=== fc_argmax_classifier ===
Figure 1. The clock network (fc_argmax_classifier).
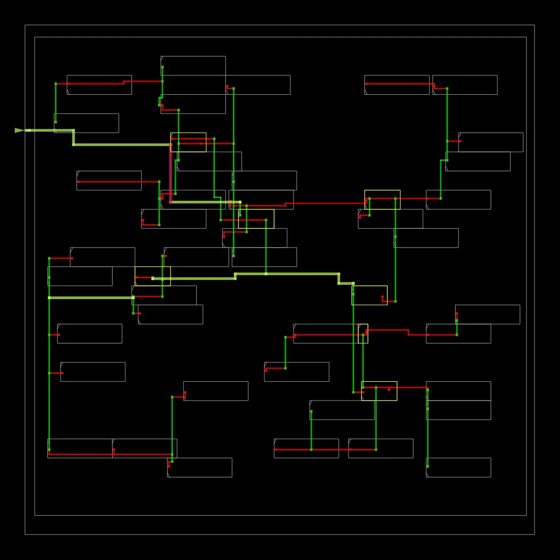
`config.mk`:
```
export PLATFORM = sky130hd
export DESIGN_NAME = fc_argmax_classifier
export DESIGN_NICKNAME = d
export VERILOG_FILES = /design/src/rtl/fc_argmax_classifier.sv
export SDC_FILE = /design/constraint.sdc
export NUM_CORES = 1
export LEC_CHECK = 0
export CAP_MARGIN = 20
export CORE_UTILIZATION = 50
export CTS_CLUSTER_SIZE = 14
export DETAILED_ROUTE_END_ITERATION = 12
export PLACE_DENSITY = 0.81
export SYNTH_ARGS = -nofsm -noshare
export SYNTH_HDL_FRONTEND = slang
export SYNTH_SLANG_ARGS = --single-unit
export TNS_END_PERCENT = 1
```
`constraint.sdc`:
```
create_clock -name clk -period 2.94 [get_ports clk]
set_clock_uncertainty 0.2 [all_clocks]
set_input_delay 0.294 -clock clk [delete_from_list [all_inputs] [get_ports clk]]
set_output_delay 0.294 -clock clk [all_outputs]
set_load 0.005 [all_outputs]
```
`src/rtl/fc_argmax_classifier.sv`:
```
// -----------------------------------------------------------------------------
// fc_argmax_classifier
//
// Purpose:
//    Final classification stage after the fully-connected layer. Once the FC
//    layer has written NUM_CLASS scores to the shared feature memory and raised
//    layer_end (wired to enable), this block reads the scores back through a
//    synchronous-read memory port. It reports the index and value of the
//    largest signed score.
//
// Ports:
//    clk          in   1      rising-edge clock
//    reset_n      in   1      asynchronous active-low reset
//    enable       in   1      level start/hold (normally FC layer_end)
//    input_value  in   16     signed score; valid one cycle after addr
//    addr         out  16     memory read address
//    class_idx    out  IDX_W  index of the winning score
//    max_value    out  16     signed winning score
//    done         out  1      result valid; held while enable stays high
//
// Configuration macro:
//    ARGMAX_TIE_LAST_EN
//       undefined : strict '>' compare, so the lowest index wins on ties.
//       defined   : '>=' compare, so the highest index wins on ties.
//
// Flow:
//    IDLE -> PRIME -> READ x NUM_CLASS -> DONE -> IDLE (when enable drops).
//    Dropping enable in PRIME or READ aborts the scan and returns to IDLE.
// -----------------------------------------------------------------------------
module fc_argmax_classifier #(
   parameter int unsigned NUM_CLASS = 5,
   parameter logic [15:0] BASE_ADDR = 16'd0,
   parameter int unsigned IDX_W     = 8
) (
   input  logic                    clk,
   input  logic                    reset_n,
   input  logic                    enable,
   input  logic signed [15:0]      input_value,
   output logic        [15:0]      addr,
   output logic        [IDX_W-1:0] class_idx,
   output logic signed [15:0]      max_value,
   output logic                    done
);

   localparam int unsigned CNT_W = $clog2(NUM_CLASS + 1);

   localparam logic [CNT_W-1:0] CNT_ZERO   = {CNT_W{1'b0}};
   localparam logic [CNT_W-1:0] CNT_ONE    = CNT_W'(1);
   localparam logic [CNT_W-1:0] CNT_LAST   = CNT_W'(NUM_CLASS - 1);
   localparam logic [15:0]      PRIME_ADDR = BASE_ADDR + 16'd1;

   typedef enum logic [1:0] {
      S_IDLE  = 2'd0,
      S_PRIME = 2'd1,
      S_READ  = 2'd2,
      S_DONE  = 2'd3
   } state_t;

   state_t                    state_q, state_d;
   logic        [CNT_W-1:0]   cnt_q, cnt_d;
   logic        [15:0]        addr_q, addr_d;
   logic        [IDX_W-1:0]   idx_q, idx_d;
   logic signed [15:0]        max_q, max_d;
   logic                      done_q, done_d;

   logic [CNT_W+IDX_W-1:0]    cnt_wide_s;
   logic [IDX_W-1:0]          cnt_idx_s;
   logic                      better_s;

   // The class index is the score counter zero-extended or truncated to IDX_W.
   assign cnt_wide_s = {{IDX_W{1'b0}}, cnt_q};
   assign cnt_idx_s  = cnt_wide_s[IDX_W-1:0];

   // Signed compare of the incoming score against the running maximum.
`ifdef ARGMAX_TIE_LAST_EN
   assign better_s = (input_value >= max_q);
`else
   assign better_s = (input_value > max_q);
`endif

   // Next-state and next-output computation for the scan sequencer.
   always_comb begin
      state_d = state_q;
      cnt_d   = cnt_q;
      addr_d  = addr_q;
      idx_d   = idx_q;
      max_d   = max_q;
      done_d  = done_q;

      case (state_q)
         S_IDLE: begin
            done_d = 1'b0;
            if (enable) begin
               // Present score 0's address; memory latches it next edge.
               addr_d  = BASE_ADDR;
               state_d = S_PRIME;
            end else begin
               addr_d  = 16'd0;
               state_d = S_IDLE;
            end
         end

         S_PRIME: begin
            if (enable) begin
               addr_d  = PRIME_ADDR;
               cnt_d   = CNT_ZERO;
               state_d = S_READ;
            end else begin
               addr_d  = 16'd0;
               cnt_d   = CNT_ZERO;
               done_d  = 1'b0;
               state_d = S_IDLE;
            end
         end

         S_READ: begin
            if (!enable) begin
               // Abort: partial max/idx may remain but done never rises.
               addr_d  = 16'd0;
               cnt_d   = CNT_ZERO;
               done_d  = 1'b0;
               state_d = S_IDLE;
            end else begin
               // Score 0 seeds the running maximum unconditionally.
               if (cnt_q == CNT_ZERO) begin
                  max_d = input_value;
                  idx_d = {IDX_W{1'b0}};
               end else if (better_s) begin
                  max_d = input_value;
                  idx_d = cnt_idx_s;
               end else begin
                  max_d = max_q;
                  idx_d = idx_q;
               end

               cnt_d = cnt_q + CNT_ONE;

               // On the last capture addr already sits at BASE_ADDR+NUM_CLASS
               // and freezes there for the DONE state.
               if (cnt_q == CNT_LAST) begin
                  addr_d  = addr_q;
                  done_d  = 1'b1;
                  state_d = S_DONE;
               end else begin
                  addr_d  = addr_q + 16'd1;
                  done_d  = 1'b0;
                  state_d = S_READ;
               end
            end
         end

         S_DONE: begin
            if (!enable) begin
               // Result registers keep the last answer until the next scan.
               addr_d  = 16'd0;
               cnt_d   = CNT_ZERO;
               done_d  = 1'b0;
               state_d = S_IDLE;
            end else begin
               done_d  = 1'b1;
               state_d = S_DONE;
            end
         end

         default: begin
            addr_d  = 16'd0;
            cnt_d   = CNT_ZERO;
            done_d  = 1'b0;
            state_d = S_IDLE;
         end
      endcase
   end

   // State and output registers; reset may arrive mid-scan and clears all.
   always_ff @(posedge clk or negedge reset_n) begin
      if (!reset_n) begin
         state_q <= S_IDLE;
         cnt_q   <= CNT_ZERO;
         addr_q  <= 16'd0;
         idx_q   <= {IDX_W{1'b0}};
         max_q   <= 16'sd0;
         done_q  <= 1'b0;
      end else begin
         state_q <= state_d;
         cnt_q   <= cnt_d;
         addr_q  <= addr_d;
         idx_q   <= idx_d;
         max_q   <= max_d;
         done_q  <= done_d;
      end
   end

   assign addr      = addr_q;
   assign class_idx = idx_q;
   assign max_value = max_q;
   assign done      = done_q;

endmodule

```
==> GITHUB_STEP_SUMMARY <==
## PnR job results

| Metric | Value |
|---|---|
| Total power | roughly 2 mW |
| Worst hold path type | flip-flop to flip-flop |
| RSZ-0062 raised after global routing | no |
| Final instance area | between 3000 and 4000 um2 |
| Antenna violations before repair | 0 |
| Status | complete, no violations |
| TritonCTS Buffers | 5 |
| Clock buffers | 7 |
| GPL Wtd Cong | approximately 0.83 |
| Buffer share of cell area | around 18% |
| GR Util met3 | 4.03% |
| DR WL met2 | 2690 um |
| Synth area leader | dfrtp_1 |
| Synth top area share | around two fifths |
| Setup TNS | 0 ns |
| Largest net degree at the start of global routing | approximately 42 |
Notes on Figure 1 above:
Late-Pin Clk Latency: 0.28 ns
flip-flops: 41

-- Yosys cell counts (2+ instances only) --
| library cell | instances |
|---|---|
| mux2_2 | 10 |
| nor2b_1 | 2 |
| dfrtp_1 | 41 |
| nand4_1 | 2 |
| nand3_1 | 15 |
| buf_2 | 2 |
| a21o_1 | 3 |
| a21oi_1 | 11 |
| o21ai_0 | 15 |
| and3_1 | 6 |
| inv_1 | 25 |
| nand2_1 | 14 |
| nor2_1 | 15 |
| nand2b_1 | 2 |
| o22ai_1 | 3 |
| mux2_4 | 7 |
| ha_1 | 23 |
| xor2_1 | 5 |
| or3_1 | 2 |
| xnor2_1 | 3 |
| buf_4 | 5 |
| nor3_1 | 5 |
| and2_1 | 2 |
| o2111ai_1 | 2 |
| and4_1 | 3 |
-- kinds of logic (layout without fill, tap and decap cells) --
group	Yosys count	count (layout)	share of synthesized area, %
simple gates	73	73	15.2
compound gates	46	46	13.5
flops	41	41	41.4
buf+inv	35	91	6.61
fa+ha+maj	23	23	11.6
mux	17	17	8.77
xor+xnor	8	8	2.82
other cells	1	5	0.151
-- timing repair --
action,in CTS,in global routing
hold buffers,1,0
buffers inserted,0,0
endpoints found under the hold margin,41,0

=== wb_accel_bridge ===
Figure 2. The clock network (wb_accel_bridge).
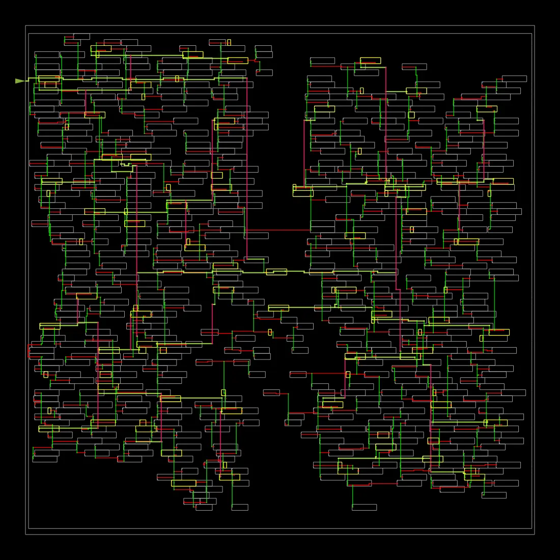
Figure 3. Register map, names as in the netlist (wb_accel_bridge).
Scale bar: 50 um. Other sequential cells in the stronger gray, the rest of the logic in the fainter gray.
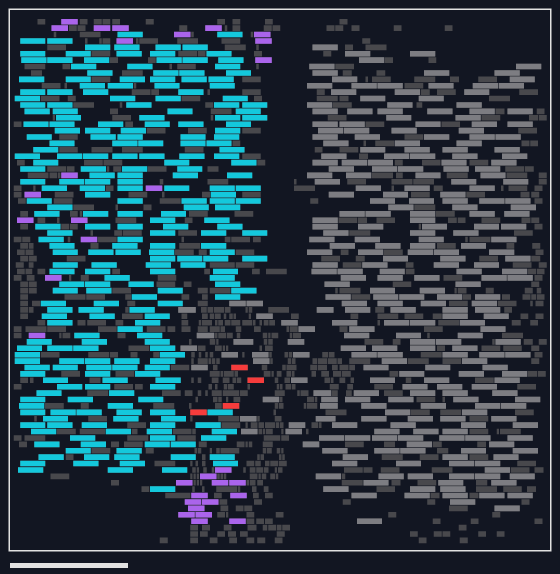
==> src/rtl/accel_bridge_pkg.sv <==
// Shared constants for the Wishbone accelerator bridge:
// register offsets, CTRL/STATUS bit positions and the default window base.
package accel_bridge_pkg;

    localparam logic [31:0] DEFAULT_BASE_ADDR = 32'h3200_0000;

    localparam logic [7:0] OFF_CTRL     = 8'h00;
    localparam logic [7:0] OFF_STATUS   = 8'h04;
    localparam logic [7:0] OFF_CMD_DATA = 8'h08;
    localparam logic [7:0] OFF_RES_DATA = 8'h0C;

    localparam int CTRL_ENABLE = 0;
    localparam int CTRL_IRQ_EN = 1;
    localparam int CTRL_FLUSH  = 2;

    localparam int ST_CMD_FULL  = 0;
    localparam int ST_CMD_EMPTY = 1;
    localparam int ST_RES_FULL  = 2;
    localparam int ST_RES_EMPTY = 3;
    localparam int ST_CMD_CNT   = 4;
    localparam int ST_RES_CNT   = 8;
    localparam int ST_OVERFLOW  = 12;
    localparam int ST_UNDERFLOW = 13;

    typedef enum logic {
        S_IDLE,
        S_ACK
    } ack_state_e;

    function automatic logic [31:0] pack_status(
        input logic       cmd_full,
        input logic       cmd_empty,
        input logic       res_full,
        input logic       res_empty,
        input logic [3:0] cmd_cnt,
        input logic [3:0] res_cnt,
        input logic       ovf,
        input logic       udf
    );
        logic [31:0] v;
        v                            = '0;
        v[ST_CMD_FULL]               = cmd_full;
        v[ST_CMD_EMPTY]              = cmd_empty;
        v[ST_RES_FULL]               = res_full;
        v[ST_RES_EMPTY]              = res_empty;
        v[ST_CMD_CNT +: 4]           = cmd_cnt;
        v[ST_RES_CNT +: 4]           = res_cnt;
        v[ST_OVERFLOW]               = ovf;
        v[ST_UNDERFLOW]              = udf;
        return v;
    endfunction

endpackage

==> src/rtl/sync_fifo.sv <==
// Single-clock FIFO with synchronous clear; a pop frees a slot
// for a push in the same cycle, so a full FIFO can stream through.
module sync_fifo #(
    parameter int WIDTH = 32,
    parameter int DEPTH = 8
) (
    input  logic                   clk,
    input  logic                   clr,
    input  logic                   push,
    input  logic                   pop,
    input  logic [WIDTH-1:0]       din,
    output logic [WIDTH-1:0]       dout,
    output logic                   full,
    output logic                   empty,
    output logic [$clog2(DEPTH):0] count
);

    localparam int AW = $clog2(DEPTH);
    localparam int CW = AW + 1;

    logic [WIDTH-1:0] r_mem [DEPTH];
    logic [AW-1:0]    r_wr;
    logic [AW-1:0]    r_rd;
    logic [CW-1:0]    r_count;
    logic             w_pop;
    logic             w_push;

    assign empty  = (r_count == '0);
    assign full   = (r_count == CW'(DEPTH));
    assign w_pop  = pop & ~empty;
    assign w_push = push & (~full | w_pop);
    assign dout   = r_mem[r_rd];
    assign count  = r_count;

    always_ff @(posedge clk) begin
        if (w_push && !clr) begin
            r_mem[r_wr] <= din;
        end
    end

    always_ff @(posedge clk) begin
        if (clr) begin
            r_wr    <= '0;
            r_rd    <= '0;
            r_count <= '0;
        end else begin
            if (w_push) begin
                r_wr <= r_wr + 1'b1;
            end
            if (w_pop) begin
                r_rd <= r_rd + 1'b1;
            end
            if (w_push && !w_pop) begin
                r_count <= r_count + 1'b1;
            end else if (w_pop && !w_push) begin
                r_count <= r_count - 1'b1;
            end
        end
    end

endmodule

==> src/rtl/wb_accel_bridge.sv <==
// Wishbone classic slave exposing a command FIFO and a result FIFO
// to an accelerator core, with a result-available interrupt.
module wb_accel_bridge
    import accel_bridge_pkg::*;
#(
    parameter logic [31:0] BASE_ADDR  = DEFAULT_BASE_ADDR,
    parameter int          FIFO_DEPTH = 8
) (
    input  logic        wb_clk_i,
    input  logic        wb_rst_i,
    input  logic        wbs_cyc_i,
    input  logic        wbs_stb_i,
    input  logic        wbs_we_i,
    input  logic [3:0]  wbs_sel_i,
    input  logic [31:0] wbs_adr_i,
    input  logic [31:0] wbs_dat_i,
    output logic        wbs_ack_o,
    output logic [31:0] wbs_dat_o,
    output logic        cmd_valid,
    input  logic        cmd_ready,
    output logic [31:0] cmd_data,
    input  logic        res_valid,
    output logic        res_ready,
    input  logic [31:0] res_data,
    output logic        irq
);

    localparam int CW = $clog2(FIFO_DEPTH) + 1;

    ack_state_e  r_state;
    logic        r_ack;
    logic [31:0] r_dat;
    logic        r_en;
    logic        r_irq_en;
    logic        r_ovf;
    logic        r_udf;

    logic          w_hit;
    logic          w_access;
    logic [7:0]    w_off;
    logic          w_is_ctrl;
    logic          w_is_status;
    logic          w_is_cmd;
    logic          w_is_res;
    logic          w_wr_ctrl;
    logic          w_wr_status;
    logic          w_flush;
    logic          w_fifo_clr;
    logic          w_cmd_push;
    logic          w_cmd_pop;
    logic          w_cmd_full;
    logic          w_cmd_empty;
    logic [CW-1:0] w_cmd_count;
    logic          w_res_push;
    logic          w_res_rd;
    logic          w_res_full;
    logic          w_res_empty;
    logic [CW-1:0] w_res_count;
    logic [31:0]   w_res_dout;
    logic          w_ovf_set;
    logic          w_udf_set;
    logic [31:0]   w_status;
    logic [31:0]   w_rdata;

    assign w_hit    = wbs_cyc_i & wbs_stb_i
                    & (wbs_adr_i[31:8] == BASE_ADDR[31:8]);
    assign w_access = (r_state == S_IDLE) & w_hit;
    assign w_off    = wbs_adr_i[7:0];

    assign w_is_ctrl   = (w_off == OFF_CTRL);
    assign w_is_status = (w_off == OFF_STATUS);
    assign w_is_cmd    = (w_off == OFF_CMD_DATA);
    assign w_is_res    = (w_off == OFF_RES_DATA);

    assign w_wr_ctrl   = w_access & wbs_we_i & w_is_ctrl;
    assign w_wr_status = w_access & wbs_we_i & w_is_status;
    assign w_flush     = w_wr_ctrl & wbs_dat_i[CTRL_FLUSH];
    assign w_fifo_clr  = wb_rst_i | w_flush;

    assign w_cmd_push = w_access & wbs_we_i & w_is_cmd
                      & (wbs_sel_i == 4'hF);
    assign w_cmd_pop  = cmd_valid & cmd_ready;
    assign w_res_rd   = w_access & ~wbs_we_i & w_is_res;
    assign w_res_push = res_valid & res_ready;

    // A full FIFO still accepts a push when the stream drains it this cycle.
    assign w_ovf_set = w_cmd_push & w_cmd_full & ~w_cmd_pop;
    assign w_udf_set = w_res_rd & w_res_empty;

    assign w_status = pack_status(
        w_cmd_full, w_cmd_empty, w_res_full, w_res_empty,
        4'(w_cmd_count), 4'(w_res_count), r_ovf, r_udf
    );

    always_comb begin
        w_rdata = '0;
        unique case (1'b1)
            w_is_ctrl:   w_rdata = {30'b0, r_irq_en, r_en};
            w_is_status: w_rdata = w_status;
            w_is_res:    w_rdata = w_res_empty ? '0 : w_res_dout;
            default:     w_rdata = '0;
        endcase
    end

    always_ff @(posedge wb_clk_i) begin
        if (wb_rst_i) begin
            r_state  <= S_IDLE;
            r_ack    <= 1'b0;
            r_dat    <= '0;
            r_en     <= 1'b0;
            r_irq_en <= 1'b0;
            r_ovf    <= 1'b0;
            r_udf    <= 1'b0;
        end else begin
            unique case (r_state)
                S_IDLE: begin
                    r_ack <= 1'b0;
                    r_dat <= '0;
                    if (w_hit) begin
                        r_state <= S_ACK;
                        r_ack   <= 1'b1;
                        r_dat   <= wbs_we_i ? '0 : w_rdata;
                    end
                end
                S_ACK: begin
                    r_state <= S_IDLE;
                    r_ack   <= 1'b0;
                    r_dat   <= '0;
                end
            endcase
            if (w_wr_ctrl) begin
                r_en     <= wbs_dat_i[CTRL_ENABLE];
                r_irq_en <= wbs_dat_i[CTRL_IRQ_EN];
            end
            if (w_ovf_set) begin
                r_ovf <= 1'b1;
            end else if (w_wr_status && wbs_dat_i[ST_OVERFLOW]) begin
                r_ovf <= 1'b0;
            end
            if (w_udf_set) begin
                r_udf <= 1'b1;
            end else if (w_wr_status && wbs_dat_i[ST_UNDERFLOW]) begin
                r_udf <= 1'b0;
            end
        end
    end

    sync_fifo #(
        .WIDTH (32),
        .DEPTH (FIFO_DEPTH)
    ) u_cmd_fifo (
        .clk   (wb_clk_i),
        .clr   (w_fifo_clr),
        .push  (w_cmd_push),
        .pop   (w_cmd_pop),
        .din   (wbs_dat_i),
        .dout  (cmd_data),
        .full  (w_cmd_full),
        .empty (w_cmd_empty),
        .count (w_cmd_count)
    );

    sync_fifo #(
        .WIDTH (32),
        .DEPTH (FIFO_DEPTH)
    ) u_res_fifo (
        .clk   (wb_clk_i),
        .clr   (w_fifo_clr),
        .push  (w_res_push),
        .pop   (w_res_rd),
        .din   (res_data),
        .dout  (w_res_dout),
        .full  (w_res_full),
        .empty (w_res_empty),
        .count (w_res_count)
    );

    assign wbs_ack_o = r_ack;
    assign wbs_dat_o = r_dat;
    assign cmd_valid = r_en & ~w_cmd_empty;
    assign res_ready = r_en & ~w_res_full;
    assign irq       = r_irq_en & ~w_res_empty;

endmodule

==> config.mk <==
export PLATFORM = sky130hd
export DESIGN_NAME = wb_accel_bridge
export DESIGN_NICKNAME = d
export VERILOG_FILES = /design/src/rtl/accel_bridge_pkg.sv /design/src/rtl/sync_fifo.sv /design/src/rtl/wb_accel_bridge.sv
export SDC_FILE = /design/constraint.sdc
export NUM_CORES = 1
export LEC_CHECK = 0
export CAP_MARGIN = 10
export CORE_UTILIZATION = 42
export DETAILED_ROUTE_END_ITERATION = 8
export SYNTH_ARGS = -nofsm -noshare
export SYNTH_HDL_FRONTEND = slang
export SYNTH_SLANG_ARGS = --single-unit
==> constraint.sdc <==
create_clock -name wb_clk_i -period 9.9 [get_ports wb_clk_i]
set_input_delay 1.485 -clock wb_clk_i [delete_from_list [all_inputs] [get_ports wb_clk_i]]
set_output_delay 1.485 -clock wb_clk_i [all_outputs]
set_load 0.05 [all_outputs]
==> GITHUB_STEP_SUMMARY <==
## PnR job results

| Metric | Value |
|---|---|
| Status | complete, no violations |
| Setup Fix Bufs, Post-CTS | 0 |
| Count leader, synth | edfxtp_1 |
| Cell area after synthesis | 21700 um2 |
| Floorplan net count | approximately 1200 |
| Mi-comb count | roughly 410 |
| Clock Root Buffer | clkbuf_16 |
| Largest cell class | registers |
| Setup slack at placement | around 4.5 ns |
| Core area | 50600 um2 |
| Final instance area | between 20000 and 30000 um2 |
| M1 WL | about 19000 um |
| Routed WL | 44600 um |
| Reg-to-reg endpoint | u_res_fifo.count[3]$_SDFFE_PP0P_ |
| DR WL/cell | ~23 um |
| Slew @ Worst Pin | roughly 1.1 ns |
| Post-synth EDFFs | around 510 |
| Fill cells | between 4000 and 5000 |
| Commonest Layout Cell | edfxtp_1 |
| TritonCTS Buffers | 57 |
| Reg-to-Reg Start | u_res_fifo.count[1]$_SDFFE_PP0P_ |
| Number of OpenROAD warnings | 26 |
| Synth top area share | between 70 and 80% |
| Max-slew violation count | 0 |
Notes on Figure 2 above:
clock buffers: 82
clock sink count: 575
flip-flops: 575
clk_skew: 0.0191 ns
Late-Pin Clk Latency: 0.60 ns

Notes on Figure 3 above:
- cyan: u_res_fifo.r_mem (sequential cells 256)
- red: u_res_fifo.count (sequential cells 4)
- purple: wbs_dat_o (sequential cells 32)
- not colored: 283
share of cell area taken by flip-flops and latches: 63.6%
FF+latch area: 16600 um2
final core utilization: 51.8%
sequential group power: 2.64 mW

[kinds of logic after synthesis]
logic type / share of synthesized area (%)
AOI/OAI and AO/OA: 1.08
xor gates and xnor gates: 0.403
adders and majority gates: 0.761
buffers and inverters: 1.01
DFF: 76.6
muxes: 16.7
and+or+nand+nor: 3.40
[how the worst max path moves through the flow]
stage,startpoint,endpoint,slack (ns),cells after the start
floorplan,wbs_adr_i[28],u_res_fifo.r_mem[3][0]$_DFFE_PP_,4.04,6
global placement,wbs_adr_i[25],u_res_fifo.count[3]$_SDFFE_PP0P_,4.57,12
detailed placement,wbs_adr_i[25],u_res_fifo.count[3]$_SDFFE_PP0P_,4.55,12
CTS,flip-flop,cmd_data[7],4.58,4
global route,flip-flop,cmd_data[7],4.46,4
finish,flip-flop,cmd_data[7],4.74,4
[report_power, final]
part | switching (mW) | total (mW) | internal [mW]
Sequential | 0.000000000145 | 2.64 | 2.64
Clock | 0.865 | 2.05 | 1.18
Combinational | 0.0355 | 0.0741 | 0.0386

=== rect_reg_arbiter ===
===== src/rtl/rect_reg_arbiter.sv =====
// rect_reg_arbiter: shares the rectangle channel registers $4000-$4003
// between the UART host and the sequencer, one buffered write at a time.
module rect_reg_arbiter #(
    parameter bit          SYNC_COMMIT   = 1'b1,
    parameter bit          HOST_PRIORITY = 1'b0,
    parameter int unsigned GAP_CYCLES    = 4
) (
    input  logic        clk,
    input  logic        reset,
    input  logic        enable_240hz,
    input  logic        host_req,
    input  logic [31:0] host_data,
    input  logic        seq_req,
    input  logic [31:0] seq_data,
    output logic [7:0]  reg_4000,
    output logic [7:0]  reg_4001,
    output logic [7:0]  reg_4002,
    output logic [7:0]  reg_4003,
    output logic        reg_change,
    output logic        host_grant,
    output logic        seq_grant,
    output logic        busy
);

    typedef enum logic [1:0] {
        IDLE,
        ARMED,
        COMMIT,
        GAP
    } state_t;

    localparam logic [7:0]  GAP_LAST  = 8'(GAP_CYCLES - 1);
    localparam logic [31:0] REGS_INIT = 32'h0000_0030;

    state_t      state_q, state_d;
    logic [7:0]  gap_q, gap_d;
    logic        host_pend_q, host_pend_d;
    logic        seq_pend_q, seq_pend_d;
    logic [31:0] host_shd_q, host_shd_d;
    logic [31:0] seq_shd_q, seq_shd_d;
    logic        last_seq_q, last_seq_d;
    logic [31:0] regs_q, regs_d;
    logic        chg_q, chg_d;
    logic        hg_q, hg_d;
    logic        sg_q, sg_d;
    logic        busy_q, busy_d;
    logic        win_seq, win_host;

    // Seq wins when alone, or on a round-robin tie after a host grant.
    assign win_seq  = seq_pend_q &&
                      (!host_pend_q || (!HOST_PRIORITY && !last_seq_q));
    assign win_host = host_pend_q && !win_seq;

    assign reg_4000   = regs_q[7:0];
    assign reg_4001   = regs_q[15:8];
    assign reg_4002   = regs_q[23:16];
    assign reg_4003   = regs_q[31:24];
    assign reg_change = chg_q;
    assign host_grant = hg_q;
    assign seq_grant  = sg_q;
    assign busy       = busy_q;

    // Next state, commit datapath and shadow capture.
    always_comb begin
        state_d     = state_q;
        gap_d       = gap_q;
        host_pend_d = host_pend_q;
        seq_pend_d  = seq_pend_q;
        host_shd_d  = host_shd_q;
        seq_shd_d   = seq_shd_q;
        last_seq_d  = last_seq_q;
        regs_d      = regs_q;
        chg_d       = 1'b0;
        hg_d        = 1'b0;
        sg_d        = 1'b0;
        unique case (state_q)
            IDLE: begin
                if (host_pend_q || seq_pend_q || host_req || seq_req)
                    state_d = ARMED;
            end
            ARMED: begin
                if (!SYNC_COMMIT || enable_240hz) begin
                    state_d = COMMIT;
                    gap_d   = 8'd0;
                end
            end
            COMMIT: begin
                chg_d = win_host || win_seq;
                hg_d  = win_host;
                sg_d  = win_seq;
                if (win_seq) begin
                    regs_d     = seq_shd_q;
                    seq_pend_d = 1'b0;
                    last_seq_d = 1'b1;
                end else if (win_host) begin
                    regs_d      = host_shd_q;
                    host_pend_d = 1'b0;
                    last_seq_d  = 1'b0;
                end
                state_d = (GAP_CYCLES > 0) ? GAP : IDLE;
            end
            GAP: begin
                if (gap_q == GAP_LAST)
                    state_d = IDLE;
                else
                    gap_d = gap_q + 8'd1;
            end
            default: state_d = IDLE;
        endcase
        // A same-cycle request re-arms pending after its own commit.
        if (host_req) begin
            host_shd_d  = host_data;
            host_pend_d = 1'b1;
        end
        if (seq_req) begin
            seq_shd_d  = seq_data;
            seq_pend_d = 1'b1;
        end
        busy_d = host_pend_d || seq_pend_d || (state_d != IDLE);
    end

    // State and output registers with synchronous reset.
    always_ff @(posedge clk) begin
        if (reset) begin
            state_q     <= IDLE;
            gap_q       <= 8'd0;
            host_pend_q <= 1'b0;
            seq_pend_q  <= 1'b0;
            host_shd_q  <= 32'd0;
            seq_shd_q   <= 32'd0;
            last_seq_q  <= 1'b1;
            regs_q      <= REGS_INIT;
            chg_q       <= 1'b0;
            hg_q        <= 1'b0;
            sg_q        <= 1'b0;
            busy_q      <= 1'b0;
        end else begin
            state_q     <= state_d;
            gap_q       <= gap_d;
            host_pend_q <= host_pend_d;
            seq_pend_q  <= seq_pend_d;
            host_shd_q  <= host_shd_d;
            seq_shd_q   <= seq_shd_d;
            last_seq_q  <= last_seq_d;
            regs_q      <= regs_d;
            chg_q       <= chg_d;
            hg_q        <= hg_d;
            sg_q        <= sg_d;
            busy_q      <= busy_d;
        end
    end

endmodule


===== config.mk =====
export PLATFORM = sky130hd
export DESIGN_NAME = rect_reg_arbiter
export DESIGN_NICKNAME = d
export VERILOG_FILES = /design/src/rtl/rect_reg_arbiter.sv
export SDC_FILE = /design/constraint.sdc
export NUM_CORES = 1
export LEC_CHECK = 0
export CORE_MARGIN = 4
export CORE_UTILIZATION = 25
export CTS_CLUSTER_SIZE = 28
export DETAILED_ROUTE_END_ITERATION = 8
export SYNTH_ARGS = -nofsm -noshare
export SYNTH_HDL_FRONTEND = slang
export SYNTH_SLANG_ARGS = --single-unit
export TNS_END_PERCENT = 100

===== constraint.sdc =====
create_clock -name clk -period 1.55 [get_ports clk]
set_input_delay 0.465 -clock clk [delete_from_list [all_inputs] [get_ports clk]]
set_output_delay 0.465 -clock clk [all_outputs]
set_load 0.01 [all_outputs]

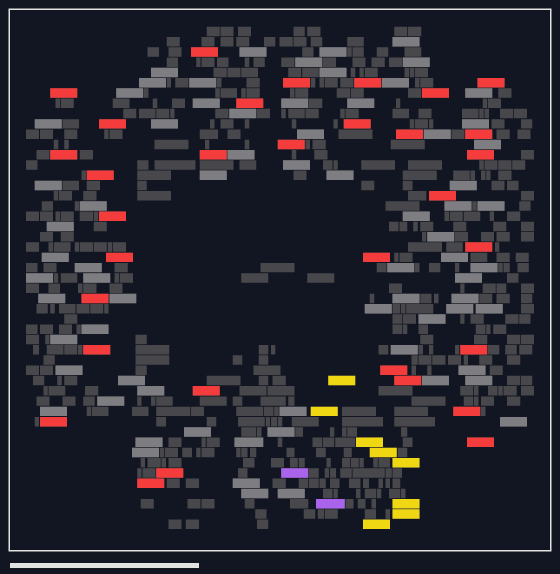
Figure 4: rect_reg_arbiter, register map, names as in the netlist.
Scale bar: 50 um. Other sequential cells in the stronger gray, the rest of the logic in the fainter gray.
- purple: state_q (sequential cells 2)
- red: seq_shd_q (sequential cells 32; where spread over the die)
- yellow: gap_q (sequential cells 8)
- not colored: 71
final core utilization: 37.0%
FF+latch area: 2260 um2
share of cell area taken by flip-flops and latches: 34.1%
sequential group power: 3.15 mW

==> GITHUB_STEP_SUMMARY <==
## PnR job results

| Metric | Value |
|---|---|
| CP required | roughly 1.1 ns |
| Vias in the first global route | 3674 |
| Kind of critical path | flip-flop to output pin |
| CP arrival | a little over 1 ns |
| Init Core Util | between 20% and 30% |
| P per Cell Area | 1210 nW/um2 |
| Synth top area share | approximately half |
| Registers, synthesis | approximately 110 |
| Late-Pin Clk Latency | ~0.40 ns |
| Status | complete, no violations |
| Clock Root Buffer | clkbuf_16 |
| XOR Share, Synth | less than 1% |
| Number of max-cap violations | 0 |
| Count leader, synth | dfxtp_1 |
| Max-slew violation count | 0 |
| Core area | 18000 um2 |
| Placed Cells | 753 |
| Top Layer Used | met4 |
| Fill cells | approximately 1800 |
| Fin nets | approximately 620 |
| Metal3 WL | 668 um |
| Most Crowded Layer GR | met2 |
| TritonCTS Buffers | 17 |
| Cell area after synthesis | approximately 4600 um2 |
[placed cells by master (no fill, tap or decap), drive strengths merged, types with 3 or more instances in the layout]
| cell | Yosys | routed |
|---|---|---|
| nand4 | 3 | 3 |
| dlygate4sd2 | 0 | 34 |
| clkdlybuf4s50 | 0 | 65 |
| dfxtp | 113 | 113 |
| clkinvlp | 0 | 5 |
| nand2 | 7 | 7 |
| o21ai | 3 | 3 |
| inv | 3 | 3 |
| nor2 | 109 | 109 |
| clkbuf | 13 | 23 |
| clkinv | 0 | 4 |
| o21bai | 3 | 3 |
| nor3 | 3 | 3 |
| bufinv | 0 | 3 |
| a21oi | 5 | 5 |
| buf | 20 | 26 |
| nor2b | 4 | 4 |
| a211oi | 33 | 33 |
| mux2i | 94 | 94 |
[repair_timing]
item | 4_1_cts | 5_1_grt
buffers inserted | 0 | 7
cloned | 0 | 3
setup endpoints to repair | 37 | 7
hold endpoints to repair | 0 | 0
hold buffers | 0 | 0
resized | 38 | 6
pin swaps | 0 | 2
[power breakdown]
part           leakage [nW]  switching, mW  internal (mW)
combinational          1.51          0.409          0.487
sequential            0.928         0.0903           3.06
clock                 0.284           1.39           2.62

=== serial_mag_comp ===
$ cat src/rtl/mag_cmp_pkg.sv
// Shared types and helpers for the bit-serial magnitude comparator.
package mag_cmp_pkg;

    typedef enum logic [1:0] {
        IDLE = 2'd0,
        SCAN = 2'd1,
        DONE = 2'd2
    } state_t;

    typedef enum logic [1:0] {
        RES_EQ = 2'd0,
        RES_GT = 2'd1,
        RES_LT = 2'd2
    } cmp_res_t;

    function automatic int clog2(input int value);
        int r;
        r = 32'sd0;
        while ((32'sd1 <<< r) < value) begin
            r = r + 32'sd1;
        end
        return r;
    endfunction

    // Flag vector ordering is {gt, lt, eq}; an illegal code reads as equal.
    function automatic logic [2:0] res_to_flags(input cmp_res_t res);
        logic [2:0] flags;
        case (res)
            RES_GT:  flags = 3'b100;
            RES_LT:  flags = 3'b010;
            RES_EQ:  flags = 3'b001;
            default: flags = 3'b001;
        endcase
        return flags;
    endfunction

endpackage

$ cat src/rtl/cmp_bit_cell.sv
// Combinational single-bit compare cell with one-hot gt/lt/eq outputs.
module cmp_bit_cell (
    input  logic a_bit,
    input  logic b_bit,
    output logic gt,
    output logic lt,
    output logic eq
);

    // One-hot compare of a single bit pair.
    always_comb begin
        gt = 1'b0;
        lt = 1'b0;
        eq = 1'b0;
        if (a_bit == b_bit) begin
            eq = 1'b1;
        end else if (a_bit == 1'b1) begin
            gt = 1'b1;
        end else begin
            lt = 1'b1;
        end
    end

endmodule

$ cat src/rtl/serial_mag_comp.sv
// Bit-serial unsigned magnitude comparator: scans MSB-first through one
// compare cell and returns a one-hot gt/lt/eq result with the scan length.
module serial_mag_comp
    import mag_cmp_pkg::*;
#(
    parameter int W          = 8,
    parameter bit EARLY_EXIT = 1'b1
) (
    input  logic                            clk,
    input  logic                            rst_n,
    input  logic                            in_valid,
    output logic                            in_ready,
    input  logic [W-1:0]                    a,
    input  logic [W-1:0]                    b,
    output logic                            out_valid,
    input  logic                            out_ready,
    output logic                            a_gt_b,
    output logic                            a_lt_b,
    output logic                            a_eq_b,
    output logic [clog2(W + 32'sd1)-1:0]    scan_cycles
);

    localparam int CW = clog2(W + 32'sd1);
    localparam int IW = clog2(W);

    state_t         state_r, state_nxt_s;
    logic [W-1:0]   a_sh_r, a_sh_nxt_s;
    logic [W-1:0]   b_sh_r, b_sh_nxt_s;
    logic [IW-1:0]  idx_r, idx_nxt_s;
    logic [CW-1:0]  cnt_r, cnt_nxt_s;
    cmp_res_t       sticky_r, sticky_nxt_s;
    logic           in_ready_r, in_ready_nxt_s;
    logic           out_valid_r, out_valid_nxt_s;
    logic [2:0]     flags_r, flags_nxt_s;
    logic [CW-1:0]  scan_r, scan_nxt_s;

    logic           cell_gt_s, cell_lt_s, cell_eq_s;
    cmp_res_t       cell_res_s;
    cmp_res_t       sticky_eff_s;
    logic           finish_s;

    cmp_bit_cell u_cell (
        .a_bit (a_sh_r[W-1]),
        .b_bit (b_sh_r[W-1]),
        .gt    (cell_gt_s),
        .lt    (cell_lt_s),
        .eq    (cell_eq_s)
    );

    // Encode the cell result and merge it with any earlier difference.
    always_comb begin
        case ({cell_gt_s, cell_lt_s, cell_eq_s})
            3'b100:  cell_res_s = RES_GT;
            3'b010:  cell_res_s = RES_LT;
            default: cell_res_s = RES_EQ;
        endcase
        if (sticky_r != RES_EQ) begin
            sticky_eff_s = sticky_r;
        end else begin
            sticky_eff_s = cell_res_s;
        end
        // With early exit the sticky register never holds a difference,
        // so sticky_eff_s is simply the current cell result.
        finish_s = ((EARLY_EXIT == 1'b1) && (cell_res_s != RES_EQ)) ||
                   (idx_r == {IW{1'b0}});
    end

    // Next-state and next-output logic of the scan FSM.
    always_comb begin
        state_nxt_s     = state_r;
        a_sh_nxt_s      = a_sh_r;
        b_sh_nxt_s      = b_sh_r;
        idx_nxt_s       = idx_r;
        cnt_nxt_s       = cnt_r;
        sticky_nxt_s    = sticky_r;
        in_ready_nxt_s  = in_ready_r;
        out_valid_nxt_s = out_valid_r;
        flags_nxt_s     = flags_r;
        scan_nxt_s      = scan_r;
        case (state_r)
            IDLE: begin
                if (in_valid && in_ready_r) begin
                    a_sh_nxt_s     = a;
                    b_sh_nxt_s     = b;
                    idx_nxt_s      = IW'(W - 32'sd1);
                    cnt_nxt_s      = {CW{1'b0}};
                    sticky_nxt_s   = RES_EQ;
                    in_ready_nxt_s = 1'b0;
                    state_nxt_s    = SCAN;
                end else begin
                    in_ready_nxt_s = 1'b1;
                end
            end
            SCAN: begin
                a_sh_nxt_s   = {a_sh_r[W-2:0], 1'b0};
                b_sh_nxt_s   = {b_sh_r[W-2:0], 1'b0};
                idx_nxt_s    = idx_r - IW'(1'b1);
                cnt_nxt_s    = cnt_r + CW'(1'b1);
                sticky_nxt_s = sticky_eff_s;
                if (finish_s) begin
                    out_valid_nxt_s = 1'b1;
                    flags_nxt_s     = res_to_flags(sticky_eff_s);
                    scan_nxt_s      = cnt_r + CW'(1'b1);
                    state_nxt_s     = DONE;
                end else begin
                    state_nxt_s     = SCAN;
                end
            end
            DONE: begin
                if (out_ready) begin
                    out_valid_nxt_s = 1'b0;
                    flags_nxt_s     = 3'b000;
                    scan_nxt_s      = {CW{1'b0}};
                    in_ready_nxt_s  = 1'b1;
                    state_nxt_s     = IDLE;
                end else begin
                    state_nxt_s     = DONE;
                end
            end
            default: begin
                out_valid_nxt_s = 1'b0;
                flags_nxt_s     = 3'b000;
                scan_nxt_s      = {CW{1'b0}};
                in_ready_nxt_s  = 1'b1;
                state_nxt_s     = IDLE;
            end
        endcase
    end

    // State, datapath and output registers with synchronous reset.
    always_ff @(posedge clk) begin
        if (!rst_n) begin
            state_r     <= IDLE;
            a_sh_r      <= {W{1'b0}};
            b_sh_r      <= {W{1'b0}};
            idx_r       <= {IW{1'b0}};
            cnt_r       <= {CW{1'b0}};
            sticky_r    <= RES_EQ;
            in_ready_r  <= 1'b1;
            out_valid_r <= 1'b0;
            flags_r     <= 3'b000;
            scan_r      <= {CW{1'b0}};
        end else begin
            state_r     <= state_nxt_s;
            a_sh_r      <= a_sh_nxt_s;
            b_sh_r      <= b_sh_nxt_s;
            idx_r       <= idx_nxt_s;
            cnt_r       <= cnt_nxt_s;
            sticky_r    <= sticky_nxt_s;
            in_ready_r  <= in_ready_nxt_s;
            out_valid_r <= out_valid_nxt_s;
            flags_r     <= flags_nxt_s;
            scan_r      <= scan_nxt_s;
        end
    end

    assign in_ready    = in_ready_r;
    assign out_valid   = out_valid_r;
    assign a_gt_b      = flags_r[2];
    assign a_lt_b      = flags_r[1];
    assign a_eq_b      = flags_r[0];
    assign scan_cycles = scan_r;

endmodule

$ cat config.mk
export PLATFORM = sky130hd
export DESIGN_NAME = serial_mag_comp
export DESIGN_NICKNAME = d
export VERILOG_FILES = /design/src/rtl/mag_cmp_pkg.sv /design/src/rtl/cmp_bit_cell.sv /design/src/rtl/serial_mag_comp.sv
export SDC_FILE = /design/constraint.sdc
export NUM_CORES = 1
export LEC_CHECK = 0
export CAP_MARGIN = 25
export CORE_AREA = 2 2 63 65
export CTS_CLUSTER_DIAMETER = 80
export DETAILED_ROUTE_END_ITERATION = 10
export DIE_AREA = 0 0 65 67
export PLACE_DENSITY = 0.72
export SLEW_MARGIN = 5
export SYNTH_ARGS = -nofsm -noshare
export SYNTH_HDL_FRONTEND = slang
export SYNTH_HIERARCHICAL = 1
export SYNTH_SLANG_ARGS = --single-unit
export TNS_END_PERCENT = 50
$ cat constraint.sdc
create_clock -name clk -period 1.6 [get_ports clk]
set_clock_uncertainty 0.2 [all_clocks]
set_input_delay 0.4 -clock clk [delete_from_list [all_inputs] [get_ports clk]]
set_output_delay 0.4 -clock clk [all_outputs]
set_load 0.005 [all_outputs]
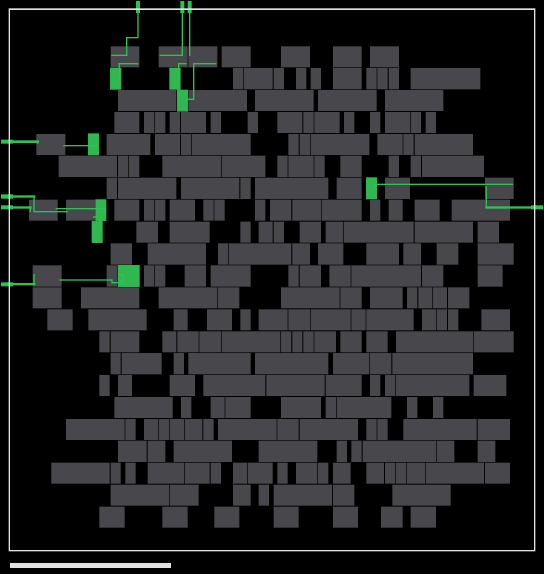
Figure 5: serial_mag_comp, nets reached from selected ports.
Scale bar: 20 um.
- green: b (bits 8; direction input; edge 4 west, 3 north, 1 east; end cells 8; buffers 8; wire 104 um)
Top Ports: 29
PortBufs: 28

==> GITHUB_STEP_SUMMARY <==
## PnR job results

| Metric | Value |
|---|---|
| Status | finished with violations |
| Commonest Layout Cell | nand2_1 |
| Hold endpoint | flags_r[1]$_SDFFE_PN0P_ |
| CP startpoint kind | flip-flop |
| CP endpoint kind | flip-flop |
| Cell area after synthesis | 1640 um2 |
| Failing checks | setup timing |
| Logic family by area | simple AND/OR/NAND/NOR gates |
| Crit-path cells | inv_2 -> ha_4 -> buf_6 -> nor2b_1 -> a21o_1 -> ha_1 -> nand2_1 -> o22ai_1 |
| Crit-path max FO | 3 |
| Max-slew violation count | 0 |
| Tapcell count | 48 |
| Yosys chip area | ~1600 um2 |
| TritonCTS Buffers | 5 |
| Flop2flop setup slack | -0.18 ns |
| Setup-failing EPs final | 9 |
| Mi-comb count | 139 |
| Fin worst setup slack | -0.181 ns |
| GPL Wtd Cong | between 0.7 and 0.8 |
| Synth area leader | dfxtp_1 |
| M1 WL | 1710 um |
| DR pass1 iterations | 4 |
| Hold Vio Cnt, Final | 0 |
| DR WL/cell | ~13 um |
| Crit path capture | flags_r[0]$_SDFFE_PN0P_ |
## sequential cells by signal, summed over array words and instances (netlist names)
name,flops
a_sh_r,8
b_sh_r,8
cnt_r,4
flags_r,3
idx_r,3
in_ready,1
out_valid,1
scan_cycles,4
state_r,2
sticky_r,2
## synthesized netlist by cell type
master     n
dfxtp_1   36
nand2_1   36
nor2_1    34
a311oi_1  14
inv_1     11
a21oi_1    9
buf_2      7
ha_1       7
clkbuf_1   6
a22oi_1    5
mux2i_1    3
nand3_1    3
nand3b_1   3
o22ai_1    3
xnor2_1    3
a21o_1     2
a221oi_1   2
nor2b_1    2
o21ai_1    2
or2_1      2
and2_1     1
and2b_1    1
inv_2      1
nand2b_1   1
nor3_1     1
o21a_1     1
o21ai_0    1
o21bai_1   1
o311ai_4   1
or2_0      1
## per-stage QoR
step	TNS, ns	hold WS (ns)	setup WS (ns)	utilization (%)
global route	-1.76	0.288	-0.273	66.0
detailed placement	-8.52	0.263	-0.331	59.3
floorplan	-0.239	0.248	-0.0617	-
finish	-1.00	0.271	-0.181	66.0
CTS	-1.11	0.269	-0.168	64.5
global placement	-7.94	0.256	-0.300	59.3

=== mem_arbiter ===
<file path="src/rtl/mem_arbiter.sv">
// mem_arbiter
//   Shares one external memory port between the instruction-fetch requester
//   and the data requester (read fill / write-through). Only one memory
//   transaction is in flight at a time. Each transaction ends with a
//   one-cycle acknowledge to the side that was granted.
//
// Ports
//   clk, reset        : clock and synchronous active-high reset
//   i_req/i_addr      : instruction read request and address (held until i_ack)
//   i_rdata/i_ack     : instruction read data and completion pulse
//   d_read/d_write    : data read / write requests (held until d_ack)
//   d_addr/d_wdata    : data address and write data
//   d_rdata/d_ack     : data read result and completion pulse
//   mem_addr/mem_wdata: registered memory address and write data
//   mem_read/mem_write: memory strobes, high for the whole access dwell
//   mem_read_ready    : memory read data valid on mem_rdata
//   mem_write_done    : memory accepted the write
//   bus_err           : pulses together with the ack when the access timed out
module mem_arbiter #(
  parameter int TIMEOUT = 255
) (
  input  logic        clk,
  input  logic        reset,
  input  logic        i_req,
  input  logic [31:0] i_addr,
  output logic [31:0] i_rdata,
  output logic        i_ack,
  input  logic        d_read,
  input  logic        d_write,
  input  logic [31:0] d_addr,
  input  logic [31:0] d_wdata,
  output logic [31:0] d_rdata,
  output logic        d_ack,
  output logic [31:0] mem_addr,
  output logic [31:0] mem_wdata,
  output logic        mem_read,
  output logic        mem_write,
  input  logic        mem_read_ready,
  input  logic [31:0] mem_rdata,
  input  logic        mem_write_done,
  output logic        bus_err
);

  typedef enum logic [2:0] {
    IDLE = 3'd0,
    IRD  = 3'd1,
    DRD  = 3'd2,
    DWR  = 3'd3,
    RESP = 3'd4
  } state_t;

  // Last value the dwell counter may reach before the access is abandoned.
  localparam logic [15:0] COUNT_LAST = 16'(TIMEOUT - 1);

  state_t      state_reg, state_next;
  // 1 = data side owns the current/most recent grant, 0 = instruction side.
  // It doubles as the round-robin history and as the ack selector in RESP.
  logic        last_d_reg, last_d_next;
  logic [15:0] count_reg, count_next;
  logic        err_reg, err_next;
  logic [31:0] mem_addr_reg, mem_addr_next;
  logic [31:0] mem_wdata_reg, mem_wdata_next;
  logic [31:0] i_rdata_reg, i_rdata_next;
  logic [31:0] d_rdata_reg, d_rdata_next;

  logic d_req;
  logic grant_d;
  logic timed_out;

  assign d_req     = d_read | d_write;
  // Data wins when it is alone, or on a tie when instruction had the last grant.
  assign grant_d   = d_req && (!i_req || !last_d_reg);
  assign timed_out = (count_reg == COUNT_LAST);

  always_ff @(posedge clk) begin
    if (reset) begin
      state_reg     <= IDLE;
      last_d_reg    <= 1'b0;
      count_reg     <= 16'd0;
      err_reg       <= 1'b0;
      mem_addr_reg  <= 32'h0;
      mem_wdata_reg <= 32'h0;
      i_rdata_reg   <= 32'h0;
      d_rdata_reg   <= 32'h0;
    end else begin
      state_reg     <= state_next;
      last_d_reg    <= last_d_next;
      count_reg     <= count_next;
      err_reg       <= err_next;
      mem_addr_reg  <= mem_addr_next;
      mem_wdata_reg <= mem_wdata_next;
      i_rdata_reg   <= i_rdata_next;
      d_rdata_reg   <= d_rdata_next;
    end
  end

  always_comb begin
    state_next     = state_reg;
    last_d_next    = last_d_reg;
    count_next     = count_reg;
    err_next       = err_reg;
    mem_addr_next  = mem_addr_reg;
    mem_wdata_next = mem_wdata_reg;
    i_rdata_next   = i_rdata_reg;
    d_rdata_next   = d_rdata_reg;

    case (state_reg)
      IDLE: begin
        err_next = 1'b0;
        if (grant_d) begin
          last_d_next   = 1'b1;
          count_next    = 16'd0;
          mem_addr_next = d_addr;
          // A write takes precedence over a simultaneous read.
          if (d_write) begin
            mem_wdata_next = d_wdata;
            state_next     = DWR;
          end else begin
            state_next = DRD;
          end
        end else if (i_req) begin
          last_d_next   = 1'b0;
          count_next    = 16'd0;
          mem_addr_next = i_addr;
          state_next    = IRD;
        end
      end

      IRD, DRD: begin
        // A ready arriving in the timeout cycle still completes cleanly.
        if (mem_read_ready) begin
          if (state_reg == IRD) i_rdata_next = mem_rdata;
          else                  d_rdata_next = mem_rdata;
          state_next = RESP;
        end else if (timed_out) begin
          if (state_reg == IRD) i_rdata_next = 32'h0;
          else                  d_rdata_next = 32'h0;
          err_next   = 1'b1;
          state_next = RESP;
        end else begin
          count_next = count_reg + 16'd1;
        end
      end

      DWR: begin
        if (mem_write_done) begin
          state_next = RESP;
        end else if (timed_out) begin
          err_next   = 1'b1;
          state_next = RESP;
        end else begin
          count_next = count_reg + 16'd1;
        end
      end

      RESP: begin
        state_next = IDLE;
      end

      default: begin
        state_next = IDLE;
      end
    endcase
  end

  assign mem_addr  = mem_addr_reg;
  assign mem_wdata = mem_wdata_reg;
  assign i_rdata   = i_rdata_reg;
  assign d_rdata   = d_rdata_reg;
  assign mem_read  = (state_reg == IRD) || (state_reg == DRD);
  assign mem_write = (state_reg == DWR);
  assign i_ack     = (state_reg == RESP) && !last_d_reg;
  assign d_ack     = (state_reg == RESP) && last_d_reg;
  assign bus_err   = (state_reg == RESP) && err_reg;

endmodule

</file>
<file path="config.mk">
export PLATFORM = sky130hd
export DESIGN_NAME = mem_arbiter
export DESIGN_NICKNAME = d
export VERILOG_FILES = /design/src/rtl/mem_arbiter.sv
export SDC_FILE = /design/constraint.sdc
export NUM_CORES = 1
export LEC_CHECK = 0
export CAP_MARGIN = 20
export CORE_MARGIN = 5
export CORE_UTILIZATION = 35
export DETAILED_ROUTE_END_ITERATION = 8
export PLACE_DENSITY = 0.7
export SLEW_MARGIN = 20
export SYNTH_ARGS = -nofsm -noshare
export SYNTH_HDL_FRONTEND = slang
export SYNTH_SLANG_ARGS = --single-unit
</file>
<file path="constraint.sdc">
create_clock -name clk -period 2.7 [get_ports clk]
set_clock_uncertainty 0.15 [all_clocks]
set_input_delay 0.54 -clock clk [delete_from_list [all_inputs] [get_ports clk]]
set_output_delay 0.54 -clock clk [all_outputs]
set_load 0.01 [all_outputs]
</file>
==> GITHUB_STEP_SUMMARY <==
## PnR job results

| Metric | Value |
|---|---|
| CTS tree | done |
| RSZ-0062 raised after global routing | no |
| Logic area | around 2600 um2 |
| Init Core Util | between 30 and 40% |
| Cell count of the worst reg-to-reg path | 8 |
| Met2 usage | between 20% and 30% |
| TritonCTS Buffers | 17 |
| Fin worst setup slack | 0.171 ns |
| Worst hold path type | flip-flop to flip-flop |
| Setup TNS | 0 ns |
| Cell Type Count | roughly 44 |
| Routed WL | 17800 um |
| GPL Wtd Cong | around 0.79 |
| Clock-pin transition on the worst setup and hold timing paths | 0.06 ns |
| Mi-comb count | around 440 |
| Yosys Instances | about 650 |
| Count leader, synth | dfxtp_1 |
| DIE WIDTH | ~140 um |
| Seq share, synth | slightly above 50% |
| CTS max path bufs | 2 |
| Floorplan net count | a little under 800 |
| CTS Hold Bufs | 0 |
| CP startpoint kind | flip-flop |
| Post-synthesis cell count | 651 |
| M1 GR Usage | 21.9% |
| Top Ports | 268 |
| Antenna violations before repair | 0 |
| Post-synth EDFFs | 0 |
| Residual DRC | 0 |
| Reg-to-reg endpoint | count_reg[14]$_SDFFE_PP0P_ |
| FF+latch area | 2980 um2 |
| Kind of critical path | flip-flop to flip-flop |
| Placed Cells | 1107 |
| Fin crit share | a little over nine tenths |
| Clock Root Buffer | clkbuf_16 |
| Clock Network Area Fraction | between 6 and 7% |
| Late-Pin Clk Latency | around 0.42 ns |
| FP Rows | between 40 and 50 |
| Crit path capture | count_reg[14]$_SDFFE_PP0P_ |
| P per Cell Area | between 700 and 800 nW/um2 |
| DPL Wire Length | 12800 um |
| Status | complete, no violations |
| Number of OpenROAD warnings | 27 |
| CP endpoint kind | flip-flop |
| Fin cells | 1145 |
| Final instance area | ~9400 um2 |
| Comb group | 2.40 mW |
| Pint | 5.08 mW |
| Avg Synthesized Cell Area | around 9.0 um2 |
| Most Crowded Layer GR | met2 |
-- placed cells by master, fill, tap and decap left out, types with 4 or more instances in the layout --
cell type	n
clkdlybuf4s50_1	266
dfxtp_1	149
nor2_1	107
nand2_1	78
a22oi_1	65
a21oi_1	38
a211oi_1	33
mux2i_1	32
buf_4	26
clkbuf_16	17
a21oi_2	12
or3_1	9
o21ai_1	7
and3_1	6
or4_1	6
nand4_1	5
inv_6	5
buf_12	5
inv_1	4
nand3_1	4
o31ai_1	4
-- metal layers --
layer  vias up  part of all wire, %
li1       2843                    -
met1      2556                   42
met2       191                   48
met3        25                  8.2
met4         0                  1.9
met5         -                    0
-- repair_timing --
| action | 4_1_cts | 5_1_grt |
|---|---|---|
| endpoints found under the setup margin | 0 | 3 |
| buffers inserted | 0 | 6 |
| endpoints found under the hold margin | 0 | 0 |
| gates resized | 0 | 0 |
-- cells by family after synthesis --
group	count (synthesis)	synth area share (%)
xor gates and xnor gates	1	0.150
AOI/OAI and AO/OA	175	21.1
buffers and inverters	59	4.21
and+or+nand+nor	233	17.4
adders and majority gates	2	0.429
DFF	149	51.2
muxes	32	5.50
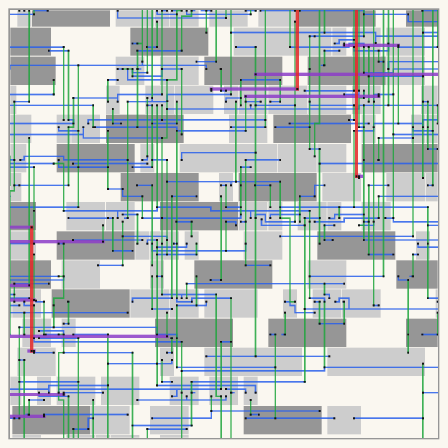
Figure 6: mem_arbiter, close-up of the layout.
Window x 15 to 55, y 84 to 124 um. Cells in gray, sequential cells in the stronger gray; small squares are vias.
- green: met2
- red: met4
- purple: met3
- blue: met1
- cells with their middle in the window: 98
- sequential cells in the window: 24
- netlist names of flops here include: i_rdata (14), d_rdata (10)
- most frequent: clkdlybuf4s50_1 (26), dfxtp_1 (24), nor2_1 (22)


=== mac_fp4_dot_sequencer_flat ===
===== src/rtl/mac_fp4_dot_sequencer_if.sv =====
// mac_fp4_dot_sequencer_if: command, operand, MAC and result signals of one dot-product sequencer
interface mac_fp4_dot_sequencer_if #(
  parameter int LEN_WIDTH = 9,
  parameter int ACC_WIDTH = 17
);
  logic                 cmd_valid;
  logic                 cmd_ready;
  logic [LEN_WIDTH-1:0] cmd_len;
  logic                 op_valid;
  logic                 op_ready;
  logic [3:0]           op_weight;
  logic [3:0]           op_act;
  logic                 mac_en;
  logic                 mac_clear;
  logic [3:0]           mac_weight;
  logic [3:0]           mac_act;
  logic [ACC_WIDTH-1:0] mac_out;
  logic                 res_valid;
  logic                 res_ready;
  logic [ACC_WIDTH-1:0] res_data;
  logic [LEN_WIDTH-1:0] res_count;
  logic                 busy;
  modport slave (
    input  cmd_valid, cmd_len, op_valid, op_weight, op_act, mac_out, res_ready,
    output cmd_ready, op_ready, mac_en, mac_clear, mac_weight, mac_act, res_valid, res_data, res_count, busy
  );
  modport master (
    output cmd_valid, cmd_len, op_valid, op_weight, op_act, mac_out, res_ready,
    input  cmd_ready, op_ready, mac_en, mac_clear, mac_weight, mac_act, res_valid, res_data, res_count, busy
  );
endinterface


===== src/rtl/mac_fp4_dot_sequencer.sv =====
// mac_fp4_dot_sequencer: drives one fp4 MAC through clear, stream, drain and result capture per job
module mac_fp4_dot_sequencer #(
  parameter int LEN_WIDTH  = 9,
  parameter int ACC_WIDTH  = 17,
  parameter int MAC_LAT    = 2,
  parameter int CLR_CYCLES = 2
) (
  input logic                    clk,
  input logic                    reset_n,
  mac_fp4_dot_sequencer_if.slave s
);
  localparam int CW = $clog2(CLR_CYCLES + 1);
  localparam int DW = $clog2(MAC_LAT + 1);
  typedef enum logic [2:0] {IDLE, CLEAR, STREAM, DRAIN, DONE} state_t;
  state_t               state_q;
  logic [LEN_WIDTH-1:0] rem_q;
  logic [LEN_WIDTH-1:0] len_q;
  logic [CW-1:0]        clr_cnt_q;
  logic [DW-1:0]        drn_cnt_q;
  logic                 cmd_ready_q;
  logic                 clr_q;
  logic                 res_valid_q;
  logic                 busy_q;
  logic [ACC_WIDTH-1:0] res_data_q;
  logic [LEN_WIDTH-1:0] res_count_q;
  logic                 take;
  assign take         = state_q == STREAM && s.op_valid;
  assign s.op_ready   = state_q == STREAM;
  assign s.mac_en     = take || state_q == DRAIN;
  assign s.mac_weight = take ? s.op_weight : 4'h0;
  assign s.mac_act    = take ? s.op_act : 4'h0;
  assign s.mac_clear  = clr_q;
  assign s.cmd_ready  = cmd_ready_q;
  assign s.res_valid  = res_valid_q;
  assign s.res_data   = res_data_q;
  assign s.res_count  = res_count_q;
  assign s.busy       = busy_q;
  // job FSM; remaining only decrements from nonzero and leaves STREAM at 1, so it never wraps
  always_ff @(posedge clk or negedge reset_n) begin
    if (!reset_n) begin
      state_q     <= IDLE;
      rem_q       <= '0;
      len_q       <= '0;
      clr_cnt_q   <= '0;
      drn_cnt_q   <= '0;
      cmd_ready_q <= 1'b1;
      clr_q       <= 1'b1;
      res_valid_q <= 1'b0;
      busy_q      <= 1'b0;
      res_data_q  <= '0;
      res_count_q <= '0;
    end else begin
      case (state_q)
        IDLE: begin
          clr_q <= s.cmd_valid;
          if (s.cmd_valid) begin
            rem_q       <= s.cmd_len;
            len_q       <= s.cmd_len;
            clr_cnt_q   <= CW'(CLR_CYCLES - 1);
            cmd_ready_q <= 1'b0;
            busy_q      <= 1'b1;
            state_q     <= CLEAR;
          end
        end
        CLEAR: begin
          clr_cnt_q <= clr_cnt_q - CW'(1);
          drn_cnt_q <= DW'(MAC_LAT - 1);
          if (clr_cnt_q == '0) begin
            clr_q   <= 1'b0;
            state_q <= len_q != '0 ? STREAM : DRAIN;
          end
        end
        STREAM: begin
          if (s.op_valid) begin
            rem_q <= rem_q - LEN_WIDTH'(1);
            if (rem_q == LEN_WIDTH'(1)) state_q <= DRAIN;
          end
        end
        DRAIN: begin
          drn_cnt_q <= drn_cnt_q - DW'(1);
          if (drn_cnt_q == '0) begin
            res_data_q  <= s.mac_out;
            res_count_q <= len_q;
            res_valid_q <= 1'b1;
            state_q     <= DONE;
          end
        end
        DONE: begin
          if (s.res_ready) begin
            res_valid_q <= 1'b0;
            cmd_ready_q <= 1'b1;
            busy_q      <= 1'b0;
            state_q     <= IDLE;
          end
        end
        default: state_q <= IDLE;
      endcase
    end
  end
endmodule


===== src/flat_wrapper.sv =====
// flat-port wrapper written by rule: the top's interface ports become plain ports
module mac_fp4_dot_sequencer_flat 
#(
  parameter int LEN_WIDTH  = 9,
  parameter int ACC_WIDTH  = 17,
  parameter int MAC_LAT    = 2,
  parameter int CLR_CYCLES = 2
)
  (clk, reset_n, s_cmd_valid, s_cmd_len, s_op_valid, s_op_weight, s_op_act, s_mac_out, s_res_ready, s_cmd_ready, s_op_ready, s_mac_en, s_mac_clear, s_mac_weight, s_mac_act, s_res_valid, s_res_data, s_res_count, s_busy);
  mac_fp4_dot_sequencer_if #(.LEN_WIDTH(LEN_WIDTH), .ACC_WIDTH(ACC_WIDTH)) s_i ();
  input logic clk;
  input logic reset_n;
  input wire logic [$bits(s_i.cmd_valid)-1:0] s_cmd_valid;
  input wire logic [$bits(s_i.cmd_len)-1:0] s_cmd_len;
  input wire logic [$bits(s_i.op_valid)-1:0] s_op_valid;
  input wire logic [$bits(s_i.op_weight)-1:0] s_op_weight;
  input wire logic [$bits(s_i.op_act)-1:0] s_op_act;
  input wire logic [$bits(s_i.mac_out)-1:0] s_mac_out;
  input wire logic [$bits(s_i.res_ready)-1:0] s_res_ready;
  output wire logic [$bits(s_i.cmd_ready)-1:0] s_cmd_ready;
  output wire logic [$bits(s_i.op_ready)-1:0] s_op_ready;
  output wire logic [$bits(s_i.mac_en)-1:0] s_mac_en;
  output wire logic [$bits(s_i.mac_clear)-1:0] s_mac_clear;
  output wire logic [$bits(s_i.mac_weight)-1:0] s_mac_weight;
  output wire logic [$bits(s_i.mac_act)-1:0] s_mac_act;
  output wire logic [$bits(s_i.res_valid)-1:0] s_res_valid;
  output wire logic [$bits(s_i.res_data)-1:0] s_res_data;
  output wire logic [$bits(s_i.res_count)-1:0] s_res_count;
  output wire logic [$bits(s_i.busy)-1:0] s_busy;
  assign s_i.cmd_valid = s_cmd_valid;
  assign s_i.cmd_len = s_cmd_len;
  assign s_i.op_valid = s_op_valid;
  assign s_i.op_weight = s_op_weight;
  assign s_i.op_act = s_op_act;
  assign s_i.mac_out = s_mac_out;
  assign s_i.res_ready = s_res_ready;
  assign s_cmd_ready = s_i.cmd_ready;
  assign s_op_ready = s_i.op_ready;
  assign s_mac_en = s_i.mac_en;
  assign s_mac_clear = s_i.mac_clear;
  assign s_mac_weight = s_i.mac_weight;
  assign s_mac_act = s_i.mac_act;
  assign s_res_valid = s_i.res_valid;
  assign s_res_data = s_i.res_data;
  assign s_res_count = s_i.res_count;
  assign s_busy = s_i.busy;
  mac_fp4_dot_sequencer #(.LEN_WIDTH(LEN_WIDTH), .ACC_WIDTH(ACC_WIDTH), .MAC_LAT(MAC_LAT), .CLR_CYCLES(CLR_CYCLES)) u_core (.clk(clk), .reset_n(reset_n), .s(s_i));
endmodule

===== config.mk =====
export PLATFORM = sky130hd
export DESIGN_NAME = mac_fp4_dot_sequencer_flat
export DESIGN_NICKNAME = d
export VERILOG_FILES = /design/src/rtl/mac_fp4_dot_sequencer_if.sv /design/src/rtl/mac_fp4_dot_sequencer.sv /design/src/flat_wrapper.sv
export SDC_FILE = /design/constraint.sdc
export NUM_CORES = 1
export LEC_CHECK = 0
export CAP_MARGIN = 20
export CORE_UTILIZATION = 40
export CTS_BUF_LIST = sky130_fd_sc_hd__clkbuf_4
export CTS_CLUSTER_DIAMETER = 30
export DETAILED_ROUTE_END_ITERATION = 16
export GPL_TIMING_DRIVEN = 0
export PLACE_DENSITY_LB_ADDON = 0.3
export SYNTH_ARGS = -nofsm -noshare
export SYNTH_HDL_FRONTEND = slang
export SYNTH_SLANG_ARGS = --single-unit

===== constraint.sdc =====
create_clock -name clk -period 2.91 [get_ports clk]
set_input_delay 0.582 -clock clk [delete_from_list [all_inputs] [get_ports clk]]
set_output_delay 0.582 -clock clk [all_outputs]
set_load 0.1 [all_outputs]

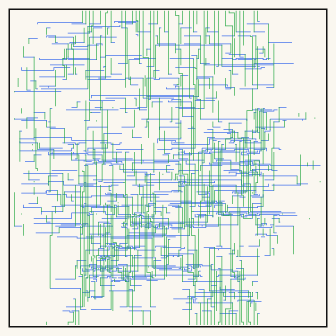
Figure 7: mac_fp4_dot_sequencer_flat, metal layers overlaid.
Only two layers are drawn.
- green: met2 (wire length 2800 um)
- blue: met1 (wire length 2540 um)
total global-route track usage: 18.2%
Routed WL: 5630 um
Via Count: 2002
DR WL/cell: 14.7 um

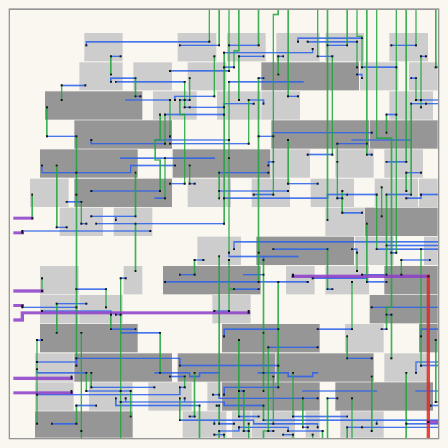
Figure 8: mac_fp4_dot_sequencer_flat, close-up of the layout.
Window x 0 to 40, y 41 to 81 um. Cells in gray, sequential cells in the stronger gray; small squares are vias.
- red: met4
- green: met2
- blue: met1
- purple: met3
- most frequent: clkdlybuf4s50_1 (24), dfrtp_1 (21), mux2_2 (18)
- sequential cells in the window: 21
- cells with their middle in the window: 68
- netlist names of flops here include: u_core.s.res_data (10), u_core.s.res_count (7), u_core.len_q (4)

==> GITHUB_STEP_SUMMARY <==
## PnR job results

| Metric | Value |
|---|---|
| DIE WIDTH | ~81 um |
| Yosys aoi share | 10.7% |
| Buffer and inverter count on the worst path | 4 |
| Yosys Instances | about 220 |
| Metal3 WL | about 220 um |
| CP arrival | between 2 and 2.5 ns |
| Fa+ha+maj area frac | 1.99% |
| Worst hold path type | input pin to async pin |
| Status | complete, no violations |
| FP Rows | 28 |
| Hold Vio Cnt, Final | 0 |
| DR WL met2 | ~2800 um |
| Final core utilization | 57.4% |
| Core area | ~6000 um2 |
| Post-synthesis cell count | approximately 220 |
| Crit path capture | s_mac_weight[0] |
| Avg Synthesized Cell Area | 11.4 um2 |
| And+or+nand+nor area frac | between 10% and 20% |
| Max-slew violation count | 0 |
| CP required | between 2 and 2.5 ns |
| Clock-pin transition on the worst setup and hold timing paths | approximately 0.16 ns |
| FMAX | around 360 MHz |
| Seq share, synth | a little over half |
| Crit-path max FO | 10 |
| Setup slack at placement | -0.400 ns |
| Fin worst setup slack | roughly 0.11 ns |
| Logic family by area | multiplexers |
| Reg-to-reg endpoint | u_core.rem_q[6]$_DFFE_PN0P_ |
| TritonCTS Buffers | 5 |
| Layout cell share with drive strength beyond 1 | 23.1% |
| Cell area after synthesis | 2510 um2 |
| Clk_skew | 0.00860 ns |
==> flip-flops by register name (all words and copies together), names as in the netlist <==
name / flops
u_core.drn_cnt_q: 2
u_core.s.mac_clear: 1
u_core.s.res_valid: 1
u_core.s.res_data: 17
u_core.rem_q: 9
u_core.s.res_count: 9
u_core.len_q: 9
u_core.clr_cnt_q: 2
u_core.s.cmd_ready: 1
u_core.s.busy: 1
u_core.state_q: 3
==> cell usage in the layout (no fill, tap or decap), drive strengths merged, types with 2 or more instances in the layout <==
master / n
dfrtp: 53
and3: 8
buf: 19
nand2: 9
mux2i: 3
o21ai: 19
nor3: 6
or3b: 3
a22oi: 3
nor4: 3
clkdlybuf4s50: 67
nor2: 12
a311oi: 2
clkbuf: 8
nand3: 10
clkdlybuf4s15: 2
mux2: 33
dfstp: 2
ha: 4
inv: 13
a21oi: 13
==> metal layers <==
layer | vias up | track usage (%)
met2 | 50 | 28.7
met5 | - | 0
met4 | 0 | 6.25
met1 | 981 | 24.7
li1 | 963 | -
met3 | 8 | 3.71

=== lpc_periph ===
Figure 9. Nets reached from selected ports (lpc_periph).
Scale bar: 20 um.
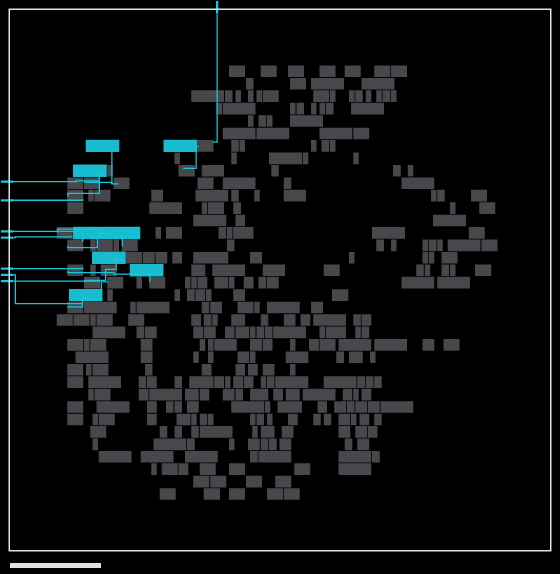
Figure 10. Metal layers overlaid (lpc_periph).
Only two layers are drawn.
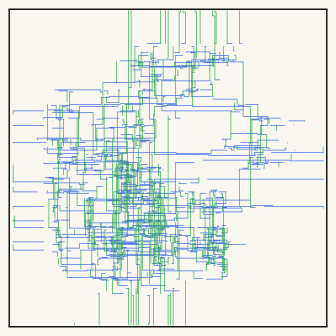
File: config.mk
export PLATFORM = sky130hd
export DESIGN_NAME = lpc_periph
export DESIGN_NICKNAME = d
export VERILOG_FILES = /design/src/rtl/lpc_periph.sv
export SDC_FILE = /design/constraint.sdc
export NUM_CORES = 1
export LEC_CHECK = 0
export ABC_AREA = 0
export CAP_MARGIN = 20
export CORE_MARGIN = 10
export CORE_UTILIZATION = 25
export CTS_CLUSTER_DIAMETER = 150
export CTS_CLUSTER_SIZE = 14
export DETAILED_ROUTE_END_ITERATION = 7
export SETUP_SLACK_MARGIN = 0.15
export SYNTH_ARGS = -nofsm -noshare
export SYNTH_HDL_FRONTEND = slang
export SYNTH_SLANG_ARGS = --single-unit
File: constraint.sdc
create_clock -name clk_i -period 2.4 [get_ports clk_i]
set_clock_uncertainty 0.05 [all_clocks]
set_input_delay 0.48 -clock clk_i [delete_from_list [all_inputs] [get_ports clk_i]]
set_output_delay 0.48 -clock clk_i [all_outputs]
set_load 0.02 [all_outputs]
File: src/rtl/lpc_periph.sv
// -----------------------------------------------------------------------------
// lpc_periph -- LPC target end of the link.
//
// Decodes host-issued single-byte I/O and memory read/write cycles (16-bit
// address, 8-bit data) from LAD/LFRAME#. Each claimed cycle is handed to a
// simple req/ack register port. The block then returns SYNC, read data and
// the peripheral turnaround on LAD.
//
// Parameters
//   BASE_ADDR  decode base; a cycle is claimed when the address bits selected
//              by ADDR_MASK equal the same bits of BASE_ADDR
//   ADDR_MASK  decode mask; 0 claims every address
//   MAX_WAIT   long-wait SYNC nibbles sent before giving up with error SYNC
//
// Ports
//   clk_i           LPC clock; LAD/LFRAME# are sampled on the rising edge
//   rst_i           synchronous, active-high reset
//   lpc_lframe_n_i  LFRAME#, active low
//   lpc_lad_i       sampled LAD value
//   lpc_lad_o       LAD drive value
//   lpc_lad_oe_o    LAD output enable (the tristate is built above this block)
//   addr_o          decoded cycle address
//   wdata_o         write data, valid with req_o on writes
//   wr_o            1 = write, 0 = read
//   mem_o           1 = memory cycle, 0 = I/O cycle
//   req_o           transfer request, held until ack_i
//   ack_i           transfer accepted; only looked at while req_o = 1
//   rdata_i         read data, captured in the cycle ack_i = 1 on a read
//   state_o         FSM state, debug only
// -----------------------------------------------------------------------------
module lpc_periph #(
  parameter logic [15:0] BASE_ADDR = 16'h0000,
  parameter logic [15:0] ADDR_MASK = 16'h0000,
  parameter int unsigned MAX_WAIT  = 15
) (
  input  logic        clk_i,
  input  logic        rst_i,
  input  logic        lpc_lframe_n_i,
  input  logic [3:0]  lpc_lad_i,
  output logic [3:0]  lpc_lad_o,
  output logic        lpc_lad_oe_o,
  output logic [15:0] addr_o,
  output logic [7:0]  wdata_o,
  output logic        wr_o,
  output logic        mem_o,
  output logic        req_o,
  input  logic        ack_i,
  input  logic [7:0]  rdata_i,
  output logic [3:0]  state_o
);

  typedef enum logic [3:0] {
    S_IDLE    = 4'd0,
    S_CYCTYPE = 4'd1,
    S_ADDR    = 4'd2,
    S_WDATA0  = 4'd3,
    S_WDATA1  = 4'd4,
    S_HTAR0   = 4'd5,
    S_HTAR1   = 4'd6,
    S_SYNC    = 4'd7,
    S_RDATA0  = 4'd8,
    S_RDATA1  = 4'd9,
    S_PTAR0   = 4'd10,
    S_PTAR1   = 4'd11
  } state_t;

  localparam logic [3:0] SYNC_READY = 4'b0000;
  localparam logic [3:0] SYNC_LWAIT = 4'b0110;
  localparam logic [3:0] SYNC_ERR   = 4'b1010;
  localparam logic [7:0] MAX_WAIT_C = 8'(MAX_WAIT);

  state_t      state_q;
  logic [1:0]  cnt_q;
  logic [7:0]  wait_q;
  logic        ack_seen_q;
  logic [7:0]  rdata_q;
  logic [3:0]  lad_q;
  logic        oe_q;
  logic [15:0] addr_q;
  logic [7:0]  wdata_q;
  logic        wr_q;
  logic        mem_q;
  logic        req_q;

  logic        ack_now;
  logic        ready;
  logic [15:0] addr_full;
  logic        hit;

  // An ack counts only while a request is outstanding.
  assign ack_now   = req_q & ack_i;
  // Ready if the ack arrives this cycle or arrived earlier for this request.
  assign ready     = ack_seen_q | ack_now;
  // Address including the nibble on LAD now (valid on the 4th ADDR nibble).
  assign addr_full = {addr_q[11:0], lpc_lad_i};
  assign hit       = (addr_full & ADDR_MASK) == (BASE_ADDR & ADDR_MASK);

  always_ff @(posedge clk_i) begin
    if (rst_i) begin
      state_q    <= S_IDLE;
      cnt_q      <= 2'd0;
      wait_q     <= 8'd0;
      ack_seen_q <= 1'b0;
      rdata_q    <= 8'd0;
      lad_q      <= 4'hF;
      oe_q       <= 1'b0;
      addr_q     <= 16'd0;
      wdata_q    <= 8'd0;
      wr_q       <= 1'b0;
      mem_q      <= 1'b0;
      req_q      <= 1'b0;
    end else begin
      // Handshake: note the ack, drop req next cycle, capture read data.
      if (ack_now) begin
        ack_seen_q <= 1'b1;
        req_q      <= 1'b0;
        if (!wr_q) rdata_q <= rdata_i;
      end

      if (!lpc_lframe_n_i) begin
        // START or abort from the host overrides whatever is in progress.
        oe_q       <= 1'b0;
        lad_q      <= 4'hF;
        req_q      <= 1'b0;
        ack_seen_q <= 1'b0;
        state_q    <= (lpc_lad_i == 4'b0000) ? S_CYCTYPE : S_IDLE;
      end else begin
        case (state_q)
          S_IDLE: state_q <= S_IDLE;
          S_CYCTYPE: begin
            // Accepted encodings are 0 m w 0 (m = memory, w = write).
            if (!lpc_lad_i[3] && !lpc_lad_i[0]) begin
              wr_q    <= lpc_lad_i[1];
              mem_q   <= lpc_lad_i[2];
              cnt_q   <= 2'd0;
              state_q <= S_ADDR;
            end else begin
              state_q <= S_IDLE;
            end
          end
          S_ADDR: begin
            addr_q <= addr_full;
            cnt_q  <= cnt_q + 2'd1;
            if (cnt_q == 2'd3) begin
              if (!hit) begin
                state_q <= S_IDLE;
              end else if (wr_q) begin
                state_q <= S_WDATA0;
              end else begin
                req_q      <= 1'b1;
                ack_seen_q <= 1'b0;
                wait_q     <= 8'd0;
                state_q    <= S_HTAR0;
              end
            end
          end
          S_WDATA0: begin
            wdata_q[3:0] <= lpc_lad_i;
            state_q      <= S_WDATA1;
          end
          S_WDATA1: begin
            wdata_q[7:4] <= lpc_lad_i;
            req_q        <= 1'b1;
            ack_seen_q   <= 1'b0;
            wait_q       <= 8'd0;
            state_q      <= S_HTAR0;
          end
          S_HTAR0: state_q <= S_HTAR1;
          S_HTAR1, S_SYNC: begin
            if (state_q == S_SYNC && lad_q == SYNC_READY) begin
              // Ready nibble was just sent: data phase or turnaround.
              lad_q   <= wr_q ? 4'hF : rdata_q[3:0];
              state_q <= wr_q ? S_PTAR0 : S_RDATA0;
            end else if (state_q == S_SYNC && lad_q == SYNC_ERR) begin
              lad_q   <= 4'hF;
              state_q <= S_PTAR0;
            end else begin
              // Choose the next SYNC nibble.
              oe_q    <= 1'b1;
              state_q <= S_SYNC;
              if (ready) begin
                lad_q <= SYNC_READY;
              end else if (wait_q == MAX_WAIT_C) begin
                lad_q <= SYNC_ERR;
                req_q <= 1'b0;
              end else begin
                lad_q  <= SYNC_LWAIT;
                wait_q <= wait_q + 8'd1;
              end
            end
          end
          S_RDATA0: begin
            lad_q   <= rdata_q[7:4];
            state_q <= S_RDATA1;
          end
          S_RDATA1: begin
            lad_q   <= 4'hF;
            state_q <= S_PTAR0;
          end
          S_PTAR0: begin
            oe_q    <= 1'b0;
            lad_q   <= 4'hF;
            state_q <= S_PTAR1;
          end
          S_PTAR1: state_q <= S_IDLE;
          default: state_q <= S_IDLE;
        endcase
      end
    end
  end

  assign lpc_lad_o    = lad_q;
  assign lpc_lad_oe_o = oe_q;
  assign addr_o       = addr_q;
  assign wdata_o      = wdata_q;
  assign wr_o         = wr_q;
  assign mem_o        = mem_q;
  assign req_o        = req_q;
  assign state_o      = state_q;

endmodule

==> GITHUB_STEP_SUMMARY <==
## PnR job results

| Metric | Value |
|---|---|
| Synth area leader | dfxtp_1 |
| Flop2flop setup slack | 0.38 ns |
| P_leak | approximately 1.2 nW |
| Post-synthesis cell count | 288 |
| First-pass GRT wire length | between 10000 and 15000 um |
| Seq pwr share | between 60% and 70% |
| Comb/total area | between 30% and 40% |
| Layout cell share with drive strength beyond 1 | between 7 and 8% |
| Net Sw Frac | roughly 22% |
| Fill cells | slightly below 1000 |
| Yosys chip area | ~2400 um2 |
| Signal buffers | around 64 |
| RSZ-0062 raised after global routing | no |
| Logic area | between 1000 and 1500 um2 |
| DIE WIDTH | ~120 um |
| TritonCTS Buffers | 5 |
| Buffer and inverter count on the worst path | 1 |
| Total power | between 1 and 1.5 mW |
| Tapcell count | 129 |
| Slew headroom | between 60% and 70% |
| Final instance area | around 3200 um2 |
| CTS tree | done |
| Number of OpenROAD warnings | 26 |
| Yosys Instances | about 290 |
| Hold Vio Cnt, Final | 0 |
| DR pass1 iterations | 4 |
| Synth top area share | a little under half |
| Cell area after synthesis | between 2000 and 2500 um2 |
| Crit-path max FO | 8 |
| Syn-to-layout area delta | 32.3% |
| Met2 usage | between 10 and 15% |
| Core area | ~9300 um2 |
| Clock Root Buffer | clkbuf_8 |
| Worst path max stage delay | around 0.55 ns |
| Floorplan net count | 306 |
| Ys async rst share | 0% |
| Commonest Layout Cell | dfxtp_1 |
| Clock buffers | 7 |
| Hold depth | 2 |
| P per Cell Area | about 470 nW/um2 |
| Inverters, non-clock | 3 |
| Worst path most repeated cell | a21oi_1 |
| Fin worst setup slack | 0.336 ns |
| Grt ovf | 0 |
| Fin nets | around 360 |
| H-tree depth | 2 |
| Seq share, synth | 45.7% |
| DP Area | between 3000 and 4000 um2 |
| Count leader, synth | dfxtp_1 |
| Top Layer Used | met4 |
| Delay-heaviest family, CP | AND-OR/OR-AND gates |
| Total global-route track usage | about 9.3% |
| Flip-flops | about 55 |
| Status | complete, no violations |
| Registers, synthesis | approximately 55 |
| Slew @ Worst Pin | ~0.5 ns |
| GPL Wtd Cong | roughly 0.85 |
| Clock Network Area Fraction | under 10% |
| Cell count of the worst reg-to-reg path | 6 |
About Figure 9:
- cyan: wdata_o (bits 8; direction output; edge 7 west, 1 north; end cells 8; buffers 8; wire 272 um)
Top Ports: 52
PortBufs: 51

About Figure 10:
- blue: met1 (wire length 3230 um)
- green: met2 (wire length 3020 um)
DR WL/cell: 14.0 um
Via Count: 2228
Routed WL: 6610 um

## cell families after synthesis
logic type                 Yosys count  share of synthesized area (%)
buffers and inverters               21                           3.53
muxes                               19                           7.90
DFF                                 55                           45.7
AOI/OAI and AO/OA                   68                           16.9
adders and majority gates            2                           1.04
xor gates and xnor gates             2                          0.728
and+or+nand+nor                    121                           24.1
## power by group through the flow
stage          Combinational (mW)  Sequential (mW)  Clock (mW)
4_1_cts                    0.0728            0.916       0.535
5_1_grt                    0.0778            0.918       0.565
3_5_place_dp               0.0726            0.938           0
3_3_place_gp               0.0724            0.938           0
6_report                   0.0721            0.917       0.498
2_1_floorplan              0.0253            0.937           0
## final timing paths
kind / from / endpoint
worst min-delay path: addr_o[12]$_SDFFE_PP0P_ / addr_o[12]$_SDFFE_PP0P_
worst min register to register: addr_o[12]$_SDFFE_PP0P_ / addr_o[12]$_SDFFE_PP0P_
worst max-delay path: ack_i / wait_q[7]$_SDFFE_PP0P_
worst max register to register: wait_q[0]$_SDFFE_PP0P_ / wait_q[7]$_SDFFE_PP0P_
## what timing repair did
action,in CTS,in global routing
hold buffers,0,0
endpoints found under the setup margin,0,1
gates resized,0,1

=== serial_alu ===
Figure 11. Metal layers overlaid (serial_alu).
Only two layers are drawn.
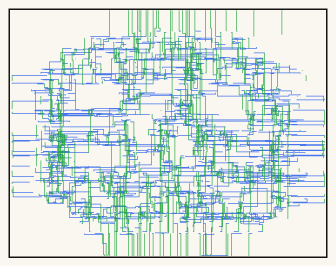
Figure 12. Close-up of the layout (serial_alu).
Window x 22 to 62, y 78 to 118 um. Cells in gray, sequential cells in the stronger gray; small squares are vias.
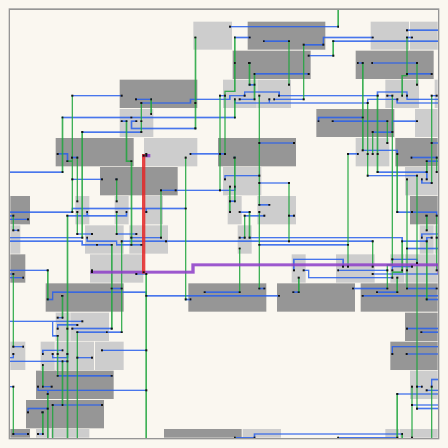
Figure 13. The clock network (serial_alu).
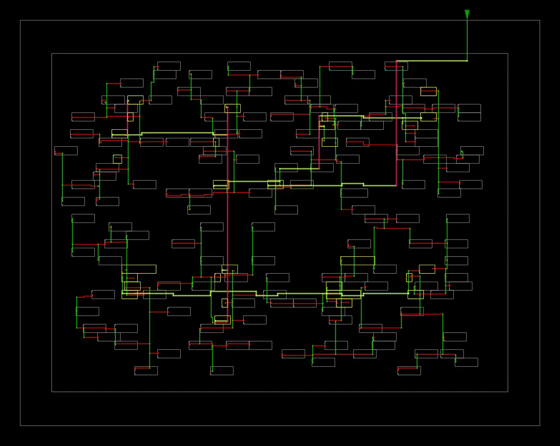
==> config.mk <==
export PLATFORM = sky130hd
export DESIGN_NAME = serial_alu
export DESIGN_NICKNAME = d
export VERILOG_FILES = /design/src/rtl/serial_alu.sv
export SDC_FILE = /design/constraint.sdc
export NUM_CORES = 1
export LEC_CHECK = 0
export CORE_ASPECT_RATIO = 0.75
export CORE_MARGIN = 10
export CORE_UTILIZATION = 35
export CTS_BUF_LIST = sky130_fd_sc_hd__clkbuf_4 sky130_fd_sc_hd__clkbuf_8
export CTS_CLUSTER_SIZE = 12
export DETAILED_ROUTE_END_ITERATION = 7
export MAX_ROUTING_LAYER = met4
export PLACE_DENSITY = 0.54
export SLEW_MARGIN = 20
export SYNTH_ARGS = -nofsm -noshare
export SYNTH_HDL_FRONTEND = slang
export SYNTH_SLANG_ARGS = --single-unit
==> constraint.sdc <==
create_clock -name CLK -period 4.6 [get_ports CLK]
set_input_delay 0.92 -clock CLK [delete_from_list [all_inputs] [get_ports CLK]]
set_output_delay 0.92 -clock CLK [all_outputs]
set_load 0.05 [all_outputs]
==> src/rtl/serial_alu.sv <==
`default_nettype none
// ============================================================================
// serial_alu : LSB-first bit-serial ALU with START/DONE handshake.
// Optional macro SERIAL_ALU_COMPARE_EN enables SLT (OP 110) / SLTU (OP 111).
// Revision : 1.0
// ============================================================================
module serial_alu #(
  parameter int WIDTH = 32
) (
  input  logic             CLK,
  input  logic             RST,
  input  logic             START,
  input  logic [2:0]       OP,
  input  logic [WIDTH-1:0] A,
  input  logic [WIDTH-1:0] B,
  output logic             BUSY,
  output logic             DONE,
  output logic [WIDTH-1:0] Y,
  output logic             CARRY,
  output logic             ZERO
);

  localparam int            CW   = $clog2(WIDTH);
  localparam logic [CW-1:0] LAST = CW'(WIDTH - 1);

  typedef enum logic [0:0] {IDLE = 1'b0, RUN = 1'b1} state_t;

  state_t           state_q, state_d;
  logic [WIDTH-1:0] a_q, a_d, b_q, b_d;
  logic [WIDTH-2:0] res_q, res_d;
  logic [2:0]       op_q, op_d;
  logic [CW-1:0]    cnt_q, cnt_d;
  logic             carry_q, carry_d;
  logic             zacc_q, zacc_d;
  logic [WIDTH-1:0] y_q, y_d;
  logic             cy_q, cy_d;
  logic             zero_q, zero_d;
  logic             done_q, done_d;

  logic             b_bit, sum_bit, cout_bit, r_bit;
  logic [WIDTH-1:0] res_next;

  function automatic logic inv_b(input logic [2:0] op);
`ifdef SERIAL_ALU_COMPARE_EN
    return (op == 3'b001) || (op[2:1] == 2'b11);
`else
    return (op == 3'b001);
`endif
  endfunction

  // One full-adder slice plus the gate-level logic ops on the current LSBs.
  always_comb begin
    b_bit    = b_q[0] ^ inv_b(op_q);
    sum_bit  = a_q[0] ^ b_bit ^ carry_q;
    cout_bit = (a_q[0] & b_bit) | (carry_q & (a_q[0] ^ b_bit));
    case (op_q)
      3'b000, 3'b001: r_bit = sum_bit;
      3'b010:         r_bit = a_q[0] & b_q[0];
      3'b011:         r_bit = a_q[0] | b_q[0];
      3'b100:         r_bit = a_q[0] ^ b_q[0];
      3'b101:         r_bit = ~(a_q[0] | b_q[0]);
      default:        r_bit = 1'b0;
    endcase
    res_next = {r_bit, res_q};
  end

`ifdef SERIAL_ALU_COMPARE_EN
  logic lt_bit;
  // On the final bit a_q[0]/b_q[0] hold the operand sign bits.
  assign lt_bit = op_q[0] ? ~cout_bit
                          : ((a_q[0] != b_q[0]) ? a_q[0] : sum_bit);
`endif

  always_comb begin
    state_d = state_q;
    a_d     = a_q;
    b_d     = b_q;
    op_d    = op_q;
    cnt_d   = cnt_q;
    carry_d = carry_q;
    zacc_d  = zacc_q;
    res_d   = res_q;
    y_d     = y_q;
    cy_d    = cy_q;
    zero_d  = zero_q;
    done_d  = 1'b0;
    case (state_q)
      IDLE: begin
        if (START) begin
          a_d     = A;
          b_d     = B;
          op_d    = OP;
          cnt_d   = '0;
          carry_d = inv_b(OP);
          zacc_d  = 1'b1;
          state_d = RUN;
        end
      end
      RUN: begin
        a_d     = {1'b0, a_q[WIDTH-1:1]};
        b_d     = {1'b0, b_q[WIDTH-1:1]};
        res_d   = res_next[WIDTH-1:1];
        carry_d = cout_bit;
        zacc_d  = zacc_q & ~r_bit;
        cnt_d   = cnt_q + CW'(1);
        if (cnt_q == LAST) begin
          y_d     = res_next;
          cy_d    = (op_q[2:1] == 2'b00) ? cout_bit : 1'b0;
          zero_d  = zacc_q & ~r_bit;
`ifdef SERIAL_ALU_COMPARE_EN
          if (op_q[2:1] == 2'b11) begin
            y_d    = {{(WIDTH-1){1'b0}}, lt_bit};
            zero_d = ~lt_bit;
          end
`endif
          done_d  = 1'b1;
          state_d = IDLE;
        end
      end
      default: state_d = IDLE;
    endcase
  end

  always_ff @(posedge CLK) begin
    if (RST) begin
      state_q <= IDLE;
      a_q     <= '0;
      b_q     <= '0;
      res_q   <= '0;
      op_q    <= '0;
      cnt_q   <= '0;
      carry_q <= 1'b0;
      zacc_q  <= 1'b0;
      y_q     <= '0;
      cy_q    <= 1'b0;
      zero_q  <= 1'b0;
      done_q  <= 1'b0;
    end else begin
      state_q <= state_d;
      a_q     <= a_d;
      b_q     <= b_d;
      res_q   <= res_d;
      op_q    <= op_d;
      cnt_q   <= cnt_d;
      carry_q <= carry_d;
      zacc_q  <= zacc_d;
      y_q     <= y_d;
      cy_q    <= cy_d;
      zero_q  <= zero_d;
      done_q  <= done_d;
    end
  end

  assign BUSY  = (state_q == RUN);
  assign DONE  = done_q;
  assign Y     = y_q;
  assign CARRY = cy_q;
  assign ZERO  = zero_q;

endmodule
`default_nettype wire

==> GITHUB_STEP_SUMMARY <==
## PnR job results

| Metric | Value |
|---|---|
| Commonest Layout Cell | dfxtp_1 |
| Seq share, synth | between 40 and 50% |
| Number of OpenROAD warnings | 27 |
| Logic pwr share | 9.9% |
| Floorplan net count | around 670 |
| Fin cells | between 800 and 900 |
| Worst hold path type | flip-flop to flip-flop |
| Hold Vio Cnt, Final | 0 |
| Cell area after synthesis | around 5700 um2 |
| CP startpoint kind | flip-flop |
| CTS max path bufs | 2 |
| Die height | about 130 um |
| Flop2flop setup slack | between 1 and 1.5 ns |
| Most frequent cells in the layout | dfxtp_1 (140), nand2_1 (126), clkdlybuf4s50_1 (103), a21oi_1 (67), mux2_2 (62) |
| CP endpoint kind | output pin |
| FP Rows | about 40 |
| Hold endpoint | a_q[7]$_SDFFE_PP0P_ |
| Ys async rst share | 0% |
| Setup Fix Bufs, Post-CTS | 0 |
| Buffer and inverter count on the worst path | 1 |
| Registers, synthesis | 141 |
| Top Ports | 106 |
| Die Area | roughly 22000 um2 |
| Worst path max stage delay | between 0.9 and 1 ns |
| Count leader, synth | dfxtp_1 |
| Clock buffers | 20 |
| Resize count post-CTS | 0 |
| Final min period | around 3.1 ns |
| Via density | about 4.7 |
| Logic area | 2600 um2 |
| H-tree depth | 4 |
| GR Util met3 | approximately 4% |
| Reg-to-reg endpoint | zacc_q$_SDFFE_PP0P_ |
| Worst VDD drop | approximately 180 uV |
| Synth area leader | dfxtp_1 |
| Status | complete, no violations |
| FMAX | ~320 MHz |
| Number of max-cap violations | 0 |
| Top area cell types | dfxtp_1 (50%), mux2_2 (12%), nand2_1 (8.3%) |
| Post-synthesis cell count | 592 |
| FF+latch area | around 2800 um2 |
| CP arrival | roughly 2.2 ns |
| Comb group | approximately 250 uW |
| Kind of critical path | flip-flop to output pin |
| Reg-to-Reg Start | BUSY$_SDFF_PP0_ |
| Tapcell count | approximately 210 |
| Hold_sp | a_q[8]$_SDFFE_PP0P_ |
| Crit-path max FO | 57 |
| GPL Wtd Cong | ~0.74 |
| Layout cell share with drive strength beyond 1 | 14.6% |
| Met2 usage | a little under a fifth |
| Mi-comb count | about 400 |
| Residual DRC | 0 |
| Largest net degree at the start of global routing | around 87 |
| Antenna cells | 0 |
| Final core utilization | between 40% and 50% |
| Initial drt markers | 185 |
| First-pass GRT wire length | 22400 um |
| Pint | just under 2 mW |
| Clock network fraction of total power | approximately two fifths |
| CTS Hold Bufs | 0 |
| Yosys chip area | approximately 5700 um2 |
| Ys flop type | dfxtp_1 |
| Avg Synthesized Cell Area | 9.60 um2 |
| DR WL met2 | 5890 um |
About Figure 11:
- green: met2 (wire length 5890 um)
- blue: met1 (wire length 6950 um)
Routed WL: 13500 um
Via Count: 4226
total global-route track usage: 13.0%
DR WL/cell: 15.1 um

About Figure 12:
- green: met2
- red: met4
- purple: met3
- blue: met1
- sequential cells in the window: 16
- most frequent: dfxtp_1 (16), nor2_1 (9), mux2i_1 (8)
- cells with their middle in the window: 48
- netlist names of flops here include: res_q (10), Y (6)

About Figure 13:
clk pwr: 1.01 mW
flip-flops: 141
Late-Pin Clk Latency: 0.44 ns
TritonCTS Buffers: 17
clk_skew: 0.00898 ns

==> through the flow <==
step | cell area [um2] | power (mW)
floorplan | 5680 | 1.49
global placement | 6790 | 1.57
detailed placement | 6790 | 1.58
CTS | 7180 | 2.60
global route | 7190 | 2.68
finish | 7190 | 2.56
==> logic make-up (layout without fill, tap and decap cells) <==
family,Yosys count,in the layout,share of synthesized area [%]
and+or+nand+nor,182,182,12.8
DFF,141,141,49.7
buffers and inverters,53,146,4.67
AOI/OAI and AO/OA,111,111,12.7
muxes,97,97,18.5
adders and majority gates,5,5,1.23
xor gates and xnor gates,3,3,0.463
==> worst max path at each step <==
| stage | slack, ns | endpoint | from | depth (start not counted) |
|---|---|---|---|---|
| finish | 1.46 | BUSY | BUSY$_SDFF_PP0_ | 1 |
| global route | 1.15 | zacc_q$_SDFFE_PP0P_ | BUSY$_SDFF_PP0_ | 4 |
| CTS | 1.44 | BUSY | BUSY$_SDFF_PP0_ | 1 |
| detailed placement | 1.64 | b_q[10]$_SDFFE_PP0P_ | START | 5 |
| global placement | 1.70 | b_q[7]$_SDFFE_PP0P_ | START | 5 |
| floorplan | 2.72 | ZERO$_SDFFE_PP0P_ | op_q[2]$_SDFFE_PP0P_ | 7 |


## Gallery

Metal layers overlaid.
Only two layers are drawn.
(a)
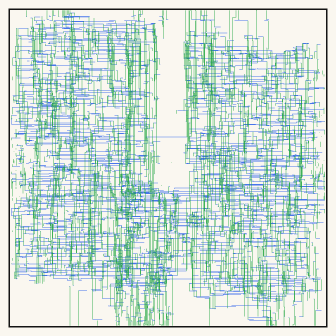
(b)
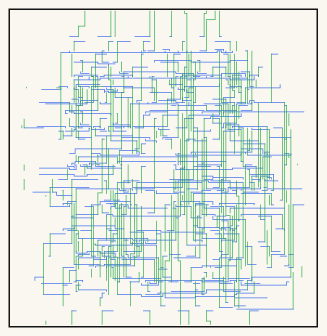
(c)
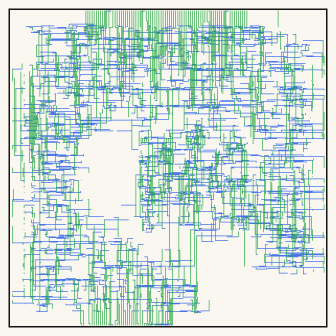
(d)
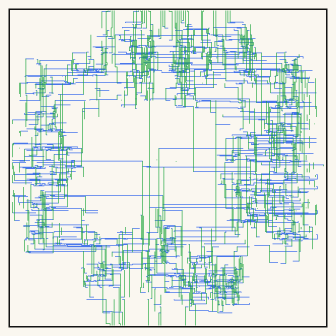
(e)
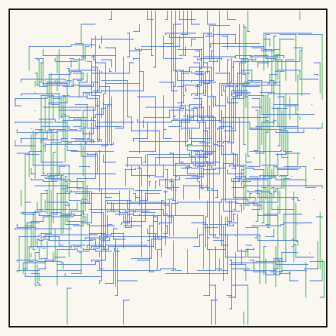
(a): wb_accel_bridge
(c): mem_arbiter
(e): fc_argmax_classifier
(b): serial_mag_comp
(d): rect_reg_arbiter
- most wire: (a)


## Gallery

The clock network.
Plate I
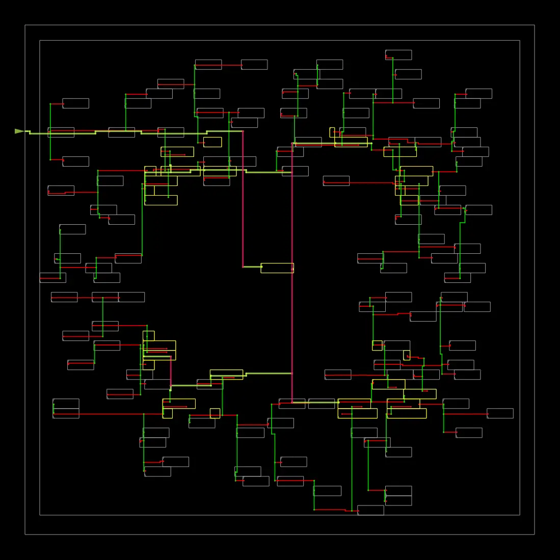
Plate II
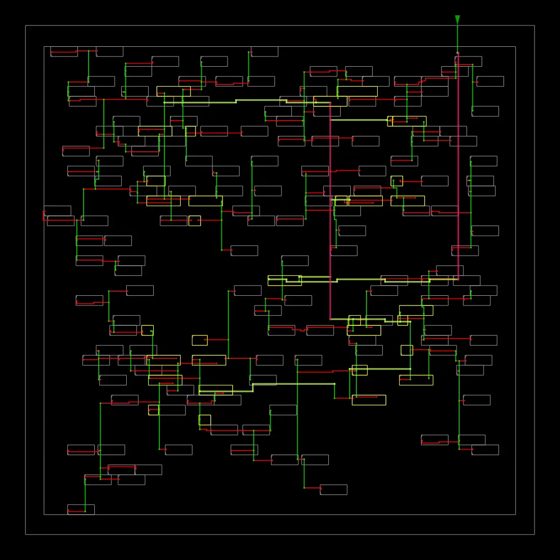
Plate III
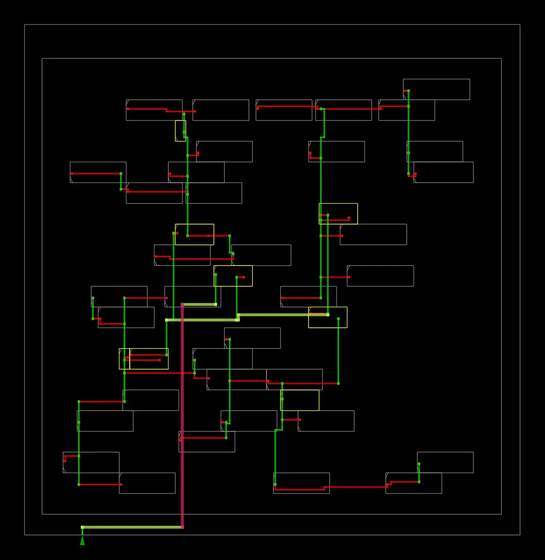
Plate IV
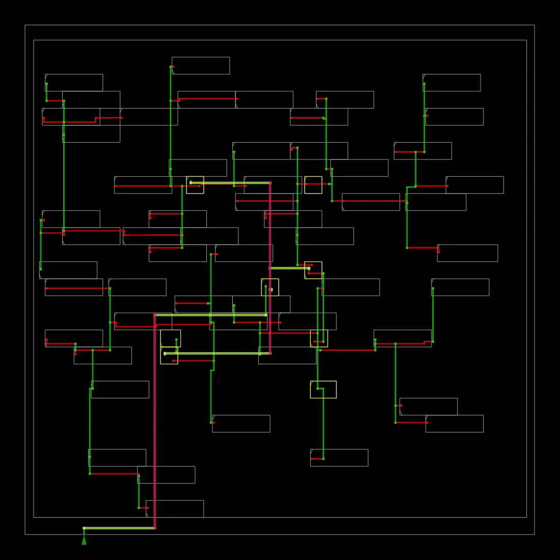
Plate V
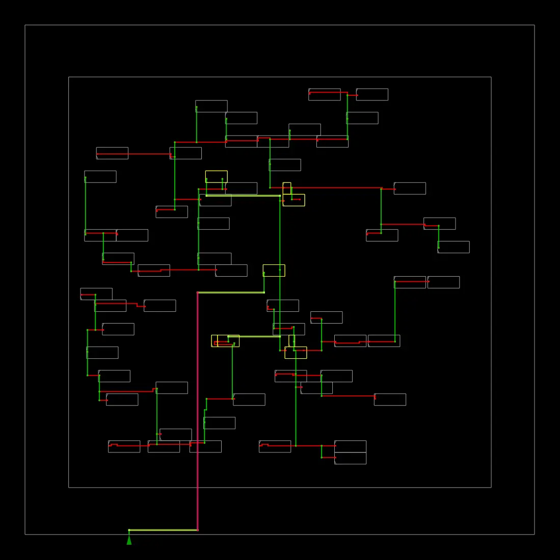
- Plate II = mem_arbiter
- Plate V = lpc_periph
- Plate IV = mac_fp4_dot_sequencer_flat
- Plate I = rect_reg_arbiter
- Plate III = serial_mag_comp
The one with the most sequential cells is Plate II.
The one with the fewest sequential cells is Plate III.

Power is estimated from default activity; no workload was simulated.
